==================== switch_rr_arb
**src/rtl/switch_rr_arb.sv**
```systemverilog
// N-port crossbar switch with per-output round-robin arbitration,
// registered outputs and a saturating illegal-route drop counter.
module switch_rr_arb #(
   parameter int N_PORTS   = 6,
   parameter int ROUTE_LEN = 3,
   parameter int FLIT_W    = 85,
   parameter int ERR_W     = 16
) (
   input  logic                         clk,
   input  logic                         rst,
   input  logic [N_PORTS*FLIT_W-1:0]    in,
   input  logic [N_PORTS*ROUTE_LEN-1:0] route_in,
   input  logic [N_PORTS-1:0]           in_valid,
   input  logic [N_PORTS-1:0]           out_avail,
   output logic [N_PORTS-1:0]           in_avail,
   output logic [N_PORTS-1:0]           out_valid,
   output logic [N_PORTS*FLIT_W-1:0]    out,
   output logic [ERR_W-1:0]             err_cnt
);

   localparam int PW = (N_PORTS > 1) ? $clog2(N_PORTS) : 1;
   localparam int CW = $clog2(N_PORTS + 1);
   localparam int SW = ((ERR_W > CW) ? ERR_W : CW) + 1;

   logic [N_PORTS-1:0][ROUTE_LEN-1:0] route_code;
   logic [N_PORTS-1:0]                illegal;
   logic [N_PORTS-1:0][N_PORTS-1:0]   req;
   logic [N_PORTS-1:0][N_PORTS-1:0]   gnt;
   logic [N_PORTS-1:0]                can_load;
   logic [N_PORTS-1:0]                grant_any;
   logic [N_PORTS-1:0][PW-1:0]        winner;
   logic [N_PORTS-1:0][PW-1:0]        rr_ptr;
   logic [N_PORTS-1:0][PW-1:0]        ptr_next;
   logic [N_PORTS-1:0][FLIT_W-1:0]    gnt_data;
   logic [CW-1:0]                     ill_cnt;
   logic [SW-1:0]                     err_sum;
   logic [ERR_W-1:0]                  err_next;

   always_comb begin
      route_code = '0;
      illegal    = '0;
      req        = '0;
      for (int i = 0; i < N_PORTS; i++) begin
         route_code[i] = route_in[i*ROUTE_LEN +: ROUTE_LEN];
         illegal[i] = in_valid[i] &&
                      ((route_code[i] == '0) ||
                       (route_code[i] > ROUTE_LEN'(N_PORTS)));
         for (int o = 0; o < N_PORTS; o++) begin
            req[o][i] = in_valid[i] &&
                        (route_code[i] == ROUTE_LEN'(o + 1));
         end
      end
   end

   // Scan upward from rr_ptr with wrap; the first requester wins.
   always_comb begin
      int idx;
      idx       = 0;
      can_load  = '0;
      grant_any = '0;
      winner    = '0;
      gnt       = '0;
      ptr_next  = rr_ptr;
      gnt_data  = '0;
      for (int o = 0; o < N_PORTS; o++) begin
         can_load[o] = !out_valid[o] || out_avail[o];
         for (int k = 0; k < N_PORTS; k++) begin
            idx = int'(rr_ptr[o]) + k;
            if (idx >= N_PORTS) begin
               idx = idx - N_PORTS;
            end
            if (can_load[o] && !grant_any[o] && req[o][idx]) begin
               grant_any[o] = 1'b1;
               winner[o]    = PW'(idx);
            end
         end
         if (grant_any[o]) begin
            gnt[o][winner[o]] = 1'b1;
            gnt_data[o] = in[int'(winner[o])*FLIT_W +: FLIT_W];
            if (winner[o] == PW'(N_PORTS - 1)) begin
               ptr_next[o] = '0;
            end else begin
               ptr_next[o] = winner[o] + 1'b1;
            end
         end
      end
   end

   always_comb begin
      in_avail = '0;
      for (int i = 0; i < N_PORTS; i++) begin
         in_avail[i] = illegal[i];
         for (int o = 0; o < N_PORTS; o++) begin
            if (gnt[o][i]) begin
               in_avail[i] = 1'b1;
            end
         end
         if (!rst) begin
            in_avail[i] = 1'b0;
         end
      end
   end

   always_comb begin
      ill_cnt = '0;
      for (int i = 0; i < N_PORTS; i++) begin
         ill_cnt = ill_cnt + CW'(illegal[i]);
      end
      err_sum = SW'(err_cnt) + SW'(ill_cnt);
      if (err_sum > SW'({ERR_W{1'b1}})) begin
         err_next = {ERR_W{1'b1}};
      end else begin
         err_next = err_sum[ERR_W-1:0];
      end
   end

   always_ff @(posedge clk or negedge rst) begin
      if (!rst) begin
         out_valid <= '0;
         out       <= '0;
         rr_ptr    <= '0;
         err_cnt   <= '0;
      end else begin
         err_cnt <= err_next;
         for (int o = 0; o < N_PORTS; o++) begin
            if (grant_any[o]) begin
               out_valid[o] <= 1'b1;
               out[o*FLIT_W +: FLIT_W] <= gnt_data[o];
               rr_ptr[o] <= ptr_next[o];
            end else if (out_avail[o]) begin
               out_valid[o] <= 1'b0;
            end
         end
      end
   end

endmodule

```
**config.mk**
```make
export PLATFORM = sky130hd
export DESIGN_NAME = switch_rr_arb
export DESIGN_NICKNAME = d
export VERILOG_FILES = /design/src/rtl/switch_rr_arb.sv
export SDC_FILE = /design/constraint.sdc
export NUM_CORES = 2
export LEC_CHECK = 0
export CORE_AREA = 8 8 411 413
export CTS_BUF_LIST = sky130_fd_sc_hd__clkbuf_16
export DETAILED_ROUTE_END_ITERATION = 6
export DIE_AREA = 0 0 419 421
export GPL_TIMING_DRIVEN = 0
export HOLD_SLACK_MARGIN = 0.06
export MAX_ROUTING_LAYER = met4
export PLACE_DENSITY_LB_ADDON = 0.2
export SLEW_MARGIN = 20
export SYNTH_ARGS = -nofsm -noshare
export SYNTH_HDL_FRONTEND = slang
export SYNTH_SLANG_ARGS = --single-unit
```
**constraint.sdc**
```tcl
create_clock -name clk -period 9.72 [get_ports clk]
set_input_delay 1.944 -clock clk [delete_from_list [all_inputs] [get_ports clk]]
set_output_delay 1.944 -clock clk [all_outputs]
set_load 0.02 [all_outputs]
```
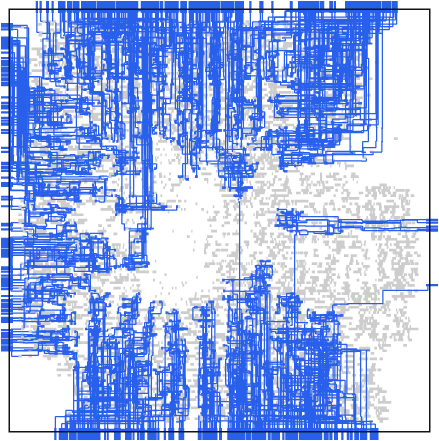
switch_rr_arb: port wiring
Drawn at 1 px/um.
port	color	bits	direction	edge	end cells	wire
`in`	blue	510	input	219 top, 175 bottom, 110 left, 6 right	1727	86.9 mm

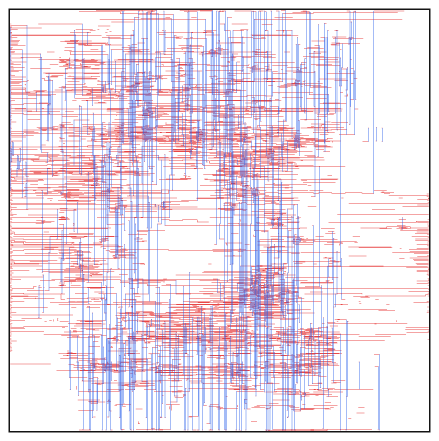
switch_rr_arb: routed metal, one color a layer
Drawn at 1 px/um. Two of the layers only.
layer	color	wire length
met3	red	44.1 mm
met4	blue	35.3 mm
GRT Total Usage: 42.4%
Total Routed Length: 384 mm
via total after detailed routing: 59300
wire length per cell: 43.1 um

==> reports/metrics.yaml <==
timing.hold.worst_path_depth: 1
postLayoutCellArea_um2: 65200
cell_area_after_synthesis_um2: 48100
status: "complete, but fails checks"
yosys-stat-cells: 5393
total_clock_buffers_created_by_cts: 78
route.detailed.drc: 24
timing.final.setup_violations: 1
post-synth-top-area-cell: "sky130_fd_sc_hd__dfrtp_1"
clock_latency_of_the_later_clocked_register_in_the_worst_skew_pair_ns: 0.74
synth.top_cell.area_share_pct: 28.6
cts_buffer_depth: 3
timing.final.ws_setup_ns: -0.0959
yosys.area_share.xor_xnor_pct: 0.937
violations: "design-rule violations, negative setup slack"
worstSetupPathType: "register to output port"
[worst paths after layout]
check / startpoint / end / slack [ns]
worst max-delay path: rr_ptr[13] / in_avail[0] / -0.1
worst min-delay path: out[315] / out[315] / 0.49
worst max register to register: rr_ptr[7] / out[238] / 2.61
worst min register to register: out[315] / out[315] / 0.49
max in group asynchronous: rst / out[63] / 6.58
min in group asynchronous: rst / out[95] / 1.13
[metal layers]
layer / track usage, % / share of wire, %
met1: 49.5 / 37
met2: 61.0 / 43
met3: 13.5 / 11
met4: 30.7 / 9.2
met5: - / 0

==================== uart_tx_fifo
uart_tx_fifo, wiring heat map:
Drawn at 4 px/um. 14 x 18 tiles, from dark blue (low) to red (high), scaled to the fullest tile. Values are wire area over tile area, all layers added.
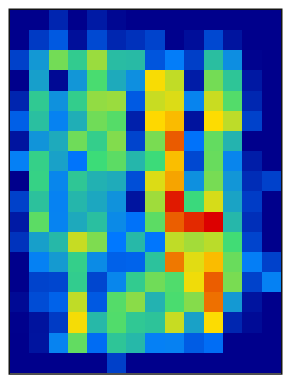
uart_tx_fifo, port wiring:
Drawn at 4 px/um.
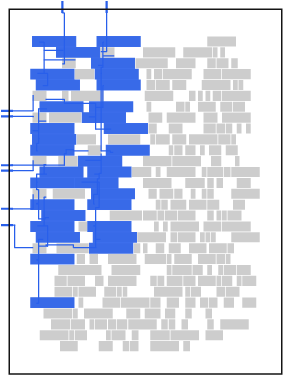
[config.mk]
export PLATFORM = sky130hd
export DESIGN_NAME = uart_tx_fifo
export DESIGN_NICKNAME = d
export VERILOG_FILES = /design/src/rtl/uart_tx_fifo.sv
export SDC_FILE = /design/constraint.sdc
export NUM_CORES = 1
export LEC_CHECK = 0
export CAP_MARGIN = 10
export CORE_ASPECT_RATIO = 1.4
export CORE_MARGIN = 5
export CORE_UTILIZATION = 60
export CTS_CLUSTER_DIAMETER = 60
export DETAILED_ROUTE_END_ITERATION = 10
export GPL_TIMING_DRIVEN = 0
export PLACE_DENSITY = 0.76
export SYNTH_ARGS = -nofsm -noshare
export SYNTH_HDL_FRONTEND = slang
export SYNTH_SLANG_ARGS = --single-unit
[constraint.sdc]
create_clock -name clk -period 4.8 [get_ports clk]
set_clock_uncertainty 0.1 [all_clocks]
set_input_delay 0.48 -clock clk [delete_from_list [all_inputs] [get_ports clk]]
set_output_delay 0.48 -clock clk [all_outputs]
set_load 0.02 [all_outputs]
[src/rtl/uart_tx_fifo.sv]
// Buffered 8N1 UART transmitter: a small byte FIFO feeding an LSB-first serializer.
// The line output comes straight from a flop, so tx has no combinational path from the inputs.
module uart_tx_fifo #(
  parameter int CLK_FREQ   = 23000000,
  parameter int BAUD       = 128000,
  parameter int FIFO_DEPTH = 4
) (
  input  logic       clk,
  input  logic       rst,
  input  logic       wr_en,
  input  logic [7:0] wr_data,
  output logic       full,
  output logic       empty,
  output logic       busy,
  output logic       tx
);

  localparam int CLKS_PER_BIT = CLK_FREQ / BAUD;
  localparam int CNT_W        = (CLKS_PER_BIT > 1) ? $clog2(CLKS_PER_BIT) : 1;
  localparam int PTR_W        = $clog2(FIFO_DEPTH);
  localparam int COUNT_W      = PTR_W + 1;

  localparam logic [CNT_W-1:0]   BAUD_LAST = CNT_W'(CLKS_PER_BIT - 1);
  localparam logic [COUNT_W-1:0] DEPTH_C   = COUNT_W'(FIFO_DEPTH);

  typedef enum logic [1:0] {
    IDLE,
    START,
    DATA,
    STOP
  } state_e;

  logic [7:0]         mem_q [FIFO_DEPTH];
  logic [PTR_W-1:0]   wrPtr_q;
  logic [PTR_W-1:0]   rdPtr_q;
  logic [COUNT_W-1:0] count_q;
  logic               push;
  logic               pop;

  state_e           state_q, state_d;
  logic [CNT_W-1:0] baudCnt_q, baudCnt_d;
  logic [2:0]       bitIdx_q, bitIdx_d;
  logic [7:0]       shift_q, shift_d;
  logic             tx_q, tx_d;
  logic             bitDone;

  assign full    = (count_q == DEPTH_C);
  assign empty   = (count_q == '0);
  assign push    = wr_en && !full;
  assign bitDone = (baudCnt_q == BAUD_LAST);
  assign busy    = (state_q != IDLE);
  assign tx      = tx_q;

  always_ff @(posedge clk) begin
    if (push) begin
      mem_q[wrPtr_q] <= wr_data;
    end
  end

  // The full test uses the pre-edge count, so a write is refused even when a pop lands on the same edge.
  always_ff @(posedge clk) begin
    if (rst) begin
      wrPtr_q <= '0;
      rdPtr_q <= '0;
      count_q <= '0;
    end else begin
      if (push) begin
        wrPtr_q <= wrPtr_q + PTR_W'(1);
      end
      if (pop) begin
        rdPtr_q <= rdPtr_q + PTR_W'(1);
      end
      if (push && !pop) begin
        count_q <= count_q + COUNT_W'(1);
      end else if (pop && !push) begin
        count_q <= count_q - COUNT_W'(1);
      end
    end
  end

  always_ff @(posedge clk) begin
    if (rst) begin
      state_q   <= IDLE;
      baudCnt_q <= '0;
      bitIdx_q  <= '0;
      shift_q   <= '0;
      tx_q      <= 1'b1;
    end else begin
      state_q   <= state_d;
      baudCnt_q <= baudCnt_d;
      bitIdx_q  <= bitIdx_d;
      shift_q   <= shift_d;
      tx_q      <= tx_d;
    end
  end

  // tx_d carries the level of the bit being entered, so tx changes on the same edge as the state.
  always_comb begin
    state_d   = state_q;
    baudCnt_d = baudCnt_q + CNT_W'(1);
    bitIdx_d  = bitIdx_q;
    shift_d   = shift_q;
    tx_d      = tx_q;
    pop       = 1'b0;

    unique case (state_q)
      IDLE: begin
        baudCnt_d = '0;
        tx_d      = 1'b1;
        if (!empty) begin
          pop     = 1'b1;
          shift_d = mem_q[rdPtr_q];
          state_d = START;
          tx_d    = 1'b0;
        end
      end

      START: begin
        if (bitDone) begin
          state_d   = DATA;
          baudCnt_d = '0;
          bitIdx_d  = '0;
          tx_d      = shift_q[0];
        end
      end

      DATA: begin
        if (bitDone) begin
          baudCnt_d = '0;
          shift_d   = {1'b0, shift_q[7:1]};
          bitIdx_d  = bitIdx_q + 3'd1;
          if (bitIdx_q == 3'd7) begin
            state_d = STOP;
            tx_d    = 1'b1;
          end else begin
            tx_d = shift_q[1];
          end
        end
      end

      STOP: begin
        if (bitDone) begin
          baudCnt_d = '0;
          if (!empty) begin
            pop     = 1'b1;
            shift_d = mem_q[rdPtr_q];
            state_d = START;
            tx_d    = 1'b0;
          end else begin
            state_d = IDLE;
            tx_d    = 1'b1;
          end
        end
      end
    endcase
  end

endmodule
==> reports/metrics.yaml <==
finalHoldViolCount: 0
m1_wire_length_mm: 2.01
numPlacedInstances: 296
sh_comb_area_pct: 35.1
regArea_um2: 1580
clock_latency_of_the_later_clocked_register_in_the_worst_skew_pair_ns: 0.34
power_density_nw_per_um2: 569
cts-htree-levels: 3
cp_slowest_stage_delay_ns: 0.44
net-switching-power_mw: 0.616
flop_cell: "sky130_fd_sc_hd__edfxtp_1"
antenna_cell_count: 0
status: "complete, no violations"
crit_path_capture_type: "register"
nFillCells: 350
syn-mean-instance-area_um2: 12.7
cts_buffer_depth: 2
About 'wiring heat map' of uart_tx_fifo:
densest ninth of the die	center
nearly empty tiles	21%
fullest tile	0.41
mean over tiles	0.13
tiles over half the peak	25%
GRT Total Usage: 18.5%
via total after detailed routing: 1722
wire length per cell: 15.8 um
Total Routed Length: 4.94 mm

About 'port wiring' of uart_tx_fifo:
port	color	bits	direction	edge	end cells	wire
`wr_data`	blue	8	input	6 left, 2 top	32	319 um
number of port buffers: 14
num ports: 15

power groups by stage:
stage | clock network (mW) | logic (mW) | registers (mW)
global route | 0.494 | 0.738 | 0.730
detailed placement | 0 | 0.658 | 0.732
global placement | 0 | 0.641 | 0.729
finish | 0.450 | 0.657 | 0.722
floorplan | 0 | 0.502 | 0.721
CTS | 0.462 | 0.662 | 0.721
registers in the layout (all words and copies together) (netlist names), named ones only:
signal,count
state_q,2
mem_q,32
rdPtr_q,2
baudCnt_q,8
wrPtr_q,2
bitIdx_q,3
count_q,3
tx,1
shift_q,8

==================== uart_rx_shifter
uart_rx_shifter, port wiring:
Drawn at 6 px/um.
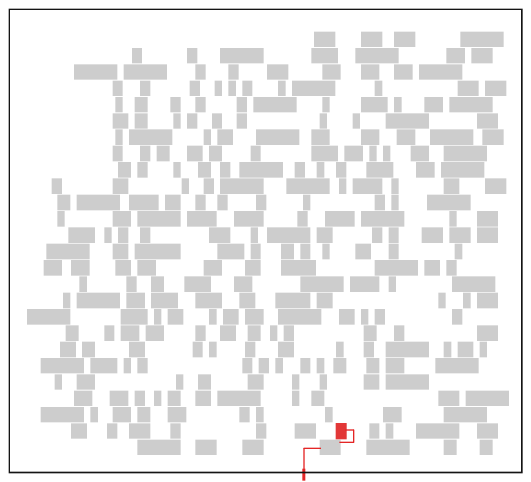
`src/rtl/uart_pkg.sv`:
```
// UART shared types and helpers.
// Receive FSM states and word-length encodings.
package uart_pkg;

    typedef enum logic [2:0] {
        IDLE,
        START,
        DATA,
        PARITY,
        STOP,
        BRK_WAIT
    } rx_state_e;

    localparam logic [1:0] WLS_5 = 2'b00;
    localparam logic [1:0] WLS_6 = 2'b01;
    localparam logic [1:0] WLS_7 = 2'b10;
    localparam logic [1:0] WLS_8 = 2'b11;

    // Number of data bits for a word-length select code.
    function automatic logic [3:0] wls_to_bits(input logic [1:0] w);
        return 4'd5 + {2'b00, w};
    endfunction

endpackage

```
`src/rtl/uart_sync.sv`:
```
// Multi-flop synchronizer for the async serial input.
// Resets to 1 so an idle line never looks like a start edge.
module uart_sync #(
    parameter int SYNC_STAGES = 2
) (
    input  logic pclk,
    input  logic preset,
    input  logic d,
    output logic q
);

    logic [SYNC_STAGES-1:0] ff;

    // Shift the async input through the flop chain.
    always_ff @(posedge pclk) begin
        if (preset) ff <= '1;
        else        ff <= {ff[SYNC_STAGES-2:0], d};
    end

    assign q = ff[SYNC_STAGES-1];

endmodule

```
`src/rtl/uart_rx_shifter.sv`:
```
// UART receive shift register stage.
// Oversamples rxd, frames the character, reports status.
module uart_rx_shifter
    import uart_pkg::*;
#(
    parameter int SYNC_STAGES = 2,
    parameter int OSR         = 16
) (
    input  logic       pclk,
    input  logic       preset,
    input  logic       rxd,
    input  logic       baud_tick,
    input  logic [1:0] wls,
    input  logic       pen,
    input  logic       eps,
    input  logic       sp,
    output logic [7:0] rsr_data,
    output logic       receive_done,
    output logic       frame_error,
    output logic       parity_error,
    output logic       uart_break,
    output logic       rx_busy
);

    localparam int CW = $clog2(OSR);
    localparam logic [CW-1:0] CNT_MID  = CW'(OSR / 2 - 1);
    localparam logic [CW-1:0] CNT_LAST = CW'(OSR - 1);

    logic rxs;
    logic rxs_d;
    logic fall;

    rx_state_e state, state_nxt;
    logic [CW-1:0] cnt, cnt_nxt;
    logic [2:0] bit_idx, bit_idx_nxt;
    logic [7:0] shreg, shreg_nxt;
    logic [1:0] wls_q, wls_nxt;
    logic pen_q, pen_nxt;
    logic eps_q, eps_nxt;
    logic sp_q, sp_nxt;
    logic par_err, par_err_nxt;
    logic par_bit, par_bit_nxt;

    logic [7:0] data_nxt;
    logic done_nxt;
    logic ferr_nxt;
    logic perr_nxt;
    logic brk_nxt;

    logic bit_last;
    logic exp_par;
    logic is_brk;

    uart_sync #(
        .SYNC_STAGES(SYNC_STAGES)
    ) u_sync (
        .pclk  (pclk),
        .preset(preset),
        .d     (rxd),
        .q     (rxs)
    );

    assign fall     = rxs_d & ~rxs;
    assign bit_last = ({1'b0, bit_idx} == wls_to_bits(wls_q) - 4'd1);
    assign exp_par  = sp_q ? ~eps_q : (eps_q ? ^shreg : ~^shreg);
    assign is_brk   = ~rxs && (shreg == 8'h00) && (!pen_q || !par_bit);
    assign rx_busy  = (state != IDLE);

    // Next-state, datapath and status decode for the framing FSM.
    always_comb begin
        state_nxt   = state;
        cnt_nxt     = cnt;
        bit_idx_nxt = bit_idx;
        shreg_nxt   = shreg;
        wls_nxt     = wls_q;
        pen_nxt     = pen_q;
        eps_nxt     = eps_q;
        sp_nxt      = sp_q;
        par_err_nxt = par_err;
        par_bit_nxt = par_bit;
        data_nxt    = rsr_data;
        done_nxt    = 1'b0;
        ferr_nxt    = frame_error;
        perr_nxt    = parity_error;
        brk_nxt     = uart_break;
        unique case (state)
            IDLE: begin
                if (fall) begin
                    state_nxt   = START;
                    cnt_nxt     = '0;
                    bit_idx_nxt = '0;
                    shreg_nxt   = '0;
                    wls_nxt     = wls;
                    pen_nxt     = pen;
                    eps_nxt     = eps;
                    sp_nxt      = sp;
                    par_err_nxt = 1'b0;
                    par_bit_nxt = 1'b0;
                end
            end
            START: begin
                if (baud_tick) begin
                    if (cnt == CNT_MID) begin
                        cnt_nxt     = '0;
                        bit_idx_nxt = '0;
                        state_nxt   = rxs ? IDLE : DATA;
                    end else begin
                        cnt_nxt = cnt + CW'(1);
                    end
                end
            end
            DATA: begin
                if (baud_tick) begin
                    if (cnt == CNT_LAST) begin
                        cnt_nxt            = '0;
                        shreg_nxt[bit_idx] = rxs;
                        if (bit_last) state_nxt = pen_q ? PARITY : STOP;
                        else          bit_idx_nxt = bit_idx + 3'd1;
                    end else begin
                        cnt_nxt = cnt + CW'(1);
                    end
                end
            end
            PARITY: begin
                if (baud_tick) begin
                    if (cnt == CNT_LAST) begin
                        cnt_nxt     = '0;
                        par_bit_nxt = rxs;
                        par_err_nxt = (rxs != exp_par);
                        state_nxt   = STOP;
                    end else begin
                        cnt_nxt = cnt + CW'(1);
                    end
                end
            end
            STOP: begin
                if (baud_tick) begin
                    if (cnt == CNT_LAST) begin
                        cnt_nxt  = '0;
                        done_nxt = 1'b1;
                        ferr_nxt = ~rxs;
                        perr_nxt = par_err;
                        brk_nxt  = is_brk;
                        data_nxt = is_brk ? 8'h00 : shreg;
                        state_nxt = is_brk ? BRK_WAIT : IDLE;
                    end else begin
                        cnt_nxt = cnt + CW'(1);
                    end
                end
            end
            BRK_WAIT: begin
                if (rxs) state_nxt = IDLE;
            end
            default: state_nxt = IDLE;
        endcase
    end

    // State, datapath and registered status outputs.
    always_ff @(posedge pclk) begin
        if (preset) begin
            rxs_d        <= 1'b1;
            state        <= IDLE;
            cnt          <= '0;
            bit_idx      <= '0;
            shreg        <= '0;
            wls_q        <= WLS_5;
            pen_q        <= 1'b0;
            eps_q        <= 1'b0;
            sp_q         <= 1'b0;
            par_err      <= 1'b0;
            par_bit      <= 1'b0;
            rsr_data     <= '0;
            receive_done <= 1'b0;
            frame_error  <= 1'b0;
            parity_error <= 1'b0;
            uart_break   <= 1'b0;
        end else begin
            rxs_d        <= rxs;
            state        <= state_nxt;
            cnt          <= cnt_nxt;
            bit_idx      <= bit_idx_nxt;
            shreg        <= shreg_nxt;
            wls_q        <= wls_nxt;
            pen_q        <= pen_nxt;
            eps_q        <= eps_nxt;
            sp_q         <= sp_nxt;
            par_err      <= par_err_nxt;
            par_bit      <= par_bit_nxt;
            rsr_data     <= data_nxt;
            receive_done <= done_nxt;
            frame_error  <= ferr_nxt;
            parity_error <= perr_nxt;
            uart_break   <= brk_nxt;
        end
    end

endmodule

```
`config.mk`:
```
export PLATFORM = sky130hd
export DESIGN_NAME = uart_rx_shifter
export DESIGN_NICKNAME = d
export VERILOG_FILES = /design/src/rtl/uart_pkg.sv /design/src/rtl/uart_sync.sv /design/src/rtl/uart_rx_shifter.sv
export SDC_FILE = /design/constraint.sdc
export NUM_CORES = 1
export LEC_CHECK = 0
export CELL_PAD_IN_SITES_DETAIL_PLACEMENT = 1
export CELL_PAD_IN_SITES_GLOBAL_PLACEMENT = 2
export CORE_ASPECT_RATIO = 0.9
export CORE_MARGIN = 1.5
export CORE_UTILIZATION = 34
export CTS_CLUSTER_DIAMETER = 60
export DETAILED_ROUTE_END_ITERATION = 12
export PLACE_DENSITY_LB_ADDON = 0.1
export SYNTH_ARGS = -nofsm -noshare
export SYNTH_HDL_FRONTEND = slang
export SYNTH_HIERARCHICAL = 1
export SYNTH_SLANG_ARGS = --single-unit
```
`constraint.sdc`:
```
create_clock -name pclk -period 2.3 [get_ports pclk]
set_clock_uncertainty 0.05 [all_clocks]
set_input_delay 0.345 -clock pclk [delete_from_list [all_inputs] [get_ports pclk]]
set_output_delay 0.345 -clock pclk [all_outputs]
set_load 0.005 [all_outputs]
```
==> reports/metrics.yaml <==
status: "complete, but fails checks"
violations: "design-rule violations"
global_route_wire_length_before_repair_mm: 9.21
clockBufferCount: 6
reg.largest.list: "rsr_data: 8 flops, shreg: 8 flops, cnt: 4 flops"
cp_num_buf_inv: 1
worstSetupEndpoint: "rx_busy"
multi_input_comb_area_um2: 1130
detailedRoute.firstIterationViolations: 51
fin_crit_ns: 2.03
yosys.area_share.xor_xnor_pct: 5.51
sh_comb_area_pct: 45.6
route.detailed.drc: 3
initial_antenna_violation_count: 0
drt-wirelength-per-cell_um: 16.0
dominant_cells: "multi-input combinational cells"
power.leakage_nw: 0.874
floorplan.initialDensity_pct: 35.9
uppermost_layer_routed: "met4"
About 'port wiring' of uart_rx_shifter:
port	color	bits	direction	edge	end cells	wire
`eps`	red	1	input	bottom	1	12.1 um
number of port buffers: 21
num ports: 22

==> power by group through the flow <==
| stage | Clock, mW | Sequential [mW] | Combinational [mW] |
|---|---|---|---|
| 2_1_floorplan | 0 | 0.736 | 0.168 |
| 3_3_place_gp | 0 | 0.754 | 0.228 |
| 3_5_place_dp | 0 | 0.754 | 0.230 |
| 4_1_cts | 0.525 | 0.738 | 0.231 |
| 5_1_grt | 0.556 | 0.743 | 0.256 |
| 6_report | 0.507 | 0.739 | 0.229 |

==================== ls7404_pipe
`src/rtl/ls74_pkg.sv`:
```
// rtl/ls74_pkg.sv - mode encodings and per-bit transform for the ls7404 pipeline
package ls74_pkg;

  localparam logic [1:0] MODE_PASS  = 2'b00;
  localparam logic [1:0] MODE_INV   = 2'b01;
  localparam logic [1:0] MODE_XMASK = 2'b10;
  localparam logic [1:0] MODE_MASK  = 2'b11;

  // Bit-sliced so any WIDTH can apply it without truncating a wider word.
  function automatic logic ls74_transform(input logic word, input logic [1:0] mode,
                                          input logic mask);
    logic res;
    case (mode)
      MODE_PASS:  res = word;
      MODE_INV:   res = ~word;
      MODE_XMASK: res = word ^ mask;
      default:    res = mask;
    endcase
    return res;
  endfunction

endpackage

```
`src/rtl/ls74_pipe_stage.sv`:
```
// rtl/ls74_pipe_stage.sv - one valid/ready register slice carrying data plus transformed flag
module ls74_pipe_stage #(
  parameter int WIDTH = 6
) (
  input  logic             clk,
  input  logic             rst_n,
  input  logic             in_valid,
  output logic             in_ready,
  input  logic [WIDTH-1:0] in_data,
  input  logic             in_flag,
  output logic             out_valid,
  input  logic             out_ready,
  output logic [WIDTH-1:0] out_data,
  output logic             out_flag
);

  logic             valid_q, valid_d;
  logic [WIDTH-1:0] data_q, data_d;
  logic             flag_q, flag_d;

  // A slice advances when empty or when its content leaves downstream.
  assign in_ready = !valid_q || out_ready;

  always_comb begin
    valid_d = valid_q;
    data_d  = data_q;
    flag_d  = flag_q;
    if (in_ready) begin
      valid_d = in_valid;
      if (in_valid) begin
        data_d = in_data;
        flag_d = in_flag;
      end
    end
  end

  always_ff @(posedge clk) begin
    if (!rst_n) begin
      valid_q <= 1'b0;
      data_q  <= '0;
      flag_q  <= 1'b0;
    end else begin
      valid_q <= valid_d;
      data_q  <= data_d;
      flag_q  <= flag_d;
    end
  end

  assign out_valid = valid_q;
  assign out_data  = data_q;
  assign out_flag  = flag_q;

endmodule

```
`src/rtl/ls7404_pipe.sv`:
```
// rtl/ls7404_pipe.sv - pipelined, back-pressurable inverter with mask register and beat counter
module ls7404_pipe
  import ls74_pkg::*;
#(
  parameter int               WIDTH    = 6,
  parameter int               STAGES   = 2,
  parameter logic [WIDTH-1:0] MASK_RST = {WIDTH{1'b1}},
  parameter int               CNT_W    = 16
) (
  input  logic             clk,
  input  logic             rst_n,
  input  logic             in_valid,
  output logic             in_ready,
  input  logic [WIDTH-1:0] a,
  input  logic [1:0]       mode,
  input  logic             mask_we,
  input  logic [WIDTH-1:0] mask_in,
  output logic             out_valid,
  input  logic             out_ready,
  output logic [WIDTH-1:0] y,
  output logic [CNT_W-1:0] beat_cnt,
  output logic             busy
);

  logic [WIDTH-1:0] mask_q, mask_d;
  logic [CNT_W-1:0] cnt_q, cnt_d;

  // Index 0 is the input side, index STAGES the output side of the chain.
  logic [STAGES:0]  vld;
  logic [STAGES:0]  rdy;
  logic [STAGES:0]  flg;
  logic [WIDTH-1:0] dat [STAGES+1];
  logic [WIDTH-1:0] xf;

  always_comb begin
    xf = '0;
    for (int i = 0; i < WIDTH; i++) begin
      xf[i] = ls74_transform(a[i], mode, mask_q[i]);
    end
  end

  assign vld[0]      = in_valid;
  assign dat[0]      = xf;
  assign flg[0]      = (mode != MODE_PASS);
  assign in_ready    = rdy[0];
  assign rdy[STAGES] = out_ready;

  for (genvar k = 0; k < STAGES; k++) begin : g_stage
    ls74_pipe_stage #(.WIDTH(WIDTH)) u_stage (
      .clk       (clk),
      .rst_n     (rst_n),
      .in_valid  (vld[k]),
      .in_ready  (rdy[k]),
      .in_data   (dat[k]),
      .in_flag   (flg[k]),
      .out_valid (vld[k+1]),
      .out_ready (rdy[k+1]),
      .out_data  (dat[k+1]),
      .out_flag  (flg[k+1])
    );
  end

  always_comb begin
    mask_d = mask_q;
    if (mask_we) begin
      mask_d = mask_in;
    end
  end

  // Only transformed beats count, and the counter sticks at all-ones.
  always_comb begin
    cnt_d = cnt_q;
    if (vld[STAGES] && out_ready && flg[STAGES] && (cnt_q != {CNT_W{1'b1}})) begin
      cnt_d = cnt_q + 1'b1;
    end
  end

  always_ff @(posedge clk) begin
    if (!rst_n) begin
      mask_q <= MASK_RST;
      cnt_q  <= '0;
    end else begin
      mask_q <= mask_d;
      cnt_q  <= cnt_d;
    end
  end

  assign out_valid = vld[STAGES];
  assign y         = dat[STAGES];
  assign beat_cnt  = cnt_q;
  assign busy      = |vld[STAGES:1];

endmodule

```
`config.mk`:
```
export PLATFORM = sky130hd
export DESIGN_NAME = ls7404_pipe
export DESIGN_NICKNAME = d
export VERILOG_FILES = /design/src/rtl/ls74_pkg.sv /design/src/rtl/ls74_pipe_stage.sv /design/src/rtl/ls7404_pipe.sv
export SDC_FILE = /design/constraint.sdc
export NUM_CORES = 1
export LEC_CHECK = 0
export CORE_ASPECT_RATIO = 2
export CORE_UTILIZATION = 30
export DETAILED_ROUTE_END_ITERATION = 10
export DONT_BUFFER_PORTS = 1
export GPL_ROUTABILITY_DRIVEN = 1
export PLACE_DENSITY_LB_ADDON = 0.15
export SLEW_MARGIN = 20
export SYNTH_ARGS = -nofsm -noshare
export SYNTH_HDL_FRONTEND = slang
export SYNTH_SLANG_ARGS = --single-unit
```
`constraint.sdc`:
```
create_clock -name clk -period 4.6 [get_ports clk]
set_clock_uncertainty 0.1 [all_clocks]
set_input_delay 1.38 -clock clk [delete_from_list [all_inputs] [get_ports clk]]
set_output_delay 1.38 -clock clk [all_outputs]
set_load 0.01 [all_outputs]
```
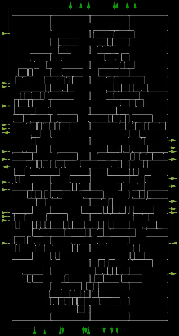
ls7404_pipe: placement view
Final Instance Count excl. Fillers: 299
row cnt: 40
Well-Tap Cells: 84
Seq/total area: 37.0%
fillers: 650

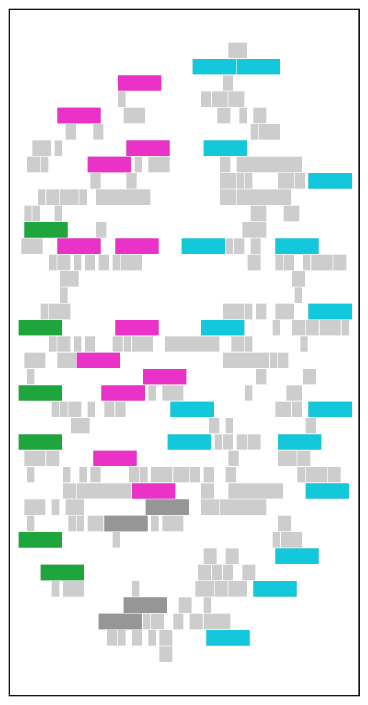
ls7404_pipe: sequential cells grouped by signal name
Drawn at 6 px/um.
signal	color	flops
`beat_cnt`	cyan	16
`g_stage.u_stage.out_data`	magenta	12
`mask_q`	green	6
not colored	4
register area: 761 um^2
post-layout utilization of the core: 34.0%
Sequential Power: 0.349 mW

==> logic make-up (layout without fill, tap and decap cells) <==
family / Yosys count / in the layout / share of synthesized area (%)
compound gates: 39 / 39 / 12.9
mux: 18 / 18 / 9.55
fa+ha+maj: 1 / 1 / 0.663
xor+xnor: 6 / 6 / 2.79
buf+inv: 20 / 12 / 6.03
simple gates: 101 / 101 / 27.8
flops: 38 / 38 / 40.3
==> final timing paths <==
check	end	slack [ns]	cells after the start
worst max-delay path	in_ready	1.40	2
worst min-delay path	mask_q[2]	0.37	2
worst max register to register	beat_cnt[6]	2.51	4
worst min register to register	mask_q[2]	0.37	2
==> reports/metrics.yaml <==
warnings: 26
timing.critical_path.from: "out_ready"
status: "complete, no violations"
firstDrtPassIters: 4
m1_wire_length_mm: 1.58
synthTopCellsByCount: "sky130_fd_sc_hd__dfxtp_1, sky130_fd_sc_hd__nand2_1, sky130_fd_sc_hd__nor2_1, sky130_fd_sc_hd__mux2i_1, sky130_fd_sc_hd__a21oi_1"
path_max_fanout: 4
crit_path_top_delay_cell: "sky130_fd_sc_hd__nor2b_1"
hold_slack_final_ns: 0.371
post-synth-top-area-cell: "sky130_fd_sc_hd__dfxtp_1"
async_reset_ff_share_pct: 0
worstSetupPathType: "primary input to output port"
die_height_um: 114
powerComb_mw: 0.0406
gr-max-usage-layer: "met2"
worstMarginPinSlew_ns: 0.952
route.vias.total: 1465

==================== neuron_mac
$ cat src/rtl/neuron_mac.sv
// Binary-input perceptron MAC: captures inputs, weights and threshold on start, then adds one gated weight per cycle.
// Build option: define ACC_SAT_EN for a saturating accumulator; otherwise each add wraps.
//
// state | meaning
// IDLE  | waiting for start_i; sum_o/fire_o hold the last result
// ACCUM | adding one gated weight per cycle, idx 0..7
// DONE  | result valid for one cycle (done_o); start_i is accepted here too
module neuron_mac #(
    parameter int WIDTH_P     = 4,
    parameter int ACC_WIDTH_P = WIDTH_P + 3
) (
    input  logic                   clk_i,
    input  logic                   rst_ni,
    input  logic                   start_i,
    input  logic [7:0]             x_i,
    input  logic [WIDTH_P-1:0]     weight_0,
    input  logic [WIDTH_P-1:0]     weight_1,
    input  logic [WIDTH_P-1:0]     weight_2,
    input  logic [WIDTH_P-1:0]     weight_3,
    input  logic [WIDTH_P-1:0]     weight_4,
    input  logic [WIDTH_P-1:0]     weight_5,
    input  logic [WIDTH_P-1:0]     weight_6,
    input  logic [WIDTH_P-1:0]     weight_7,
    input  logic [ACC_WIDTH_P-1:0] thresh_i,
    output logic                   busy_o,
    output logic                   done_o,
    output logic [ACC_WIDTH_P-1:0] sum_o,
    output logic                   fire_o
);

    typedef enum logic [1:0] {
        ST_IDLE  = 2'd0,
        ST_ACCUM = 2'd1,
        ST_DONE  = 2'd2
    } state_t;

    state_t                 state_q, state_d;
    logic [2:0]             idx_q, idx_d;
    logic [ACC_WIDTH_P-1:0] acc_q, acc_d;
    logic [7:0]             x_q, x_d;
    logic [WIDTH_P-1:0]     w_q [8];
    logic [WIDTH_P-1:0]     w_d [8];
    logic [ACC_WIDTH_P-1:0] thr_q, thr_d;
    logic [ACC_WIDTH_P-1:0] sum_q, sum_d;
    logic                   fire_q, fire_d;

    logic [WIDTH_P-1:0]     w_in [8];
    logic [ACC_WIDTH_P-1:0] term;
    logic [ACC_WIDTH_P:0]   add_full;
    logic [ACC_WIDTH_P-1:0] acc_nxt;
    logic                   capture;

    assign w_in[0] = weight_0;
    assign w_in[1] = weight_1;
    assign w_in[2] = weight_2;
    assign w_in[3] = weight_3;
    assign w_in[4] = weight_4;
    assign w_in[5] = weight_5;
    assign w_in[6] = weight_6;
    assign w_in[7] = weight_7;

    // Upstream weights change every clock, so everything is taken from the captured copies.
    always_comb begin
        term     = x_q[idx_q] ? ACC_WIDTH_P'(w_q[idx_q]) : '0;
        add_full = {1'b0, acc_q} + {1'b0, term};
`ifdef ACC_SAT_EN
        acc_nxt  = add_full[ACC_WIDTH_P] ? '1 : add_full[ACC_WIDTH_P-1:0];
`else
        acc_nxt  = add_full[ACC_WIDTH_P-1:0];
`endif
    end

    // DONE accepts start as well, giving a 9-cycle start-to-start period.
    assign capture = start_i && ((state_q == ST_IDLE) || (state_q == ST_DONE));

    always_comb begin
        state_d = state_q;
        idx_d   = idx_q;
        acc_d   = acc_q;
        x_d     = x_q;
        w_d     = w_q;
        thr_d   = thr_q;
        sum_d   = sum_q;
        fire_d  = fire_q;

        case (state_q)
            ST_IDLE: begin
                if (capture) state_d = ST_ACCUM;
            end
            ST_ACCUM: begin
                acc_d = acc_nxt;
                idx_d = idx_q + 3'd1;
                if (idx_q == 3'd7) begin
                    sum_d   = acc_nxt;
                    fire_d  = (acc_nxt >= thr_q);
                    state_d = ST_DONE;
                end
            end
            ST_DONE: begin
                state_d = capture ? ST_ACCUM : ST_IDLE;
            end
            default: state_d = ST_IDLE;
        endcase

        if (capture) begin
            x_d   = x_i;
            w_d   = w_in;
            thr_d = thresh_i;
            acc_d = '0;
            idx_d = '0;
        end
    end

    always_ff @(posedge clk_i or negedge rst_ni) begin
        if (!rst_ni) begin
            state_q <= ST_IDLE;
            idx_q   <= '0;
            acc_q   <= '0;
            x_q     <= '0;
            for (int k = 0; k < 8; k++) w_q[k] <= '0;
            thr_q   <= '0;
            sum_q   <= '0;
            fire_q  <= 1'b0;
        end else begin
            state_q <= state_d;
            idx_q   <= idx_d;
            acc_q   <= acc_d;
            x_q     <= x_d;
            w_q     <= w_d;
            thr_q   <= thr_d;
            sum_q   <= sum_d;
            fire_q  <= fire_d;
        end
    end

    assign busy_o = (state_q == ST_ACCUM) || (state_q == ST_DONE);
    assign done_o = (state_q == ST_DONE);
    assign sum_o  = sum_q;
    assign fire_o = fire_q;

endmodule

$ cat config.mk
export PLATFORM = sky130hd
export DESIGN_NAME = neuron_mac
export DESIGN_NICKNAME = d
export VERILOG_FILES = /design/src/rtl/neuron_mac.sv
export SDC_FILE = /design/constraint.sdc
export NUM_CORES = 1
export LEC_CHECK = 0
export ABC_AREA = 1
export CAP_MARGIN = 20
export CORE_ASPECT_RATIO = 0.7
export CORE_MARGIN = 5
export CORE_UTILIZATION = 40
export DETAILED_ROUTE_END_ITERATION = 8
export MAX_ROUTING_LAYER = met4
export PLACE_DENSITY_LB_ADDON = 0.15
export SETUP_SLACK_MARGIN = 0.2
export SYNTH_ARGS = -nofsm -noshare
export SYNTH_HDL_FRONTEND = slang
export SYNTH_SLANG_ARGS = --single-unit
$ cat constraint.sdc
create_clock -name clk_i -period 7.9 [get_ports clk_i]
set_input_delay 1.58 -clock clk_i [delete_from_list [all_inputs] [get_ports clk_i]]
set_output_delay 1.58 -clock clk_i [all_outputs]
set_load 0.01 [all_outputs]
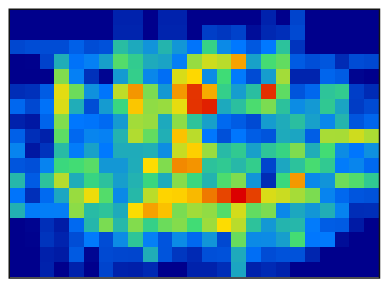
neuron_mac: wiring heat map
Drawn at 3 px/um. 25 x 18 tiles, from dark blue (low) to red (high), scaled to the fullest tile. Values are wire area over tile area, all layers added.
fullest tile	0.38
tiles over half the peak	22%
mean over tiles	0.12
densest ninth of the die	center
nearly empty tiles	16%
GRT Total Usage: 16.8%
via total after detailed routing: 2807
Total Routed Length: 8.16 mm

==> reports/metrics.yaml <==
max-slew-margin-rel_pct: 43.2
clock.fmax_mhz: 307
yosys-stat-cells: 429
status: "complete, no violations"
comb_power_share_pct: 44.7
post_layout_utilization_of_the_core_pct: 52.6
hpwl_mm: 5.98
die_x_um: 123
synth.top_cell.area_share_pct: 46.9
worst_clock_skew_ns: 0.00382
crit_path_capture_type: "register"
cp_data_arrival_time_ns: 3.47
worstSetupEndpoint: "fire_o"
firstDrtPassIters: 4
grt_overflow: 0
powerComb_mw: 0.772
route.detailed.drc: 0
path_cells: "buf_16 -> nor2_1 -> nor2_1 -> nand2_1 -> nand2_1 -> nand2_1 -> nand2_2 -> nand2_1 -> inv_1 -> ha_1 -> fa_1 -> nand3_1 -> nand3_1 -> nand4_1 -> and2_1 -> ha_1 -> a21o_1 -> nor2_1 -> nand3_1 -> nand2_1 -> nand2_1"
## stage by stage
step | instance area, um^2 | power [mW]
2_1_floorplan | 3570 | 1.14
3_3_place_gp | 4200 | 1.31
3_5_place_dp | 4200 | 1.33
4_1_cts | 4490 | 1.73
5_1_grt | 4520 | 1.89
6_report | 4520 | 1.73
## cell type report
type	instances	area share (%)
flip-flops and latches	67	37.1
multi-input cells	295	34.9
repair buffers	62	13.9
clock buffers	11	5.37
inverters	51	4.24
well taps	120	3.32
clock inverters	5	1.16

==================== sr_cmd_driver
sr_cmd_driver, port wiring:
Drawn at 10 px/um.
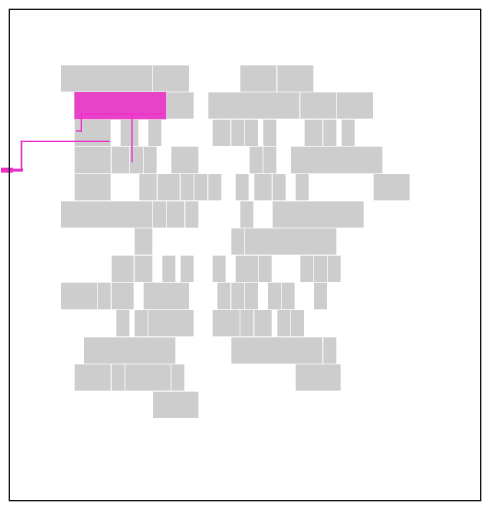
<file path="config.mk">
export PLATFORM = sky130hd
export DESIGN_NAME = sr_cmd_driver
export DESIGN_NICKNAME = d
export VERILOG_FILES = /design/src/rtl/sr_cmd_pkg.sv /design/src/rtl/sr_cmd_timer.sv /design/src/rtl/sr_cmd_driver.sv
export SDC_FILE = /design/constraint.sdc
export NUM_CORES = 1
export LEC_CHECK = 0
export ABC_AREA = 1
export CAP_MARGIN = 15
export CORE_AREA = 5 5 42 44
export CTS_CLUSTER_DIAMETER = 40
export DETAILED_ROUTE_END_ITERATION = 10
export DIE_AREA = 0 0 47 49
export HOLD_SLACK_MARGIN = 0.02
export MAX_ROUTING_LAYER = met4
export PLACE_DENSITY = 0.75
export REMOVE_ABC_BUFFERS = 1
export SKIP_CTS_REPAIR_TIMING = 1
export SLEW_MARGIN = 10
export SYNTH_ARGS = -nofsm -noshare
export SYNTH_HDL_FRONTEND = slang
export SYNTH_SLANG_ARGS = --single-unit
</file>
<file path="constraint.sdc">
create_clock -name clk -period 2.5 [get_ports clk]
set_input_delay 0.375 -clock clk [delete_from_list [all_inputs] [get_ports clk]]
set_output_delay 0.375 -clock clk [all_outputs]
set_load 0.03 [all_outputs]
</file>
<file path="src/rtl/sr_cmd_pkg.sv">
// Shared definitions for the SR latch command driver.
//   state_e    : driver FSM encoding (idle / pulse / guard gap)
//   OP_SET     : command opcode that drives S
//   OP_RESET   : command opcode that drives R
//   op_to_sr() : maps an opcode onto the {s, r} drive pair
package sr_cmd_pkg;

  typedef enum logic [1:0] {
    StIdle  = 2'b00,
    StPulse = 2'b01,
    StGap   = 2'b10
  } state_e;

  localparam logic OP_SET   = 1'b1;
  localparam logic OP_RESET = 1'b0;

  // Exactly one of s/r is set, so the pair can never be 2'b11.
  function automatic logic [1:0] op_to_sr(input logic op);
    return (op == OP_SET) ? 2'b10 : 2'b01;
  endfunction

endpackage

</file>
<file path="src/rtl/sr_cmd_timer.sv">
// Loadable down-counter with a zero flag; times the pulse and gap phases.
// Ports:
//   clk_i      : clock, rising edge
//   rst_i      : asynchronous active-high reset (count -> 0)
//   load_i     : load load_val_i (takes priority over dec_i)
//   load_val_i : value to load
//   dec_i      : decrement by one; saturates at zero
//   zero_o     : count is zero
module sr_cmd_timer #(
  parameter int unsigned Width = 2
) (
  input  logic             clk_i,
  input  logic             rst_i,
  input  logic             load_i,
  input  logic [Width-1:0] load_val_i,
  input  logic             dec_i,
  output logic             zero_o
);

  logic [Width-1:0] count_q, count_d;

  always_comb begin
    count_d = count_q;
    if (load_i) begin
      count_d = load_val_i;
    end else if (dec_i && (count_q != '0)) begin
      count_d = count_q - 1'b1;
    end
  end

  always_ff @(posedge clk_i or posedge rst_i) begin
    if (rst_i) begin
      count_q <= '0;
    end else begin
      count_q <= count_d;
    end
  end

  assign zero_o = (count_q == '0);

endmodule

</file>
<file path="src/rtl/sr_cmd_driver.sv">
// Upstream driver for the SR latch stage. Turns set/reset commands taken on a
// valid/ready handshake into registered S/R pulses of PULSE_W cycles, each
// followed by GAP_W idle cycles; S and R are never high together. At the end
// of the gap the latch feedback is compared with the commanded value and a
// sticky error is raised on mismatch.
// Ports:
//   clk, rst             : clock (rising edge), asynchronous active-high reset
//   req_valid, req_op    : command handshake (req_op 1 = set, 0 = reset)
//   req_ready            : command accepted when valid && ready at an edge
//   s, r                 : registered latch drives
//   q_fb                 : latch output fed back for checking
//   busy                 : pulse or gap in progress
//   exp_q                : latch value expected after the last completed command
//   err, err_clr         : sticky mismatch flag and its clear (set wins)
// Build option: define SR_CMD_DRIVER_SKID_EN to add a one-entry command buffer
// so a command can be accepted during PULSE/GAP and start back-to-back.
module sr_cmd_driver
  import sr_cmd_pkg::*;
#(
  parameter int unsigned PULSE_W = 2,
  parameter int unsigned GAP_W   = 1
) (
  input  logic clk,
  input  logic rst,
  input  logic req_valid,
  input  logic req_op,
  output logic req_ready,
  output logic s,
  output logic r,
  input  logic q_fb,
  output logic busy,
  output logic exp_q,
  output logic err,
  input  logic err_clr
);

  localparam int unsigned MaxW = (PULSE_W > GAP_W) ? PULSE_W : GAP_W;
  localparam int unsigned CntW = $clog2(MaxW + 1);
  localparam logic [CntW-1:0] PulseLoad = CntW'(PULSE_W - 1);
  localparam logic [CntW-1:0] GapLoad   = CntW'(GAP_W - 1);

  state_e state_q, state_d;
  logic s_q, s_d, r_q, r_d;
  logic op_q, op_d;
  logic exp_val_q, exp_val_d;
  logic err_q, err_d;

  logic            tmr_load, tmr_dec, tmr_zero;
  logic [CntW-1:0] tmr_load_val;
  logic            start, start_op;

`ifdef SR_CMD_DRIVER_SKID_EN
  logic buf_valid_q, buf_valid_d, buf_op_q, buf_op_d;
  logic accept;

  assign req_ready = ~buf_valid_q;
  assign accept    = req_valid & req_ready;
`else
  assign req_ready = (state_q == StIdle);
`endif

  sr_cmd_timer #(
    .Width(CntW)
  ) u_timer (
    .clk_i      (clk),
    .rst_i      (rst),
    .load_i     (tmr_load),
    .load_val_i (tmr_load_val),
    .dec_i      (tmr_dec),
    .zero_o     (tmr_zero)
  );

  always_comb begin
    state_d      = state_q;
    s_d          = 1'b0;
    r_d          = 1'b0;
    op_d         = op_q;
    exp_val_d    = exp_val_q;
    err_d        = err_clr ? 1'b0 : err_q;
    tmr_load     = 1'b0;
    tmr_load_val = PulseLoad;
    tmr_dec      = 1'b0;
    start        = 1'b0;
    start_op     = req_op;
`ifdef SR_CMD_DRIVER_SKID_EN
    buf_valid_d  = buf_valid_q;
    buf_op_d     = buf_op_q;
`endif

    unique case (state_q)
      // The skid buffer is always empty in idle, so ready is high in both builds.
      StIdle: start = req_valid;
      StPulse: begin
        if (tmr_zero) begin
          state_d      = StGap;
          tmr_load     = 1'b1;
          tmr_load_val = GapLoad;
        end else begin
          s_d     = s_q;
          r_d     = r_q;
          tmr_dec = 1'b1;
        end
`ifdef SR_CMD_DRIVER_SKID_EN
        if (accept) begin
          buf_valid_d = 1'b1;
          buf_op_d    = req_op;
        end
`endif
      end
      StGap: begin
        if (tmr_zero) begin
          if (q_fb != op_q) err_d = 1'b1;
          exp_val_d = op_q;
          state_d   = StIdle;
`ifdef SR_CMD_DRIVER_SKID_EN
          // Chain straight into the next pulse: buffered command first,
          // otherwise one arriving on this very edge.
          if (buf_valid_q) begin
            start       = 1'b1;
            start_op    = buf_op_q;
            buf_valid_d = 1'b0;
          end else begin
            start = accept;
          end
`endif
        end else begin
          tmr_dec = 1'b1;
`ifdef SR_CMD_DRIVER_SKID_EN
          if (accept) begin
            buf_valid_d = 1'b1;
            buf_op_d    = req_op;
          end
`endif
        end
      end
      default: state_d = StIdle;
    endcase

    if (start) begin
      op_d         = start_op;
      {s_d, r_d}   = op_to_sr(start_op);
      tmr_load     = 1'b1;
      tmr_load_val = PulseLoad;
      state_d      = StPulse;
    end
  end

  always_ff @(posedge clk or posedge rst) begin
    if (rst) begin
      state_q   <= StIdle;
      s_q       <= 1'b0;
      r_q       <= 1'b0;
      op_q      <= OP_RESET;
      exp_val_q <= 1'b0;
      err_q     <= 1'b0;
    end else begin
      state_q   <= state_d;
      s_q       <= s_d;
      r_q       <= r_d;
      op_q      <= op_d;
      exp_val_q <= exp_val_d;
      err_q     <= err_d;
    end
  end

`ifdef SR_CMD_DRIVER_SKID_EN
  always_ff @(posedge clk or posedge rst) begin
    if (rst) begin
      buf_valid_q <= 1'b0;
      buf_op_q    <= OP_RESET;
    end else begin
      buf_valid_q <= buf_valid_d;
      buf_op_q    <= buf_op_d;
    end
  end
`endif

  assign s     = s_q;
  assign r     = r_q;
  assign busy  = (state_q != StIdle);
  assign exp_q = exp_val_q;
  assign err   = err_q;

endmodule
</file>
==> reports/metrics.yaml <==
power.leakage_nw: 0.357
weighted_congestion_at_the_end_of_routability_driven_global_placement: 0.772
wl_met2_um: 496
cts_root_buffer: "sky130_fd_sc_hd__clkbuf_4"
synthTopLogicFamily: "simple AND/OR/NAND/NOR gates"
synth.cellmix.compoundShare_pct: 4.84
crit_path_top_delay_cell: "sky130_fd_sc_hd__clkdlybuf4s50_1"
warnings: 28
synth_flops: 9
nonClockBufferCount: 11
multi_input_comb_cells: 46
yosys-stat-cells: 69
layout.non_clock_inverters: 14
top_power_group: "combinational cells"
power_clock_mw: 0.111
seqAreaFraction_pct: 33.5
timing.final.setup_violations: 0
worstSetupPathType: "register to output port"
startpoint_kind_of_the_worst_setup_timing_path: "register"
timing.critical_path.from: "state_q[0]"
worstMarginPinSlew_ns: 0.347
syn-mean-instance-area_um2: 7.49
grt_overflow: 0
status: "complete, no violations"
multi_input_comb_area_um2: 239
dpl_cell_area_um2: 647
worstReg2RegStart: "state_q[0]"
timing.final.ws_setup_ns: 0.396
## Picture notes: 'port wiring' of sr_cmd_driver
port	color	bits	direction	edge	end cells	wire
`r`	magenta	1	output	left	1	27.5 um
number of port buffers: 11
num ports: 12

==> registers in the layout, summed over array words and instances, names as in the netlist <==
| name | cells |
|---|---|
| state_q | 2 |
| op_q | 1 |
| exp_q | 1 |
| r | 1 |
| err | 1 |
| u_timer.count_q | 2 |
| s | 1 |
==> per-stage QoR <==
step,hold WS [ns],std cells
5_1_grt,0.395,100
3_5_place_dp,0.470,96
4_1_cts,0.385,100
2_1_floorplan,0.203,69
3_3_place_gp,0.467,96
6_report,0.376,100

==================== bcd_code_conv
bcd_code_conv, routed metal, one color a layer:
Drawn at 4 px/um. Two of the layers only.
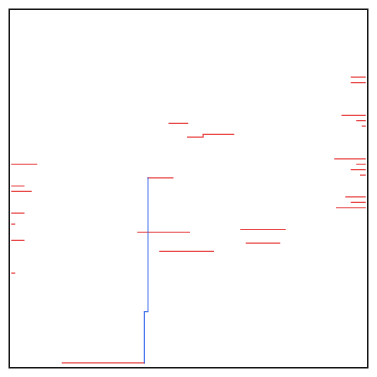
bcd_code_conv, port wiring:
Drawn at 6 px/um.
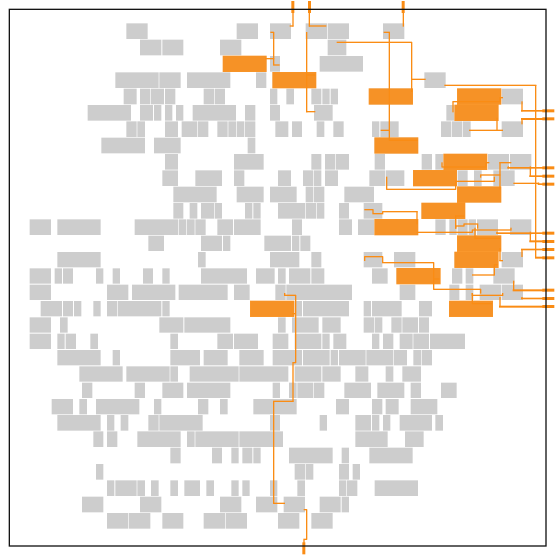
[config.mk]
export PLATFORM = sky130hd
export DESIGN_NAME = bcd_code_conv
export DESIGN_NICKNAME = d
export VERILOG_FILES = /design/src/rtl/bcd_code_conv.sv
export SDC_FILE = /design/constraint.sdc
export NUM_CORES = 1
export LEC_CHECK = 0
export ABC_CLOCK_PERIOD_IN_PS = 2500
export CORE_UTILIZATION = 30
export DETAILED_ROUTE_END_ITERATION = 6
export PLACE_DENSITY = 0.52
export REMOVE_ABC_BUFFERS = 1
export SLEW_MARGIN = 20
export SYNTH_ARGS = -nofsm -noshare
export SYNTH_HDL_FRONTEND = slang
export SYNTH_SLANG_ARGS = --single-unit
[constraint.sdc]
create_clock -name clk -period 2.5 [get_ports clk]
set_input_delay 0.25 -clock clk [delete_from_list [all_inputs] [get_ports clk]]
set_output_delay 0.25 -clock clk [all_outputs]
set_load 0.05 [all_outputs]
[src/rtl/bcd_code_conv.sv]
`timescale 1ns/1ps
// Purpose : multi-digit 8421-BCD word converter to excess-3, 2421, nine's complement or Gray,
//           one digit per clock, with per-digit invalid (>9) flags.
// Latency : out_valid rises after edge T0+DIGITS for an accept at edge T0; one word per DIGITS+2 cycles.
// Backpr. : in_ready is high only in IDLE; out_valid/out_data/err_digit hold steady until out_ready.
//
// Ports:
//   clk, rst            clock, synchronous active-high reset
//   in_valid/in_ready   input handshake; in_data (4*DIGITS) and mode (2) sampled at accept
//   out_valid/out_ready output handshake; out_data (4*DIGITS) and err_digit (DIGITS)
module bcd_code_conv #(
  parameter int DIGITS = 4
) (
  input  logic                  clk,
  input  logic                  rst,
  input  logic                  in_valid,
  output logic                  in_ready,
  input  logic [4*DIGITS-1:0]   in_data,
  input  logic [1:0]            mode,
  output logic                  out_valid,
  input  logic                  out_ready,
  output logic [4*DIGITS-1:0]   out_data,
  output logic [DIGITS-1:0]     err_digit
);

  // Digit counter is at least one bit wide so DIGITS=1 still elaborates cleanly.
  localparam int IW = (DIGITS > 1) ? $clog2(DIGITS) : 1;
  localparam logic [IW-1:0] LAST_IDX = IW'(DIGITS - 1);

  typedef enum logic [1:0] {
    IDLE = 2'd0,
    CONV = 2'd1,
    DONE = 2'd2
  } state_t;

  state_t               state;
  logic [IW-1:0]        idx;
  logic [4*DIGITS-1:0]  data_q;
  logic [1:0]           mode_q;

  logic [3:0]           cur_digit;
  logic [4:0]           cur_res;   // {invalid, code}

  // Single-digit map. Invalid digits produce 0000 regardless of mode.
  function automatic logic [4:0] conv_digit(input logic [1:0] m, input logic [3:0] d);
    logic [3:0] code;
    code = 4'd0;
    if (d > 4'd9) begin
      return {1'b1, 4'd0};
    end
    case (m)
      2'd0:    code = d + 4'd3;
      2'd1:    code = (d <= 4'd4) ? d : d + 4'd6;
      2'd2:    code = 4'd9 - d;
      default: code = d ^ (d >> 1);
    endcase
    return {1'b0, code};
  endfunction

  always_comb begin
    cur_digit = data_q[4*idx +: 4];
    cur_res   = conv_digit(mode_q, cur_digit);
  end

  // Handshake outputs are registered alongside the state so nothing on the
  // output side depends combinationally on in_* signals.
  always_ff @(posedge clk) begin
    if (rst) begin
      state     <= IDLE;
      idx       <= '0;
      data_q    <= '0;
      mode_q    <= 2'd0;
      out_data  <= '0;
      err_digit <= '0;
      out_valid <= 1'b0;
      in_ready  <= 1'b1;
    end else begin
      case (state)
        IDLE: begin
          if (in_valid) begin
            data_q    <= in_data;
            mode_q    <= mode;
            out_data  <= '0;
            err_digit <= '0;
            idx       <= '0;
            in_ready  <= 1'b0;
            state     <= CONV;
          end
        end
        CONV: begin
          out_data[4*idx +: 4] <= cur_res[3:0];
          err_digit[idx]       <= cur_res[4];
          if (idx == LAST_IDX) begin
            out_valid <= 1'b1;
            state     <= DONE;
          end else begin
            idx <= idx + 1'b1;
          end
        end
        DONE: begin
          if (out_ready) begin
            out_valid <= 1'b0;
            in_ready  <= 1'b1;
            state     <= IDLE;
          end
        end
        default: begin
          out_valid <= 1'b0;
          in_ready  <= 1'b1;
          state     <= IDLE;
        end
      endcase
    end
  end

endmodule

==> reports/metrics.yaml <==
nFillCells: 809
finalHoldViolCount: 0
die_height_um: 89.2
path_cells: "mux4_2 -> inv_1 -> ha_1 -> and3_1 -> a31oi_2 -> o31ai_4 -> a32oi_1 -> o31ai_1"
firstDrtPassIters: 4
hp-start: "out_data[11]"
synth.cellmix.compoundShare_pct: 20.6
status: "complete, no violations"
synthTopLogicFamily: "simple AND/OR/NAND/NOR gates"
layout_top_cell: "sky130_fd_sc_hd__nand2_1"
postSynthCellCount: 276
warnings: 33
post_synth_edffs: 0
rr_worst_depth: 8
taps: 99
most-common-layout-cells: "sky130_fd_sc_hd__nand2_1, sky130_fd_sc_hd__clkdlybuf4s50_1, sky130_fd_sc_hd__dfxtp_1"
synth.top_cell.area_share_pct: 38.6
synth.distinct_cells: 43
fin_crit_ns: 2.31
dr_wl_met3_um: 155
timing.final.ws_setup_ns: 0.192
Notes on 'routed metal, one color a layer' of bcd_code_conv above:
layer	color	wire length
met4	blue	47.2 um
met3	red	156 um
GRT Total Usage: 15.3%
Total Routed Length: 5.54 mm

Notes on 'port wiring' of bcd_code_conv above:
port	color	bits	direction	edge	end cells	wire
`out_data`	orange	16	output	12 right, 3 top, 1 bottom	16	382 um

[per-layer routing]
metal / GRT usage, % / vias to the layer above
li1: - / 1045
met1: 20.0 / 947
met2: 25.3 / 33
met3: 3.05 / 2
met4: 4.76 / 0
met5: 0 / -
[synthesized netlist by cell type (all sizes together), types with 2 or more instances]
library cell / number
nand3: 9
o21ai: 11
o21a: 2
nand2b: 6
or2: 2
dfxtp: 44
buf: 7
or3: 4
a22oi: 2
nor2b: 3
o31ai: 7
mux2i: 4
nor2: 13
inv: 10
clkbuf: 8
nor3: 8
mux4: 3
a32oi: 7
a21oi: 38
ha: 12
mux2: 3
nand2: 61

==================== medac_phase_sched
$ cat config.mk
export PLATFORM = sky130hd
export DESIGN_NAME = medac_phase_sched
export DESIGN_NICKNAME = d
export VERILOG_FILES = /design/src/rtl/medac_pkg.sv /design/src/rtl/medac_err_acc.sv /design/src/rtl/medac_phase_sched.sv
export SDC_FILE = /design/constraint.sdc
export NUM_CORES = 1
export LEC_CHECK = 0
export ABC_AREA = 0
export CAP_MARGIN = 20
export CORE_MARGIN = 5
export CORE_UTILIZATION = 55
export CTS_CLUSTER_DIAMETER = 40
export DETAILED_ROUTE_END_ITERATION = 6
export GPL_TIMING_DRIVEN = 0
export PLACE_DENSITY_LB_ADDON = 0.08
export SYNTH_ARGS = -nofsm -noshare
export SYNTH_HDL_FRONTEND = slang
export SYNTH_SLANG_ARGS = --single-unit
$ cat constraint.sdc
create_clock -name clk -period 6.2 [get_ports clk]
set_input_delay 1.24 -clock clk [delete_from_list [all_inputs] [get_ports clk]]
set_output_delay 1.24 -clock clk [all_outputs]
set_load 0.01 [all_outputs]
$ cat src/rtl/medac_pkg.sv
// Shared encodings and helpers for the MEDAC phase-selection scheduler.
package medac_pkg;

    localparam logic [1:0] PH_LEAD = 2'b00;
    localparam logic [1:0] PH_ORIG = 2'b01;
    localparam logic [1:0] PH_LAG  = 2'b10;

    typedef enum logic [2:0] {
        IDLE,
        OBSERVE,
        DECIDE,
        SWITCH,
        HOLD
    } state_t;

    function automatic int clog2(input int value);
        int r;
        r = 0;
        while ((1 << r) < value) begin
            r++;
        end
        return r;
    endfunction

endpackage

$ cat src/rtl/medac_err_acc.sv
// Three saturating error counters (bit i of err is phase index i: lead, orig, lag)
// plus the saturating sum of all three.
module medac_err_acc #(
    parameter int CNT_W = 6
) (
    input  logic                  clk,
    input  logic                  rst_n,
    input  logic                  clr,
    input  logic                  en,
    input  logic [2:0]            err,
    output logic [2:0][CNT_W-1:0] cnt,
    output logic [CNT_W-1:0]      sum_sat
);

    localparam logic [CNT_W-1:0] CNT_MAX = '1;

    logic [CNT_W+1:0] sum_full;

    genvar gi;
    generate
        for (gi = 0; gi < 3; gi++) begin : g_cnt
            logic [CNT_W-1:0] cnt_reg;

            always_ff @(posedge clk or negedge rst_n) begin
                if (!rst_n) begin
                    cnt_reg <= '0;
                end else if (clr) begin
                    cnt_reg <= '0;
                end else if (en && err[gi] && (cnt_reg != CNT_MAX)) begin
                    cnt_reg <= cnt_reg + 1'b1;
                end
            end

            assign cnt[gi] = cnt_reg;
        end
    endgenerate

    // Two extra bits hold the full three-way sum before clamping.
    assign sum_full = {2'b00, cnt[0]} + {2'b00, cnt[1]} + {2'b00, cnt[2]};
    assign sum_sat  = (sum_full > {2'b00, CNT_MAX}) ? CNT_MAX : sum_full[CNT_W-1:0];

endmodule

$ cat src/rtl/medac_phase_sched.sv
// Windowed phase-selection scheduler: counts phase errors per window, steps the
// mux select via a req/ack handshake, then holds off and tracks lock.
module medac_phase_sched
    import medac_pkg::*;
#(
    parameter int WIN_LEN  = 64,
    parameter int THRESH   = 4,
    parameter int CNT_W    = 6,
    parameter int HOLD_CYC = 16,
    parameter int ACK_TO   = 32,
    parameter int LOCK_WIN = 4
) (
    input  logic             clk,
    input  logic             rst_n,
    input  logic             enable,
    input  logic             error_lagging,
    input  logic             error_origin,
    input  logic             error_leading,
    input  logic             mux_ack,
    output logic [1:0]       clk_sel,
    output logic             sel_req,
    output logic             locked,
    output logic             sw_fail,
    output logic [CNT_W-1:0] win_errs
);

    localparam int TMR_MAX = (WIN_LEN > HOLD_CYC) ? ((WIN_LEN > ACK_TO) ? WIN_LEN : ACK_TO)
                                                  : ((HOLD_CYC > ACK_TO) ? HOLD_CYC : ACK_TO);
    localparam int TMR_W   = clog2(TMR_MAX + 1);
    localparam int STB_W   = clog2(LOCK_WIN + 1);

    state_t             state_reg, state_next;
    logic [TMR_W-1:0]   tmr_reg, tmr_next;
    logic [STB_W-1:0]   stable_reg, stable_next;
    logic [1:0]         target_reg, target_next;
    logic [1:0]         clk_sel_reg, clk_sel_next;
    logic               sel_req_reg, sel_req_next;
    logic               locked_reg, locked_next;
    logic               sw_fail_reg, sw_fail_next;
    logic [CNT_W-1:0]   win_errs_reg, win_errs_next;

    logic [2:0][CNT_W-1:0] acc_cnt;
    logic [CNT_W-1:0]      acc_sum;
    logic [1:0]            dec_target;
    logic [1:0]            sel_nxt;

    medac_err_acc #(.CNT_W(CNT_W)) u_err_acc (
        .clk     (clk),
        .rst_n   (rst_n),
        .clr     (state_reg != OBSERVE),
        .en      (state_reg == OBSERVE),
        .err     ({error_lagging, error_origin, error_leading}),
        .cnt     (acc_cnt),
        .sum_sat (acc_sum)
    );

    assign sel_nxt = target_reg;

    // Step toward the dominant error side; ties and origin-only windows stay put.
    always_comb begin
        dec_target = clk_sel_reg;
        if ((acc_cnt[2] >= CNT_W'(THRESH)) && (acc_cnt[2] > acc_cnt[0])) begin
            dec_target = (clk_sel_reg == PH_LEAD) ? PH_LEAD : clk_sel_reg - 2'd1;
        end else if ((acc_cnt[0] >= CNT_W'(THRESH)) && (acc_cnt[0] > acc_cnt[2])) begin
            dec_target = (clk_sel_reg == PH_LAG) ? PH_LAG : clk_sel_reg + 2'd1;
        end
    end

    always_comb begin
        state_next    = state_reg;
        tmr_next      = tmr_reg + 1'b1;
        stable_next   = stable_reg;
        target_next   = target_reg;
        clk_sel_next  = clk_sel_reg;
        sel_req_next  = sel_req_reg;
        locked_next   = locked_reg;
        sw_fail_next  = sw_fail_reg;
        win_errs_next = win_errs_reg;

        case (state_reg)
            IDLE: begin
                tmr_next    = '0;
                stable_next = '0;
                locked_next = 1'b0;
                if (enable) begin
                    state_next   = OBSERVE;
                    sw_fail_next = 1'b0;
                end
            end
            OBSERVE: begin
                if (!enable) begin
                    state_next  = IDLE;
                    locked_next = 1'b0;
                end else if (tmr_reg == TMR_W'(WIN_LEN - 1)) begin
                    state_next = DECIDE;
                    tmr_next   = '0;
                end
            end
            DECIDE: begin
                win_errs_next = acc_sum;
                tmr_next      = '0;
                if (!enable) begin
                    state_next  = IDLE;
                    locked_next = 1'b0;
                end else if (dec_target == clk_sel_reg) begin
                    state_next  = OBSERVE;
                    stable_next = (stable_reg == STB_W'(LOCK_WIN)) ? stable_reg : stable_reg + 1'b1;
                    locked_next = (stable_reg >= STB_W'(LOCK_WIN - 1));
                end else begin
                    state_next   = SWITCH;
                    stable_next  = '0;
                    locked_next  = 1'b0;
                    target_next  = dec_target;
                    sel_req_next = 1'b1;
                end
            end
            SWITCH: begin
                // The handshake always completes before honouring enable=0.
                if (mux_ack) begin
                    clk_sel_next = sel_nxt;
                    sel_req_next = 1'b0;
                    tmr_next     = '0;
                    state_next   = enable ? HOLD : IDLE;
                end else if (tmr_reg == TMR_W'(ACK_TO - 1)) begin
                    sel_req_next = 1'b0;
                    sw_fail_next = 1'b1;
                    tmr_next     = '0;
                    state_next   = enable ? HOLD : IDLE;
                end
            end
            HOLD: begin
                if (!enable) begin
                    state_next  = IDLE;
                    locked_next = 1'b0;
                end else if (tmr_reg == TMR_W'(HOLD_CYC - 1)) begin
                    state_next = OBSERVE;
                    tmr_next   = '0;
                end
            end
            default: begin
                state_next = IDLE;
            end
        endcase
    end

    always_ff @(posedge clk or negedge rst_n) begin
        if (!rst_n) begin
            state_reg    <= IDLE;
            tmr_reg      <= '0;
            stable_reg   <= '0;
            target_reg   <= PH_ORIG;
            clk_sel_reg  <= PH_ORIG;
            sel_req_reg  <= 1'b0;
            locked_reg   <= 1'b0;
            sw_fail_reg  <= 1'b0;
            win_errs_reg <= '0;
        end else begin
            state_reg    <= state_next;
            tmr_reg      <= tmr_next;
            stable_reg   <= stable_next;
            target_reg   <= target_next;
            clk_sel_reg  <= clk_sel_next;
            sel_req_reg  <= sel_req_next;
            locked_reg   <= locked_next;
            sw_fail_reg  <= sw_fail_next;
            win_errs_reg <= win_errs_next;
        end
    end

    assign clk_sel  = clk_sel_reg;
    assign sel_req  = sel_req_reg;
    assign locked   = locked_reg;
    assign sw_fail  = sw_fail_reg;
    assign win_errs = win_errs_reg;

endmodule

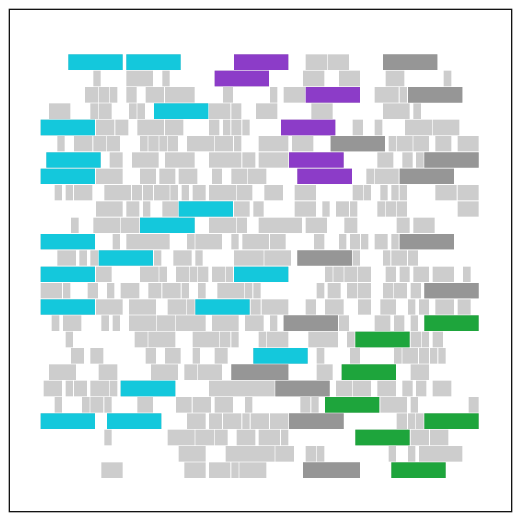
medac_phase_sched: sequential cells grouped by signal name
Drawn at 6 px/um.
signal	color	flops
`win_errs`	purple	6
`tmr_reg`	green	7
`u_err_acc.g_cnt.cnt_reg`	cyan	18
not colored	13

==> reports/metrics.yaml <==
port-buffer-count: 17
status: "complete, no violations"
floorplan.initialDensity_pct: 57.4
synth.top_cell.area_share_pct: 35.4
regArea_um2: 1100
initial_antenna_violation_count: 0
cts_root_buffer: "sky130_fd_sc_hd__clkbuf_8"
crit_family: "adder cells"
power_clock_mw: 0.242
nonClockBufferCount: 26
worstReg2RegStart: "u_err_acc.g_cnt[1].cnt_reg[0]"
postLayoutCellArea_um2: 3370
max_cap_viol_count: 0
synth_flops: 44
slew_violations: 0
cp_slowest_stage_delay_ns: 0.48
power.share.switching_pct: 24.1
cts.sink_count: 44
die_height_um: 83.5
worst-endpoint-required_ns: 6.39
synth.distinct_cells: 52
mappedNetlistNets: 360
detailedRoute.firstIterationViolations: 64
timing.reg2reg.setup_slack_ns: 3.14
post_cts_resized: 0
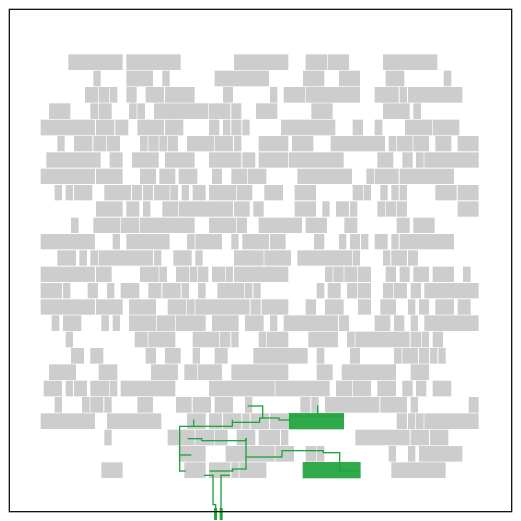
medac_phase_sched: port wiring
Drawn at 6 px/um.
port	color	bits	direction	edge	end cells	wire
`clk_sel`	green	2	output	bottom	2	107 um

[per-stage QoR]
step | cells | setup slack, ns | utilization [%] | power, mW
2_1_floorplan | 321 | 3.46 | - | 0.348
3_3_place_gp | 408 | 2.65 | 62.4 | 0.370
3_5_place_dp | 409 | 3.19 | 62.7 | 0.373
4_1_cts | 417 | 3.16 | 65.1 | 0.618
5_1_grt | 417 | 2.98 | 65.1 | 0.640
6_report | 417 | 3.14 | 65.1 | 0.609
[metal layers]
metal / vias up / track usage, %
li1: 1174 / -
met1: 1107 / 21.2
met2: 36 / 33.5
met3: 9 / 3.85
met4: 0 / 5.26
met5: - / 0

==================== serial_add_nbit
### config.mk
export PLATFORM = sky130hd
export DESIGN_NAME = serial_add_nbit
export DESIGN_NICKNAME = d
export VERILOG_FILES = /design/src/rtl/serial_add_nbit.sv
export SDC_FILE = /design/constraint.sdc
export NUM_CORES = 1
export LEC_CHECK = 0
export ABC_AREA = 1
export CORE_MARGIN = 2
export CORE_UTILIZATION = 44
export DETAILED_ROUTE_END_ITERATION = 8
export PLACE_DENSITY = 0.79
export SKIP_LAST_GASP = 1
export SLEW_MARGIN = 10
export SYNTH_ARGS = -nofsm -noshare
export SYNTH_HDL_FRONTEND = slang
export SYNTH_SLANG_ARGS = --single-unit
export TNS_END_PERCENT = 1
### constraint.sdc
create_clock -name clk -period 1.3 [get_ports clk]
set_clock_uncertainty 0.15 [all_clocks]
set_input_delay 0.195 -clock clk [delete_from_list [all_inputs] [get_ports clk]]
set_output_delay 0.195 -clock clk [all_outputs]
set_load 0.01 [all_outputs]
### src/rtl/serial_add_nbit.sv
// Bit-serial N-bit adder: one operand bit pair per clock, LSB first, through a full-adder slice.
// Optional SERIAL_ADD_OVF_EN adds a registered signed-overflow flag output (ovf).
module serial_add_nbit #(
    parameter int N = 8
) (
    input  logic         clk,
    input  logic         rst,
    input  logic         start,
    input  logic [N-1:0] a,
    input  logic [N-1:0] b,
    output logic         busy,
    output logic         done,
    output logic [N-1:0] sum,
`ifdef SERIAL_ADD_OVF_EN
    output logic         ovf,
`endif
    output logic         cout
);

    localparam int CW = $clog2(N) + 1;
    localparam logic [CW-1:0] LAST = CW'(N - 1);

    typedef enum logic [1:0] {
        IDLE = 2'd0,
        RUN  = 2'd1,
        DONE = 2'd2
    } state_t;

    state_t        state, state_nxt;
    logic [N-1:0]  op_a, op_b;
    logic          carry;
    logic [CW-1:0] cnt;
    logic          s_bit, c_next;

    // Full-adder bit slice.
    always_comb begin
        s_bit  = op_a[0] ^ op_b[0] ^ carry;
        c_next = (op_a[0] & op_b[0]) | (op_a[0] & carry) | (op_b[0] & carry);
    end

    always_ff @(posedge clk) begin
        if (rst) state <= IDLE;
        else     state <= state_nxt;
    end

    always_comb begin
        state_nxt = state;
        unique case (state)
            IDLE:    if (start) state_nxt = RUN;
            RUN:     if (cnt == LAST) state_nxt = DONE;
            DONE:    state_nxt = IDLE;
            default: state_nxt = IDLE;
        endcase
    end

    always_comb begin
        busy = (state == RUN);
        done = (state == DONE);
    end

    always_ff @(posedge clk) begin
        if (rst) begin
            op_a  <= '0;
            op_b  <= '0;
            carry <= 1'b0;
            cnt   <= '0;
            sum   <= '0;
            cout  <= 1'b0;
`ifdef SERIAL_ADD_OVF_EN
            ovf   <= 1'b0;
`endif
        end else begin
            unique case (state)
                IDLE: begin
                    if (start) begin
                        op_a  <= a;
                        op_b  <= b;
                        carry <= 1'b0;
                        cnt   <= '0;
                        sum   <= '0;
                        cout  <= 1'b0;
`ifdef SERIAL_ADD_OVF_EN
                        ovf   <= 1'b0;
`endif
                    end
                end
                RUN: begin
                    sum   <= {s_bit, sum[N-1:1]};
                    op_a  <= op_a >> 1;
                    op_b  <= op_b >> 1;
                    carry <= c_next;
                    cnt   <= cnt + 1'b1;
                    if (cnt == LAST) begin
                        cout <= c_next;
`ifdef SERIAL_ADD_OVF_EN
                        // carry still holds the carry into bit N-1 on this edge
                        ovf  <= carry ^ c_next;
`endif
                    end
                end
                default: ;
            endcase
        end
    end

endmodule

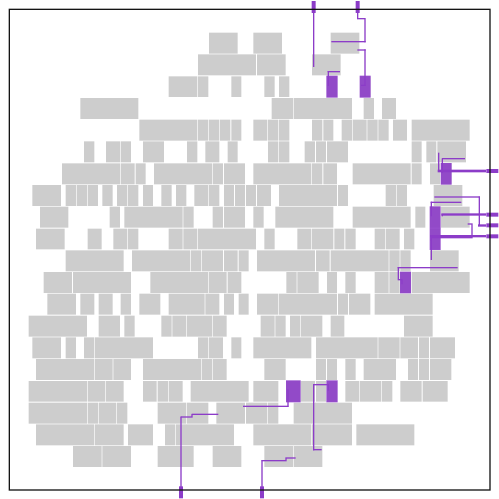
serial_add_nbit: port wiring
Drawn at 8 px/um.
port	color	bits	direction	edge	end cells	wire
`a`	purple	8	input	4 right, 2 top, 2 bottom	8	125 um

==> reports/metrics.yaml <==
status: "complete, but fails checks"
power.leakage_nw: 0.835
crit_path_capture_type: "output port"
area_delta_synth_final_pct: 35.5
synth.distinct_cells: 23
total_routed_length_mm: 2.89
use_met1_pct: 21.9
timing.final.setup_violations: 32
first_global_vias: 1156
timing.final.ws_setup_ns: -0.253
path_cells: "clkdlybuf4s50_1"
setup_repair_after_global_routing_missed_its_margin: "true"
timing.hold.worst_path_depth: 3
postSynthCellCount: 188
critical_path_cell_count: 1
global_route.usage.met2_pct: 29.5
violations: "negative setup slack"
worstMarginPinSlew_ns: 0.177
rr_worst_depth: 7
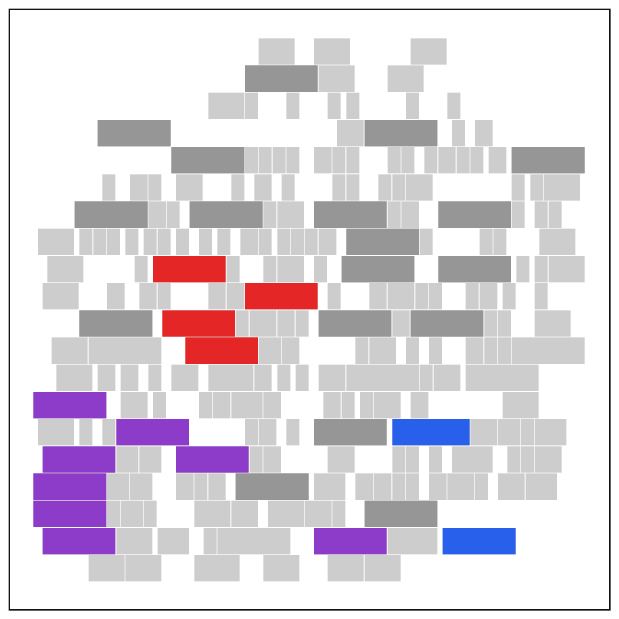
serial_add_nbit: sequential cells grouped by signal name
Drawn at 10 px/um.
signal	color	flops
`cnt`	red	4
`sum`	purple	8
`state`	blue	2
not colored	18
register area: 642 um^2
Seq/total area: 34.5%

[final cells by class]
| type | instances | share of cell area [%] |
|---|---|---|
| clock buffer | 8 | 3.16 |
| sequential | 32 | 34.5 |
| inverter | 5 | 1.01 |
| multi-input combinational | 140 | 34.1 |
| tap | 33 | 2.22 |
| timing repair buffer | 46 | 25.1 |
[logic make-up after synthesis]
logic type                 Yosys count  synth area share [%]
AOI/OAI and AO/OA                   32                  12.7
xor gates and xnor gates             1                 0.637
adders and majority gates            2                  2.37
buffers and inverters               16                  7.19
DFF                                 32                  46.6
and+or+nand+nor                    105                  30.5

==================== truth_table_scanner
truth_table_scanner, placement view:
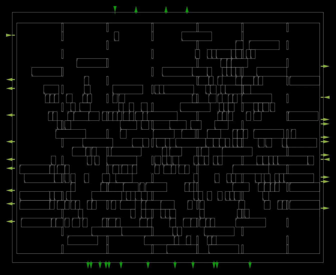
truth_table_scanner, routed metal, one color a layer:
Drawn at 4 px/um. Two of the layers only.
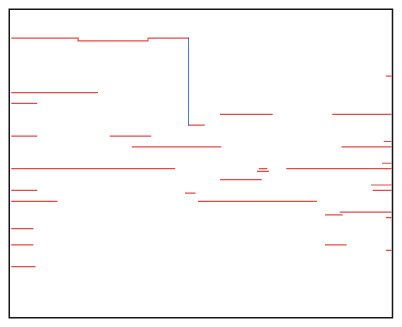
truth_table_scanner, sequential cells grouped by signal name:
Drawn at 6 px/um.
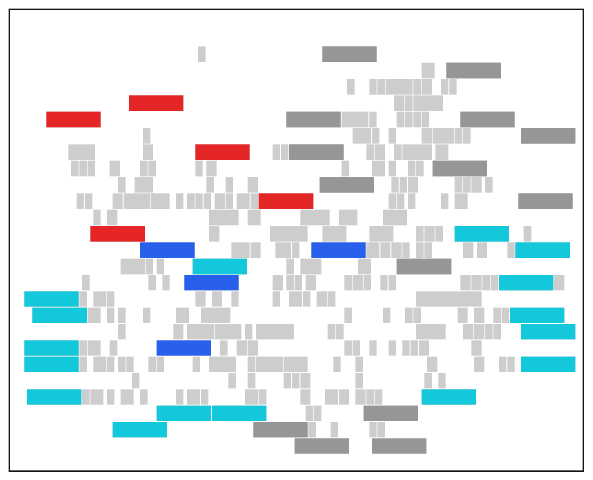
**src/rtl/truth_table_scanner.sv**
```systemverilog
// Clocked exerciser for small combinational blocks: sweeps every input vector,
// waits SETTLE cycles, captures F and compares the table against EXPECTED.
module truth_table_scanner #(
    parameter int                   N_IN     = 4,
    parameter int                   SETTLE   = 1,
    parameter logic [2**N_IN-1:0]   EXPECTED = 16'h0222
) (
    input  logic                clk,
    input  logic                rst,
    input  logic                start,
    output logic [N_IN-1:0]     vec,
    input  logic                f_in,
    output logic                busy,
    output logic                done,
    output logic                pass,
    output logic [2**N_IN-1:0]  table_out,
    output logic [N_IN:0]       mismatch_cnt,
    output logic [N_IN-1:0]     first_fail,
    output logic                first_fail_valid
);

    typedef enum logic [1:0] {
        ST_IDLE   = 2'd0,
        ST_WAIT   = 2'd1,
        ST_SAMPLE = 2'd2,
        ST_DONE   = 2'd3
    } state_t;

    localparam logic [3:0]      SETTLE_M1 = 4'(SETTLE - 1);
    localparam logic [N_IN-1:0] VEC_MAX   = {N_IN{1'b1}};

    state_t      state_r;
    state_t      state_nxt_s;
    logic [3:0]  cnt_r;
    logic        mismatch_s;

    // State register.
    always_ff @(posedge clk or posedge rst) begin
        if (rst) begin
            state_r <= ST_IDLE;
        end else begin
            state_r <= state_nxt_s;
        end
    end

    // Next-state decode and compare of the current sample against the golden bit.
    always_comb begin
        state_nxt_s = state_r;
        mismatch_s  = f_in ^ EXPECTED[vec];
        case (state_r)
            ST_IDLE: begin
                if (start) begin
                    state_nxt_s = ST_WAIT;
                end else begin
                    state_nxt_s = ST_IDLE;
                end
            end
            ST_WAIT: begin
                if (cnt_r == SETTLE_M1) begin
                    state_nxt_s = ST_SAMPLE;
                end else begin
                    state_nxt_s = ST_WAIT;
                end
            end
            ST_SAMPLE: begin
                if (vec == VEC_MAX) begin
                    state_nxt_s = ST_DONE;
                end else begin
                    state_nxt_s = ST_WAIT;
                end
            end
            ST_DONE: state_nxt_s = ST_IDLE;
            default: state_nxt_s = ST_IDLE;
        endcase
    end

    // Status flags decoded from the next state so they are registered and
    // line up exactly with the state they describe.
    always_ff @(posedge clk or posedge rst) begin
        if (rst) begin
            busy <= 1'b0;
            done <= 1'b0;
        end else begin
            busy <= (state_nxt_s != ST_IDLE);
            done <= (state_nxt_s == ST_DONE);
        end
    end

    // Scan datapath: vector sequencing, settle timer, capture and scoring.
    always_ff @(posedge clk or posedge rst) begin
        if (rst) begin
            vec              <= '0;
            cnt_r            <= 4'd0;
            table_out        <= '0;
            mismatch_cnt     <= '0;
            first_fail       <= '0;
            first_fail_valid <= 1'b0;
            pass             <= 1'b0;
        end else begin
            case (state_r)
                ST_IDLE: begin
                    if (start) begin
                        vec              <= '0;
                        cnt_r            <= 4'd0;
                        table_out        <= '0;
                        mismatch_cnt     <= '0;
                        first_fail       <= '0;
                        first_fail_valid <= 1'b0;
                        pass             <= 1'b0;
                    end
                end
                ST_WAIT: begin
                    if (cnt_r != SETTLE_M1) begin
                        cnt_r <= cnt_r + 4'd1;
                    end
                end
                ST_SAMPLE: begin
                    table_out[vec] <= f_in;
                    if (mismatch_s) begin
                        mismatch_cnt <= mismatch_cnt + (N_IN+1)'(1);
                        if (!first_fail_valid) begin
                            first_fail       <= vec;
                            first_fail_valid <= 1'b1;
                        end
                    end
                    if (vec != VEC_MAX) begin
                        vec   <= vec + N_IN'(1);
                        cnt_r <= 4'd0;
                    end else begin
                        // Count must include this final vector's outcome.
                        pass <= (mismatch_cnt == '0) && !mismatch_s;
                    end
                end
                ST_DONE: begin
                    cnt_r <= cnt_r;
                end
                default: begin
                    cnt_r <= 4'd0;
                end
            endcase
        end
    end

endmodule

```
**config.mk**
```make
export PLATFORM = sky130hd
export DESIGN_NAME = truth_table_scanner
export DESIGN_NICKNAME = d
export VERILOG_FILES = /design/src/rtl/truth_table_scanner.sv
export SDC_FILE = /design/constraint.sdc
export NUM_CORES = 1
export LEC_CHECK = 0
export ABC_AREA = 1
export CAP_MARGIN = 5
export CORE_ASPECT_RATIO = 0.8
export CORE_MARGIN = 1
export CORE_UTILIZATION = 30
export DETAILED_ROUTE_END_ITERATION = 7
export DONT_BUFFER_PORTS = 1
export GPL_TIMING_DRIVEN = 0
export HOLD_SLACK_MARGIN = 0.1
export PLACE_DENSITY = 0.49
export SYNTH_ARGS = -nofsm -noshare
export SYNTH_HDL_FRONTEND = slang
export SYNTH_SLANG_ARGS = --single-unit
export TNS_END_PERCENT = 30
```
**constraint.sdc**
```tcl
create_clock -name clk -period 4.4 [get_ports clk]
set_clock_uncertainty 0.15 [all_clocks]
set_input_delay 0.66 -clock clk [delete_from_list [all_inputs] [get_ports clk]]
set_output_delay 0.66 -clock clk [all_outputs]
set_load 0.02 [all_outputs]
```
==> reports/metrics.yaml <==
taps: 84
sh_comb_area_pct: 41.4
route.detailed.vias_per_inst: 4.65
gr-max-usage-layer: "met1"
floorplan.initialDensity_pct: 31.9
synth.cellmix.compoundShare_pct: 6.33
route.antenna.remaining_nets: 0
multi_input_comb_cells: 191
synth.cellmix.adderShare_pct: 4.78
finalHoldViolCount: 0
largest_register: "table_out"
postSynthCellCount: 263
hpwl_mm: 3.51
slew_violations: 0
status: "complete, no violations"
path_clk_slew_ns: 0.08
nonClockBufferCount: 6
route.detailed.drc: 0
global_route.usage.met2_pct: 18.5
uppermost_layer_routed: "met4"
bufAreaShareNonClock_pct: 2.48
startpoint_kind_of_the_worst_setup_timing_path: "register"
worstSetupPathType: "register to register"
timing.reg2reg.setup_slack_ns: 2.58
antenna_cell_count: 0
crit_path_capture_type: "register"
flop_cell: "sky130_fd_sc_hd__dfrtp_1"
Notes on 'placement view' of truth_table_scanner above:
Final Instance Count excl. Fillers: 355
flip-flops: 39

Notes on 'routed metal, one color a layer' of truth_table_scanner above:
layer	color	wire length
met3	red	340 um
met4	blue	21.8 um

Notes on 'sequential cells grouped by signal name' of truth_table_scanner above:
signal	color	flops
`mismatch_cnt`	red	5
`table_out`	cyan	16
`vec`	blue	4
register area: 976 um^2
Seq/total area: 42.1%
Sequential Power: 0.525 mW
post-layout utilization of the core: 35.3%

[critical path: stages (launching register included)]
cell and delay [ns]:
sky130_fd_sc_hd__dfrtp_1 0.58, sky130_fd_sc_hd__ha_1 0.38, sky130_fd_sc_hd__nand3_1 0.17, sky130_fd_sc_hd__nand2_2 0.19, sky130_fd_sc_hd__nand2_1 0.09, sky130_fd_sc_hd__nand3_1 0.06
sky130_fd_sc_hd__o21ai_0 0.09
[report_power, final]
part	internal, mW	leakage, nW	total [mW]	switching [mW]
logic	0.0796	0.572	0.241	0.162
registers	0.405	0.528	0.525	0.120
clock network	0.184	0.0612	0.318	0.135

==================== ram_wr_gen_flat
ram_wr_gen_flat, placement view:
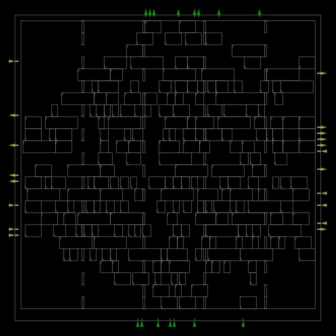
ram_wr_gen_flat, routed metal, one color a layer:
Drawn at 6 px/um. Two of the layers only.
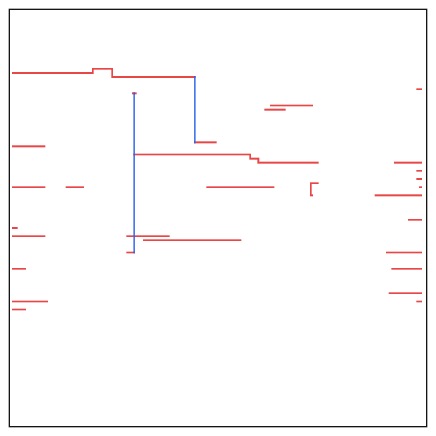
ram_wr_gen_flat, wiring heat map:
Drawn at 6 px/um. 14 x 14 tiles, from dark blue (low) to red (high), scaled to the fullest tile. Values are wire area over tile area, all layers added.
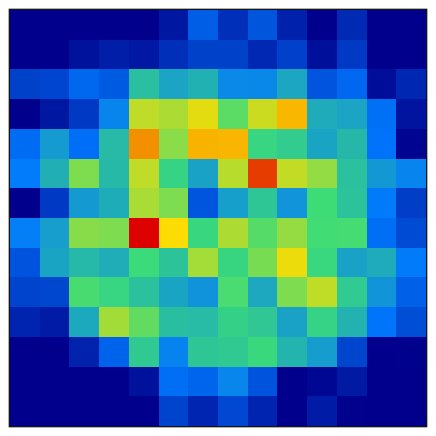
[src/rtl/ram_wr_gen_pkg.sv]
// Shared types and helpers for the RAM write-pattern generator.
package ram_wr_gen_pkg;

    // Data pattern selected at the start of a fill.
    typedef enum logic [1:0] {
        MODE_ADDR  = 2'd0,
        MODE_INV   = 2'd1,
        MODE_CONST = 2'd2,
        MODE_LFSR  = 2'd3
    } mode_e;

    typedef enum logic [1:0] {
        StIdle,
        StWrite,
        StDone
    } state_e;

    // Galois (right-shift) tap masks for maximal-length sequences, indexed by width.
    function automatic logic [31:0] lfsr_taps(input int unsigned width);
        logic [31:0] taps;
        case (width)
            2:       taps = 32'h0000_0003;
            3:       taps = 32'h0000_0006;
            4:       taps = 32'h0000_000C;
            5:       taps = 32'h0000_0014;
            6:       taps = 32'h0000_0030;
            7:       taps = 32'h0000_0060;
            8:       taps = 32'h0000_00B8;
            9:       taps = 32'h0000_0110;
            10:      taps = 32'h0000_0240;
            11:      taps = 32'h0000_0500;
            12:      taps = 32'h0000_0829;
            13:      taps = 32'h0000_100D;
            14:      taps = 32'h0000_2015;
            15:      taps = 32'h0000_6000;
            16:      taps = 32'h0000_D008;
            default: taps = 32'h8000_0057;
        endcase
        return taps;
    endfunction

    // One Galois step; upper bits beyond the width stay zero.
    function automatic logic [31:0] lfsr_step(input logic [31:0] s, input int unsigned width);
        return s[0] ? ((s >> 1) ^ lfsr_taps(width)) : (s >> 1);
    endfunction

endpackage

[src/rtl/ram_wr_gen_if.sv]
// RAM write-port bundle driven by the generator (master) and consumed by the RAM side (slave).
interface ram_wr_gen_if
    import ram_wr_gen_pkg::*;
#(
    parameter int unsigned ADDR_W = 6,
    parameter int unsigned DATA_W = 8
);
    logic              ram_wr_en;
    logic              ram_wr_we;
    logic [ADDR_W-1:0] ram_wr_addr;
    logic [DATA_W-1:0] ram_wr_data;
    logic              ram_rd_flag;

    modport master (
        output ram_wr_en,
        output ram_wr_we,
        output ram_wr_addr,
        output ram_wr_data,
        output ram_rd_flag
    );

    modport slave (
        input ram_wr_en,
        input ram_wr_we,
        input ram_wr_addr,
        input ram_wr_data,
        input ram_rd_flag
    );
endinterface

[src/rtl/ram_wr_lfsr.sv]
// Galois LFSR pattern source; only instantiated when RAM_WR_GEN_LFSR_EN is defined.
module ram_wr_lfsr
    import ram_wr_gen_pkg::*;
#(
    parameter int unsigned DATA_W = 8
) (
    input  logic              clk,
    input  logic              rst,
    input  logic              load,
    input  logic [DATA_W-1:0] load_val,
    input  logic              advance,
    output logic [DATA_W-1:0] state
);
    logic [DATA_W-1:0] state_q;

    // Load wins over advance; reset leaves the register all-ones so it never locks up.
    always_ff @(posedge clk) begin
        if (rst) begin
            state_q <= '1;
        end else if (load) begin
            state_q <= load_val;
        end else if (advance) begin
            state_q <= DATA_W'(lfsr_step(32'(state_q), DATA_W));
        end
    end

    assign state = state_q;
endmodule

[src/rtl/ram_wr_gen.sv]
// RAM write-pattern generator: fills the RAM one word per cycle with a selectable pattern,
// optionally wrapping forever, and raises a sticky flag once the reader may begin.
// Define RAM_WR_GEN_LFSR_EN to enable the LFSR pattern (mode 3); otherwise mode 3 = mode 0.
module ram_wr_gen
    import ram_wr_gen_pkg::*;
#(
    parameter int unsigned ADDR_W    = 6,
    parameter int unsigned DATA_W    = 8,
    parameter int unsigned RD_THRESH = 2 ** (ADDR_W - 1) - 1
) (
    input  logic              clk,
    input  logic              rst,
    input  logic              start,
    input  logic              stop,
    input  logic              cont,
    input  logic [1:0]        mode,
    input  logic [DATA_W-1:0] seed,
    output logic              busy,
    output logic              done,
    ram_wr_gen_if.master      wr
);
    localparam logic [ADDR_W-1:0] AddrLast     = '1;
    localparam logic [ADDR_W-1:0] RdThreshAddr = ADDR_W'(RD_THRESH);

    state_e            state_q;
    logic              en_q, busy_q, done_q, rd_flag_q, cont_q;
    logic [ADDR_W-1:0] addr_q, addr_nxt;
    logic [DATA_W-1:0] data_q, seed_q, first_word, next_word;
    mode_e             mode_q;
    logic              accept, advance;

    function automatic logic [DATA_W-1:0] pattern(input mode_e m, input logic [ADDR_W-1:0] a,
                                                  input logic [DATA_W-1:0] s);
        logic [DATA_W-1:0] aw, r;
        aw = DATA_W'(a);
        case (m)
            MODE_INV:   r = ~aw;
            MODE_CONST: r = s;
            default:    r = aw;
        endcase
        return r;
    endfunction

    assign accept   = (state_q == StIdle) && start && !stop;
    // Move on to another word unless this is the last address of a single pass.
    assign advance  = (state_q == StWrite) && !stop && ((addr_q != AddrLast) || cont_q);
    assign addr_nxt = addr_q + 1'b1;

`ifdef RAM_WR_GEN_LFSR_EN
    logic [DATA_W-1:0] lfsr_state, lfsr_seed, lfsr_next;

    assign lfsr_seed = (seed == '0) ? '1 : seed;
    assign lfsr_next = DATA_W'(lfsr_step(32'(lfsr_state), DATA_W));

    ram_wr_lfsr #(
        .DATA_W (DATA_W)
    ) u_lfsr (
        .clk      (clk),
        .rst      (rst),
        .load     (accept),
        .load_val (lfsr_seed),
        .advance  (advance),
        .state    (lfsr_state)
    );
`endif

    // Word for the first address uses live inputs; later words use the latched settings.
    always_comb begin
        first_word = pattern(mode_e'(mode), '0, seed);
        next_word  = pattern(mode_q, addr_nxt, seed_q);
`ifdef RAM_WR_GEN_LFSR_EN
        if (mode_e'(mode) == MODE_LFSR) first_word = lfsr_seed;
        if (mode_q == MODE_LFSR)        next_word  = lfsr_next;
`endif
    end

    // Control FSM with all outputs registered; stop overrides everything but reset.
    always_ff @(posedge clk) begin
        if (rst) begin
            state_q   <= StIdle;
            en_q      <= 1'b0;
            addr_q    <= '0;
            data_q    <= '0;
            busy_q    <= 1'b0;
            done_q    <= 1'b0;
            rd_flag_q <= 1'b0;
            mode_q    <= MODE_ADDR;
            seed_q    <= '0;
            cont_q    <= 1'b0;
        end else begin
            done_q <= 1'b0;
            if (en_q && (addr_q == RdThreshAddr)) rd_flag_q <= 1'b1;
            if (stop) begin
                state_q <= StIdle;
                en_q    <= 1'b0;
                addr_q  <= '0;
                data_q  <= '0;
                busy_q  <= 1'b0;
            end else begin
                case (state_q)
                    StIdle: begin
                        if (start) begin
                            state_q   <= StWrite;
                            en_q      <= 1'b1;
                            busy_q    <= 1'b1;
                            addr_q    <= '0;
                            data_q    <= first_word;
                            mode_q    <= mode_e'(mode);
                            seed_q    <= seed;
                            cont_q    <= cont;
                            rd_flag_q <= 1'b0;
                        end
                    end
                    StWrite: begin
                        if (advance) begin
                            addr_q <= addr_nxt;
                            data_q <= next_word;
                        end else begin
                            state_q <= StDone;
                            en_q    <= 1'b0;
                            busy_q  <= 1'b0;
                            addr_q  <= '0;
                            data_q  <= '0;
                            done_q  <= 1'b1;
                        end
                    end
                    default: state_q <= StIdle;
                endcase
            end
        end
    end

    assign wr.ram_wr_en   = en_q;
    assign wr.ram_wr_we   = en_q;
    assign wr.ram_wr_addr = addr_q;
    assign wr.ram_wr_data = data_q;
    assign wr.ram_rd_flag = rd_flag_q;
    assign busy           = busy_q;
    assign done           = done_q;
endmodule

[src/flat_wrapper.sv]
// flat-port wrapper written by rule: the top's interface ports become plain ports
module ram_wr_gen_flat import ram_wr_gen_pkg::*;
#(
    parameter int unsigned ADDR_W    = 6,
    parameter int unsigned DATA_W    = 8,
    parameter int unsigned RD_THRESH = 2 ** (ADDR_W - 1) - 1
)
  (clk, rst, start, stop, cont, mode, seed, busy, done, wr_ram_wr_en, wr_ram_wr_we, wr_ram_wr_addr, wr_ram_wr_data, wr_ram_rd_flag);
  ram_wr_gen_if #(.ADDR_W(ADDR_W), .DATA_W(DATA_W)) wr_i ();
  input  logic clk;
  input  logic rst;
  input  logic start;
  input  logic stop;
  input  logic cont;
  input  logic [1:0] mode;
  input  logic [DATA_W-1:0] seed;
  output logic busy;
  output logic done;
  output wire logic [$bits(wr_i.ram_wr_en)-1:0] wr_ram_wr_en;
  output wire logic [$bits(wr_i.ram_wr_we)-1:0] wr_ram_wr_we;
  output wire logic [$bits(wr_i.ram_wr_addr)-1:0] wr_ram_wr_addr;
  output wire logic [$bits(wr_i.ram_wr_data)-1:0] wr_ram_wr_data;
  output wire logic [$bits(wr_i.ram_rd_flag)-1:0] wr_ram_rd_flag;
  assign wr_ram_wr_en = wr_i.ram_wr_en;
  assign wr_ram_wr_we = wr_i.ram_wr_we;
  assign wr_ram_wr_addr = wr_i.ram_wr_addr;
  assign wr_ram_wr_data = wr_i.ram_wr_data;
  assign wr_ram_rd_flag = wr_i.ram_rd_flag;
  ram_wr_gen #(.ADDR_W(ADDR_W), .DATA_W(DATA_W), .RD_THRESH(RD_THRESH)) u_core (.clk(clk), .rst(rst), .start(start), .stop(stop), .cont(cont), .mode(mode), .seed(seed), .busy(busy), .done(done), .wr(wr_i));
endmodule
[config.mk]
export PLATFORM = sky130hd
export DESIGN_NAME = ram_wr_gen_flat
export DESIGN_NICKNAME = d
export VERILOG_FILES = /design/src/rtl/ram_wr_gen_pkg.sv /design/src/rtl/ram_wr_gen_if.sv /design/src/rtl/ram_wr_lfsr.sv /design/src/rtl/ram_wr_gen.sv /design/src/flat_wrapper.sv
export SDC_FILE = /design/constraint.sdc
export NUM_CORES = 1
export LEC_CHECK = 0
export CORE_UTILIZATION = 33
export DETAILED_ROUTE_END_ITERATION = 7
export SLEW_MARGIN = 20
export SYNTH_ARGS = -nofsm -noshare
export SYNTH_HDL_FRONTEND = slang
export SYNTH_SLANG_ARGS = --single-unit
[constraint.sdc]
create_clock -name clk -period 2.05 [get_ports clk]
set_input_delay 0.3075 -clock clk [delete_from_list [all_inputs] [get_ports clk]]
set_output_delay 0.3075 -clock clk [all_outputs]
set_load 0.02 [all_outputs]
==> reports/metrics.yaml <==
status: "complete, no violations"
crit_path_capture_type: "register"
use_met1_pct: 21.1
grtUsageTotal_pct: 16.4
worstSetupPathType: "register to register"
synth_seq_share_pct: 40.2
net-switching-power_mw: 0.333
power_density_nw_per_um2: 688
post_synth_edffs: 0
hold_slack_final_ns: 0.460
path_cells: "ha_1 -> nand4_1 -> o21ai_1 -> buf_4 -> a21oi_1 -> a21oi_1 -> nor3_1"
comb_power_share_pct: 14.0
core.rowCount: 24
cts-htree-levels: 2
dieArea_um2: 4800
gr-max-usage-layer: "met2"
wl_met2_mm: 1.78
worst-endpoint-required_ns: 2.21
grt_max_degree: 19
synth.area.top_cells: "sky130_fd_sc_hd__dfxtp_1, sky130_fd_sc_hd__a21oi_1, sky130_fd_sc_hd__nand2_1"
numPlacedInstances: 269
m1_wire_length_mm: 1.73
Notes on 'placement view' of ram_wr_gen_flat above:
Floorplan Core Area: 4350 um^2
Final Instance Count excl. Fillers: 277

Notes on 'routed metal, one color a layer' of ram_wr_gen_flat above:
layer	color	wire length
met4	blue	37.4 um
met3	red	179 um

Notes on 'wiring heat map' of ram_wr_gen_flat above:
mean over tiles	0.12
tiles over half the peak	19%
fullest tile	0.42
wire length per cell: 13.4 um
via total after detailed routing: 1439
Total Routed Length: 3.72 mm

-- worst register-to-register path: cells and delay by family (launching register included) --
family,cells,cell delay [ns]
and+or+nand+nor,2,0.25
DFF,1,0.33
AOI/OAI and AO/OA,3,0.71
adders and majority gates,1,0.18
buffers and inverters,1,0.21
-- cell type report --
type	count	area, um^2
fill	440	2340
multi-input combinational	138	815
sequential	30	601
timing repair buffer	44	413
clock buffer	7	76.3
tap	52	65.1
clock inverter	1	30.0
inverter	5	18.8

==================== prog_timer_counter
prog_timer_counter, wiring heat map:
Drawn at 6 px/um. 12 x 12 tiles, from dark blue (low) to red (high), scaled to the fullest tile. Values are wire area over tile area, all layers added.
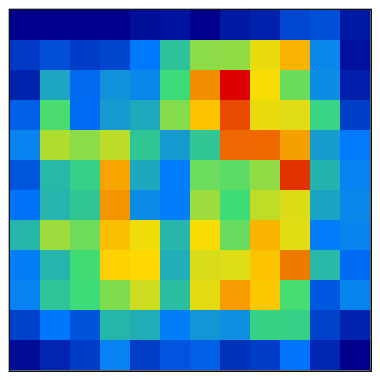
==> config.mk <==
export PLATFORM = sky130hd
export DESIGN_NAME = prog_timer_counter
export DESIGN_NICKNAME = d
export VERILOG_FILES = /design/src/rtl/prog_timer_counter.sv
export SDC_FILE = /design/constraint.sdc
export NUM_CORES = 1
export LEC_CHECK = 0
export CAP_MARGIN = 20
export CORE_UTILIZATION = 54
export DETAILED_ROUTE_END_ITERATION = 10
export PLACE_DENSITY = 0.85
export SETUP_SLACK_MARGIN = 0.2
export SYNTH_ARGS = -nofsm -noshare
export SYNTH_HDL_FRONTEND = slang
export SYNTH_SLANG_ARGS = --single-unit
==> constraint.sdc <==
create_clock -name clk -period 4.21 [get_ports clk]
set_input_delay 0.421 -clock clk [delete_from_list [all_inputs] [get_ports clk]]
set_output_delay 0.421 -clock clk [all_outputs]
set_load 0.02 [all_outputs]
==> src/rtl/prog_timer_counter.sv <==
// prog_timer_counter: free-running modulo up counter plus FSM-driven down counter
// with one-shot/auto-reload modes, abort and terminal-count pulses.
module prog_timer_counter #(
   parameter int WIDTH = 8
) (
   input  logic             clk,
   input  logic             areset_n,
   input  logic             enable,
   input  logic             up_clear,
   input  logic [WIDTH-1:0] up_max,
   input  logic             down_start,
   input  logic [WIDTH-1:0] down_load,
   input  logic             auto_reload,
   input  logic             down_abort,
   output logic [WIDTH-1:0] out_count_up,
   output logic [WIDTH-1:0] out_count_down,
   output logic             up_wrap,
   output logic             down_done,
   output logic             down_busy
);
   localparam logic [0:0] IDLE = 1'b0;
   localparam logic [0:0] RUN  = 1'b1;
   logic [0:0]       state;
   logic [WIDTH-1:0] rld;
   logic             ar;
   assign down_busy = (state == RUN);
   // >= rather than == so lowering up_max below the current count still wraps
   always_ff @(posedge clk or negedge areset_n) begin
      if (!areset_n) begin
         out_count_up <= '0;
         up_wrap      <= 1'b0;
      end else if (up_clear) begin
         out_count_up <= '0;
         up_wrap      <= 1'b0;
      end else if (enable && out_count_up >= up_max) begin
         out_count_up <= '0;
         up_wrap      <= 1'b1;
      end else begin
         out_count_up <= enable ? out_count_up + 1'b1 : out_count_up;
         up_wrap      <= 1'b0;
      end
   end
   always_ff @(posedge clk or negedge areset_n) begin
      if (!areset_n) begin
         state          <= IDLE;
         out_count_down <= '0;
         down_done      <= 1'b0;
         rld            <= '0;
         ar             <= 1'b0;
      end else begin
         down_done <= 1'b0;
         if (down_abort) begin
            state          <= IDLE;
            out_count_down <= '0;
         end else if (down_start && down_load != '0) begin
            state          <= RUN;
            out_count_down <= down_load;
            rld            <= down_load;
            ar             <= auto_reload;
         end else if (down_start) begin
            state          <= IDLE;
            out_count_down <= '0;
            down_done      <= 1'b1;
         end else if (state == RUN && enable) begin
            if (out_count_down > WIDTH'(1)) begin
               out_count_down <= out_count_down - 1'b1;
            end else begin
               down_done      <= 1'b1;
               out_count_down <= ar ? rld : '0;
               state          <= ar ? RUN : IDLE;
            end
         end
      end
   end
endmodule

==> reports/metrics.yaml <==
tritoncts: "built"
use_met1_pct: 36.8
mappedNetlistNets: 244
cell_area_after_synthesis_um2: 1820
route.antenna.remaining_nets: 0
r2r-end: "out_count_up[7]"
cp_slowest_stage_delay_ns: 0.73
post_synth_edffs: 0
crit_path_top_delay_cell: "sky130_fd_sc_hd__a31oi_1"
postCtsSetupRepairBufs: 0
status: "complete, no violations"
flop_cell: "sky130_fd_sc_hd__dfrtp_1"
yosys.stat.chipArea_um2: 1820
port-buffer-count: 41
die_x_um: 60.1
critical_path_cell_count: 7
totalPowerFinal_mw: 0.686
hold_path.class: "primary input to asynchronous set/reset pin"
timing.critical_path.from: "out_count_up[0]"
worstMarginPinSlew_ns: 0.961
power_clock_mw: 0.181
floorplan.initialDensity_pct: 58.2
syn-mean-instance-area_um2: 8.67
net-switching-power_mw: 0.213
Notes on 'wiring heat map' of prog_timer_counter above:
mean over tiles	0.19
nearly empty tiles	4.2%
emptiest ninth of the die	upper left
tiles over half the peak	36%
fullest tile	0.47
wire length per cell: 15.1 um
via total after detailed routing: 1680
GRT Total Usage: 28.2%
Total Routed Length: 4.41 mm

==> cells in the final DEF, fill, tap and decap left out, drive strengths merged, types with 3 or more instances in the layout <==
master,count
ha,11
o22ai,3
a22o,5
nand2b,6
clkdlybuf4s50,41
nor2b,5
o21ai,11
and3,5
a21oi,15
a31oi,9
inv,14
nand3,7
dfrtp,28
a211oi,3
nor3,4
nand2,27
nor2,21
clkbuf,3
==> flip-flops by register name, indices dropped and copies added (netlist names) <==
register	cells
out_count_up	8
rld	8
out_count_down	8
down_busy	1
up_wrap	1
ar	1
down_done	1

==================== noise_gen_multi
===== src/rtl/noise_gen_multi.sv =====
// Multi-channel Galois LFSR noise source with a per-sample channel sequencer,
// four noise modes and a shared amplitude multiplier.
module noise_gen_multi #(
   parameter int          WIDTH    = 16,
   parameter int          CHANNELS = 4,
   parameter logic [31:0] SEED     = 32'hABABABAB
) (
   input  logic                         clk,
   input  logic                         reset,
   input  logic                         sample_stb,
   input  logic [1:0]                   mode,
   input  logic [7:0]                   rate_div,
   input  logic [8:0]                   level,
   output logic [CHANNELS*WIDTH-1:0]    audio_out,
   output logic                         out_valid,
   output logic                         busy,
   output logic                         overrun
);

   localparam int                      CW   = (CHANNELS > 1) ? $clog2(CHANNELS) : 1;
   localparam logic [31:0]             POLY = 32'h80200003;
   localparam logic signed [WIDTH-1:0] MAXP = {1'b0, {(WIDTH-1){1'b1}}};

   typedef enum logic [1:0] {S_IDLE, S_RUN, S_DONE} state_t;

   function automatic logic [31:0] f_seed(input int k);
      logic [31:0] s;
      s = SEED;
      for (int i = 0; i < (5 * k) % 32; i++) s = {s[30:0], s[31]};
      return s;
   endfunction

   function automatic logic [31:0] f_lfsr(input logic [31:0] s);
      return (s >> 1) ^ (s[0] ? POLY : 32'h0);
   endfunction

   // One-pole low-pass step; the result lies between y and r so truncation is safe.
   function automatic logic signed [WIDTH-1:0] f_red(input logic signed [WIDTH-1:0] r,
                                                     input logic signed [WIDTH-1:0] y);
      logic signed [WIDTH:0] d;
      logic signed [WIDTH:0] s;
      d = (WIDTH+1)'(r) - (WIDTH+1)'(y);
      s = (WIDTH+1)'(y) + (d >>> 3);
      return WIDTH'(s);
   endfunction

   function automatic logic signed [WIDTH-1:0] f_bin(input logic neg);
      return neg ? -MAXP : MAXP;
   endfunction

   function automatic logic signed [WIDTH-1:0] f_scale(input logic signed [WIDTH-1:0] x,
                                                       input logic [8:0] lvl);
      logic signed [WIDTH+8:0] p;
      p = (WIDTH+9)'(x) * (WIDTH+9)'($signed({1'b0, lvl}));
      return WIDTH'(p >>> 8);
   endfunction

   state_t                  r_state, w_state_nxt;
   logic [CW-1:0]           r_ch;
   logic                    r_overrun;
   logic [31:0]             r_lfsr  [CHANNELS];
   logic signed [WIDTH-1:0] r_raw   [CHANNELS];
   logic signed [WIDTH-1:0] r_y     [CHANNELS];
   logic signed [WIDTH-1:0] r_xprev [CHANNELS];
   logic signed [WIDTH-1:0] r_res   [CHANNELS];
   logic [7:0]              r_hold  [CHANNELS];
   logic [1:0]              r_mode;
   logic [7:0]              r_rate;
   logic [8:0]              r_lvl;
   logic [CHANNELS*WIDTH-1:0] r_audio;

   logic                    w_accept;
   logic                    w_last;
   logic signed [WIDTH-1:0] w_r, w_x, w_y_nxt, w_scaled;
   logic [7:0]              w_hold_nxt;

   assign w_accept  = (r_state == S_IDLE) && sample_stb;
   assign w_last    = (r_ch == CW'(CHANNELS - 1));
   assign audio_out = r_audio;
   assign out_valid = (r_state == S_DONE);
   assign busy      = (r_state == S_RUN);
   assign overrun   = r_overrun;

   always_ff @(posedge clk or posedge reset) begin
      if (reset) r_state <= S_IDLE;
      else       r_state <= w_state_nxt;
   end

   always_comb begin
      w_state_nxt = r_state;
      case (r_state)
         S_IDLE:  if (sample_stb) w_state_nxt = S_RUN;
         S_RUN:   if (w_last)     w_state_nxt = S_DONE;
         S_DONE:  w_state_nxt = S_IDLE;
         default: w_state_nxt = S_IDLE;
      endcase
   end

   always_ff @(posedge clk or posedge reset) begin
      if (reset) begin
         r_ch      <= '0;
         r_overrun <= 1'b0;
      end else begin
         if (w_accept)                        r_ch <= '0;
         else if (r_state == S_RUN && !w_last) r_ch <= r_ch + CW'(1);
         if (sample_stb && r_state != S_IDLE) r_overrun <= 1'b1;
      end
   end

   // Free-running LFSRs, self-healing from the lock-up state.
   always_ff @(posedge clk or posedge reset) begin
      if (reset) begin
         for (int k = 0; k < CHANNELS; k++) r_lfsr[k] <= f_seed(k);
      end else begin
         for (int k = 0; k < CHANNELS; k++)
            r_lfsr[k] <= (r_lfsr[k] == 32'h0) ? f_seed(k) : f_lfsr(r_lfsr[k]);
      end
   end

   // Stage p0: per-channel mode processing on the channel selected by r_ch.
   always_comb begin
      w_r        = r_raw[r_ch];
      w_x        = w_r;
      w_y_nxt    = r_y[r_ch];
      w_hold_nxt = r_hold[r_ch];
      case (r_mode)
         2'd1: begin
            if (r_hold[r_ch] == 8'd0) begin
               w_x        = w_r;
               w_hold_nxt = r_rate;
            end else begin
               w_x        = r_xprev[r_ch];
               w_hold_nxt = r_hold[r_ch] - 8'd1;
            end
         end
         2'd2: begin
            w_y_nxt = f_red(w_r, r_y[r_ch]);
            w_x     = w_y_nxt;
         end
         2'd3:    w_x = f_bin(w_r[WIDTH-1]);
         default: w_x = w_r;
      endcase
      w_scaled = f_scale(w_x, r_lvl);
   end

   // Stage p1: frame capture, per-channel state update and frame publication.
   always_ff @(posedge clk or posedge reset) begin
      if (reset) begin
         for (int k = 0; k < CHANNELS; k++) begin
            r_raw[k]   <= '0;
            r_y[k]     <= '0;
            r_xprev[k] <= '0;
            r_res[k]   <= '0;
            r_hold[k]  <= '0;
         end
         r_mode  <= '0;
         r_rate  <= '0;
         r_lvl   <= '0;
         r_audio <= '0;
      end else begin
         if (w_accept) begin
            for (int k = 0; k < CHANNELS; k++) r_raw[k] <= r_lfsr[k][31 -: WIDTH];
            r_mode <= mode;
            r_rate <= rate_div;
            r_lvl  <= (level > 9'd256) ? 9'd256 : level;
         end
         if (r_state == S_RUN) begin
            for (int k = 0; k < CHANNELS; k++) begin
               if (CW'(k) == r_ch) begin
                  r_y[k]     <= w_y_nxt;
                  r_hold[k]  <= w_hold_nxt;
                  r_xprev[k] <= w_x;
                  r_res[k]   <= w_scaled;
               end
            end
            if (w_last) begin
               for (int k = 0; k < CHANNELS; k++)
                  r_audio[k*WIDTH +: WIDTH] <= (CW'(k) == r_ch) ? w_scaled : r_res[k];
            end
         end
      end
   end

endmodule


===== config.mk =====
export PLATFORM = sky130hd
export DESIGN_NAME = noise_gen_multi
export DESIGN_NICKNAME = d
export VERILOG_FILES = /design/src/rtl/noise_gen_multi.sv
export SDC_FILE = /design/constraint.sdc
export NUM_CORES = 2
export LEC_CHECK = 0
export ABC_AREA = 1
export CAP_MARGIN = 20
export CORE_MARGIN = 2
export CORE_UTILIZATION = 33
export CTS_CLUSTER_DIAMETER = 50
export DETAILED_ROUTE_END_ITERATION = 8
export PLACE_DENSITY = 0.53
export SLEW_MARGIN = 20
export SYNTH_ARGS = -nofsm -noshare
export SYNTH_HDL_FRONTEND = slang
export SYNTH_SLANG_ARGS = --single-unit

===== constraint.sdc =====
create_clock -name clk -period 20.8 [get_ports clk]
set_clock_uncertainty 0.2 [all_clocks]
set_input_delay 3.12 -clock clk [delete_from_list [all_inputs] [get_ports clk]]
set_output_delay 3.12 -clock clk [all_outputs]
set_load 0.01 [all_outputs]

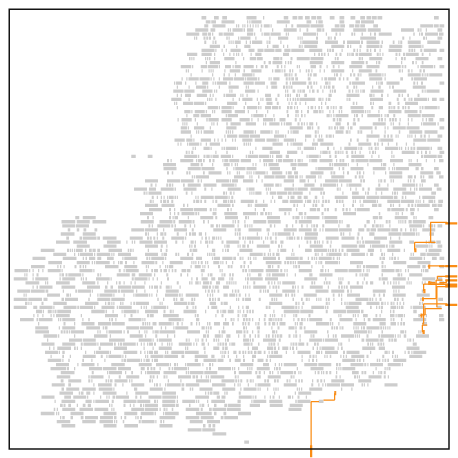
noise_gen_multi: port wiring
Drawn at 1.5 px/um.
port	color	bits	direction	edge	end cells	wire
`rate_div`	orange	8	input	7 right, 1 bottom	8	264 um

==> reports/metrics.yaml <==
largest_register_ff_count: 128
cell_area_after_synthesis_um2: 27400
timing.final.ws_setup_ns: 10.07
area_delta_synth_final_pct: 15.2
synth.area.top_cells: "sky130_fd_sc_hd__dfrtp_1, sky130_fd_sc_hd__nand2_1, sky130_fd_sc_hd__fa_1"
multi_input_comb_area_um2: 12800
io-pin-count: 89
flop_cell: "sky130_fd_sc_hd__dfrtp_1"
layout.cells.non_filler: 4423
synth_flops: 488
nFillCells: 8424
floorplan.initialDensity_pct: 33.4
status: "complete, no violations"
yosys.stat.chipArea_um2: 27400
route.vias.total: 21500
global_route_wire_length_before_repair_mm: 122
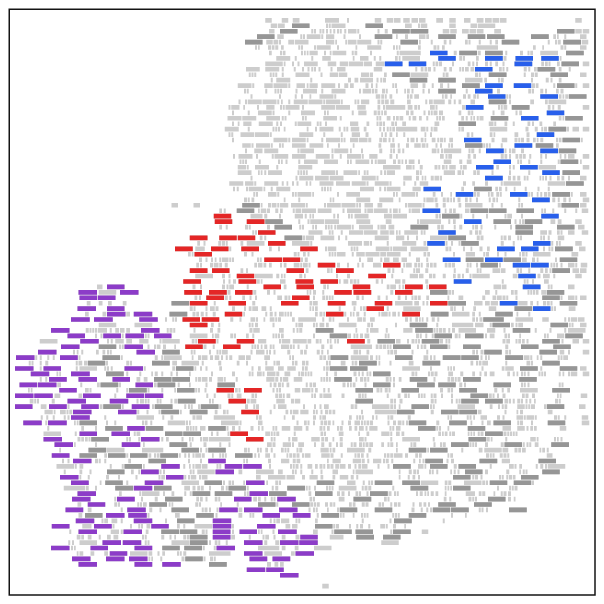
noise_gen_multi: sequential cells grouped by signal name
Drawn at 2 px/um.
signal	color	flops
`r_lfsr`	purple	128
`r_res`	blue	48
`r_xprev`	red	64
post-layout utilization of the core: 38.4%
register area: 12300 um^2

worst min path at each step:
stage / startpoint / end / slack (ns) / cells after the start
floorplan: r_lfsr[79] / r_lfsr[78] / 0.22 / 2
global route: r_lfsr[14] / r_lfsr[13] / 0.20 / 0
detailed placement: r_lfsr[125] / r_lfsr[124] / 0.19 / 0
global placement: r_lfsr[99] / r_lfsr[98] / 0.19 / 0
CTS: r_lfsr[14] / r_lfsr[13] / 0.19 / 0
finish: r_lfsr[14] / r_lfsr[13] / 0.19 / 0

==================== program_loader
program_loader, sequential cells grouped by signal name:
Drawn at 8 px/um.
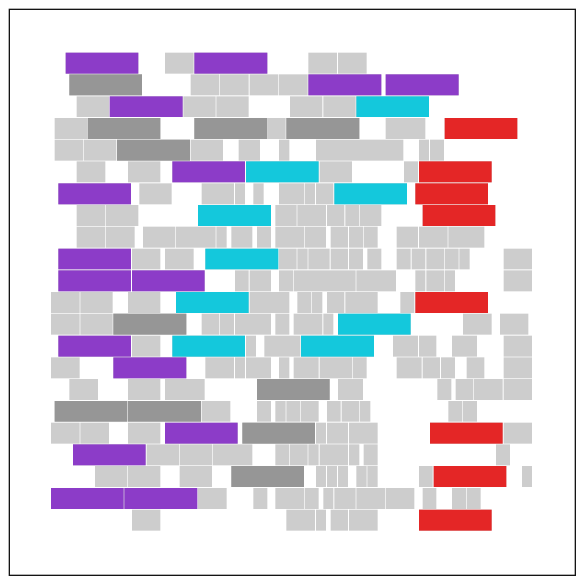
program_loader, placement view:
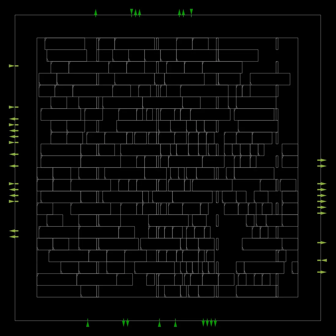
$ cat config.mk
export PLATFORM = sky130hd
export DESIGN_NAME = program_loader
export DESIGN_NICKNAME = d
export VERILOG_FILES = /design/src/rtl/program_loader_pkg.sv /design/src/rtl/program_loader_csum.sv /design/src/rtl/program_loader.sv
export SDC_FILE = /design/constraint.sdc
export NUM_CORES = 1
export LEC_CHECK = 0
export ABC_CLOCK_PERIOD_IN_PS = 4700
export CORE_MARGIN = 5
export CORE_UTILIZATION = 57
export CTS_BUF_LIST = sky130_fd_sc_hd__clkbuf_4 sky130_fd_sc_hd__clkbuf_8
export DETAILED_ROUTE_END_ITERATION = 7
export GPL_TIMING_DRIVEN = 1
export HOLD_SLACK_MARGIN = 0.05
export PLACE_DENSITY = 0.84
export SYNTH_ARGS = -nofsm -noshare
export SYNTH_HDL_FRONTEND = slang
export SYNTH_SLANG_ARGS = --single-unit
$ cat constraint.sdc
create_clock -name clk -period 4.7 [get_ports clk]
set_clock_uncertainty 0.1 [all_clocks]
set_input_delay 0.705 -clock clk [delete_from_list [all_inputs] [get_ports clk]]
set_output_delay 0.705 -clock clk [all_outputs]
set_load 0.03 [all_outputs]
$ cat src/rtl/program_loader_pkg.sv
// Shared loader definitions: FSM state encodings and default port widths.
package program_loader_pkg;

  localparam int LD_ADDR_W  = 8;
  localparam int LD_INSTR_W = 16;
  localparam int LD_BYTE_W  = 8;

  typedef enum logic [2:0] {
    S_IDLE = 3'd0,
    S_LEN  = 3'd1,
    S_HI   = 3'd2,
    S_LO   = 3'd3,
    S_WR   = 3'd4,
    S_CSUM = 3'd5,
    S_DONE = 3'd6,
    S_ERR  = 3'd7
  } state_t;

endpackage

$ cat src/rtl/program_loader_csum.sv
// XOR accumulator over the load stream; match compares the running XOR with din.
// Single-cycle update on en, clr has priority; no backpressure of its own.
module program_loader_csum #(
  parameter int W = 8
) (
  input  logic         clk,
  input  logic         rst_n,
  input  logic         clr,
  input  logic         en,
  input  logic [W-1:0] din,
  output logic         match
);

  logic [W-1:0] acc;

  always_ff @(posedge clk or negedge rst_n) begin
    if (!rst_n) begin
      acc <= '0;
    end else if (clr) begin
      acc <= '0;
    end else if (en) begin
      acc <= acc ^ din;
    end
  end

  assign match = (acc == din);

endmodule

$ cat src/rtl/program_loader.sv
// Packs a high-byte-first byte stream into instruction words, writes them from address 0 and
// holds cpu_rst until the load completes; in_ready drops during WR, so at most one word per 3 cycles.
// Optional trailing checksum byte under LOADER_CHECKSUM_EN.
module program_loader
  import program_loader_pkg::*;
#(
  parameter int ADDR_W  = LD_ADDR_W,
  parameter int INSTR_W = LD_INSTR_W,
  parameter int BYTE_W  = LD_BYTE_W
) (
  input  logic               clk,
  input  logic               rst_n,
  input  logic               start,
  input  logic               in_valid,
  input  logic [BYTE_W-1:0]  in_data,
  output logic               in_ready,
  output logic               im_we,
  output logic [ADDR_W-1:0]  im_addr,
  output logic [INSTR_W-1:0] im_wdata,
  output logic               cpu_rst,
  output logic               busy,
  output logic               done,
  output logic               err
);

  localparam int CNT_W = ADDR_W + 1;

  state_t             state, state_nxt;
  logic [ADDR_W-1:0]  addr;
  logic [CNT_W-1:0]   count;
  logic [BYTE_W-1:0]  hi_byte;
  logic               xfer;
  logic               start_ok;
  logic               last;

  assign in_ready = (state == S_LEN) || (state == S_HI) || (state == S_LO) || (state == S_CSUM);
  assign xfer     = in_valid && in_ready;
  assign start_ok = start && ((state == S_IDLE) || (state == S_DONE) || (state == S_ERR));
  assign last     = (count == CNT_W'(1));

  assign im_we   = (state == S_WR);
  assign im_addr = addr;
  assign busy    = (state == S_LEN) || (state == S_HI) || (state == S_LO) ||
                   (state == S_WR)  || (state == S_CSUM);
  assign done    = (state == S_DONE);
  assign cpu_rst = !done;

`ifdef LOADER_CHECKSUM_EN
  logic csum_ok;

  program_loader_csum #(.W(BYTE_W)) u_csum (
    .clk   (clk),
    .rst_n (rst_n),
    .clr   (start_ok),
    .en    (xfer && (state != S_CSUM)),
    .din   (in_data),
    .match (csum_ok)
  );

  assign err = (state == S_ERR);
`else
  assign err = 1'b0;
`endif

  always_ff @(posedge clk or negedge rst_n) begin
    if (!rst_n) begin
      state <= S_IDLE;
    end else begin
      state <= state_nxt;
    end
  end

  always_comb begin
    state_nxt = state;
    case (state)
      S_IDLE, S_DONE, S_ERR: if (start) state_nxt = S_LEN;
      S_LEN:  if (xfer) state_nxt = S_HI;
      S_HI:   if (xfer) state_nxt = S_LO;
      S_LO:   if (xfer) state_nxt = S_WR;
      S_WR: begin
        if (last) begin
`ifdef LOADER_CHECKSUM_EN
          state_nxt = S_CSUM;
`else
          state_nxt = S_DONE;
`endif
        end else begin
          state_nxt = S_HI;
        end
      end
`ifdef LOADER_CHECKSUM_EN
      S_CSUM: if (xfer) state_nxt = csum_ok ? S_DONE : S_ERR;
`endif
      default: state_nxt = S_IDLE;
    endcase
  end

  // A length byte of zero means a full memory image.
  always_ff @(posedge clk or negedge rst_n) begin
    if (!rst_n) begin
      addr     <= '0;
      count    <= '0;
      hi_byte  <= '0;
      im_wdata <= '0;
    end else begin
      if (start_ok) begin
        addr <= '0;
      end
      if ((state == S_LEN) && xfer) begin
        count <= (in_data == '0) ? {1'b1, {ADDR_W{1'b0}}} : CNT_W'(in_data);
      end
      if ((state == S_HI) && xfer) begin
        hi_byte <= in_data;
      end
      if ((state == S_LO) && xfer) begin
        im_wdata <= INSTR_W'({hi_byte, in_data});
      end
      if (state == S_WR) begin
        addr  <= addr + ADDR_W'(1);
        count <= count - CNT_W'(1);
      end
    end
  end

endmodule

==> reports/metrics.yaml <==
status: "complete, no violations"
layout_top_cell: "sky130_fd_sc_hd__dfrtp_1"
top_power_group: "combinational cells"
mappedNetlistNets: 200
postSynthCellCount: 185
antenna_cell_count: 0
post_layout_utilization_of_the_core_pct: 72.1
preCtsSetupSlack_ns: 2.06
regArea_um2: 1100
syn-mean-instance-area_um2: 11.3
max-slew-margin-rel_pct: 35.9
grtUsageTotal_pct: 18.7
firstDrtPassIters: 4
synth_flops: 44
die_x_um: 70.6
multi_input_comb_cells: 125
power_density_nw_per_um2: 685
warnings: 27
route.detailed.vias_per_inst: 5.83
timing.final.ws_setup_ns: 1.72
comb_power_share_pct: 44.3
clock_latency_of_the_later_clocked_register_in_the_worst_skew_pair_ns: 0.30
whs_endpoint: "im_addr[7]"
crit_path_capture_type: "output port"
yosys.area_share.simple_pct: 18.1
async_reset_ff_share_pct: 100
route.vias.total: 1579
hold_path.class: "register to register"
## Picture notes: 'sequential cells grouped by signal name' of program_loader
signal	color	flops
`count`	cyan	9
`im_addr`	red	8
`im_wdata`	purple	16
not colored	11

## Picture notes: 'placement view' of program_loader
Seq/total area: 42.3%
flip-flops: 44
fillers: 239
Final Instance Count excl. Fillers: 271
row cnt: 22

-- per-layer routing --
| layer | GRT usage [%] | vias to the layer above | routed length (um) |
|---|---|---|---|
| li1 | - | 736 | - |
| met1 | 23.4 | 776 | 1830 |
| met2 | 30.0 | 55 | 2160 |
| met3 | 5.11 | 12 | 279 |
| met4 | 9.39 | 0 | 108 |
| met5 | 0 | - | 0 |
-- worst max path at each step --
stage	from	to	slack, ns
after floorplan	state[0]	im_we	2.65
after global placement	state[2]	im_we	2.11
after detailed placement	state[2]	im_we	2.06
after CTS	state[2]	im_we	1.72
after global routing	state[2]	im_we	1.61
final	state[2]	im_we	1.72


==> notes/layouts.md <==
Pictures saved along the way, in no particular order.

Routed metal, one color a layer.
shot_01.png
Drawn at 4 px/um. Two of the layers only.
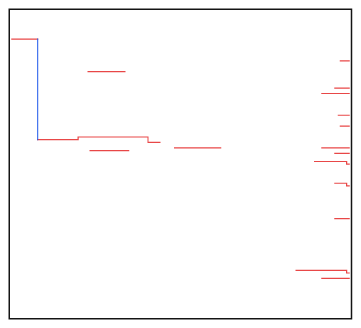
shot_02.png
Drawn at 6 px/um. Two of the layers only.
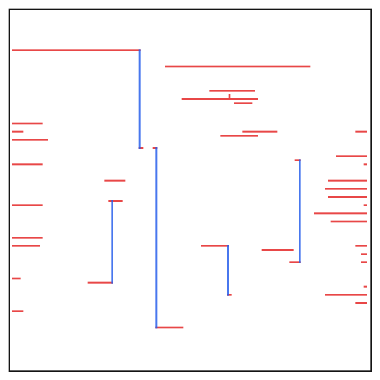
shot_03.png
Drawn at 3 px/um. Two of the layers only.
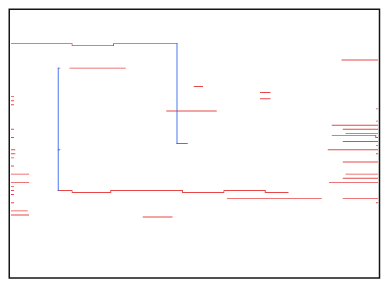
shot_04.png
Drawn at 6 px/um. Two of the layers only.
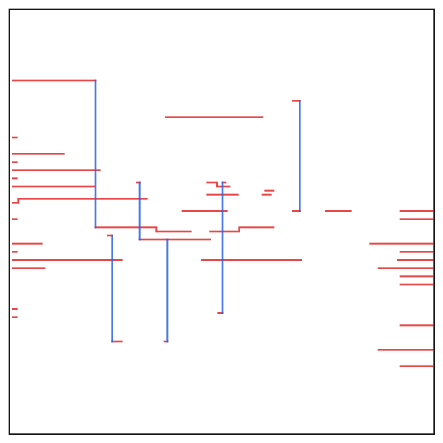
shot_05.png
Drawn at 4 px/um. Two of the layers only.
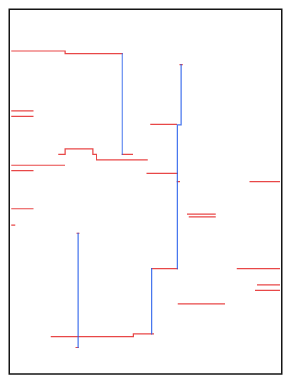
shot_06.png
Drawn at 4 px/um. Two of the layers only.
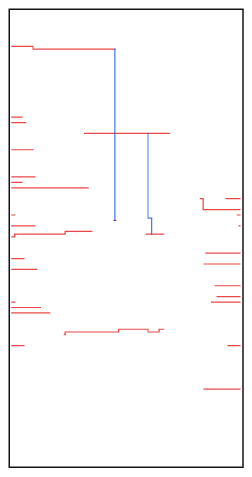
- shot_03.png = neuron_mac
- shot_06.png = ls7404_pipe
- shot_01.png = uart_rx_shifter
- shot_02.png = prog_timer_counter
- shot_04.png = program_loader
- shot_05.png = uart_tx_fifo
- smallest die: shot_02.png
- most wire: shot_03.png

Key to shot_06.png:
layer	color	wire length
met3	red	241 um
met4	blue	68.9 um


==> gallery <==
Placement view.
image #1
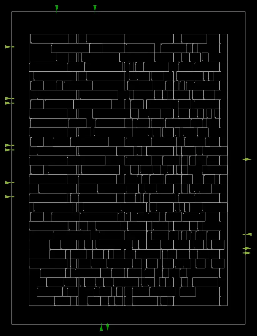
image #2
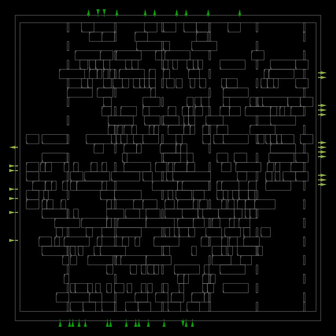
image #3
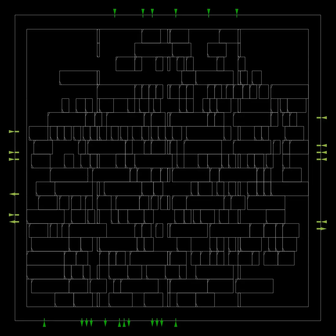
image #4
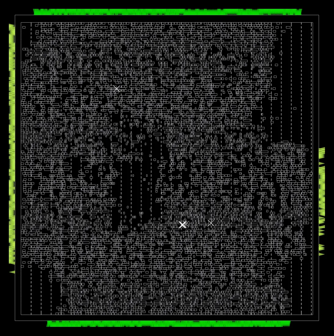
image #5
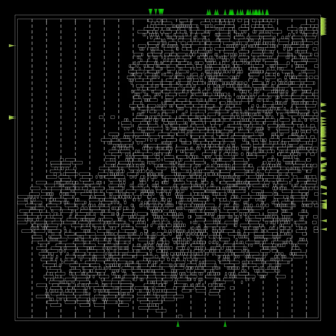
image #6
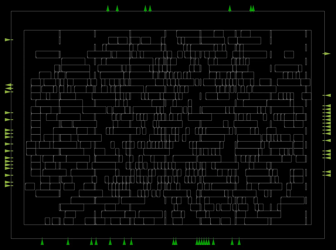
Image #6 comes from neuron_mac.
Image #1 comes from uart_tx_fifo.
Image #5 comes from noise_gen_multi.
Image #3 comes from serial_add_nbit.
Image #2 comes from bcd_code_conv.
Image #4 comes from switch_rr_arb.

Power figures rest on the tool's default switching activity, not on a simulated workload.
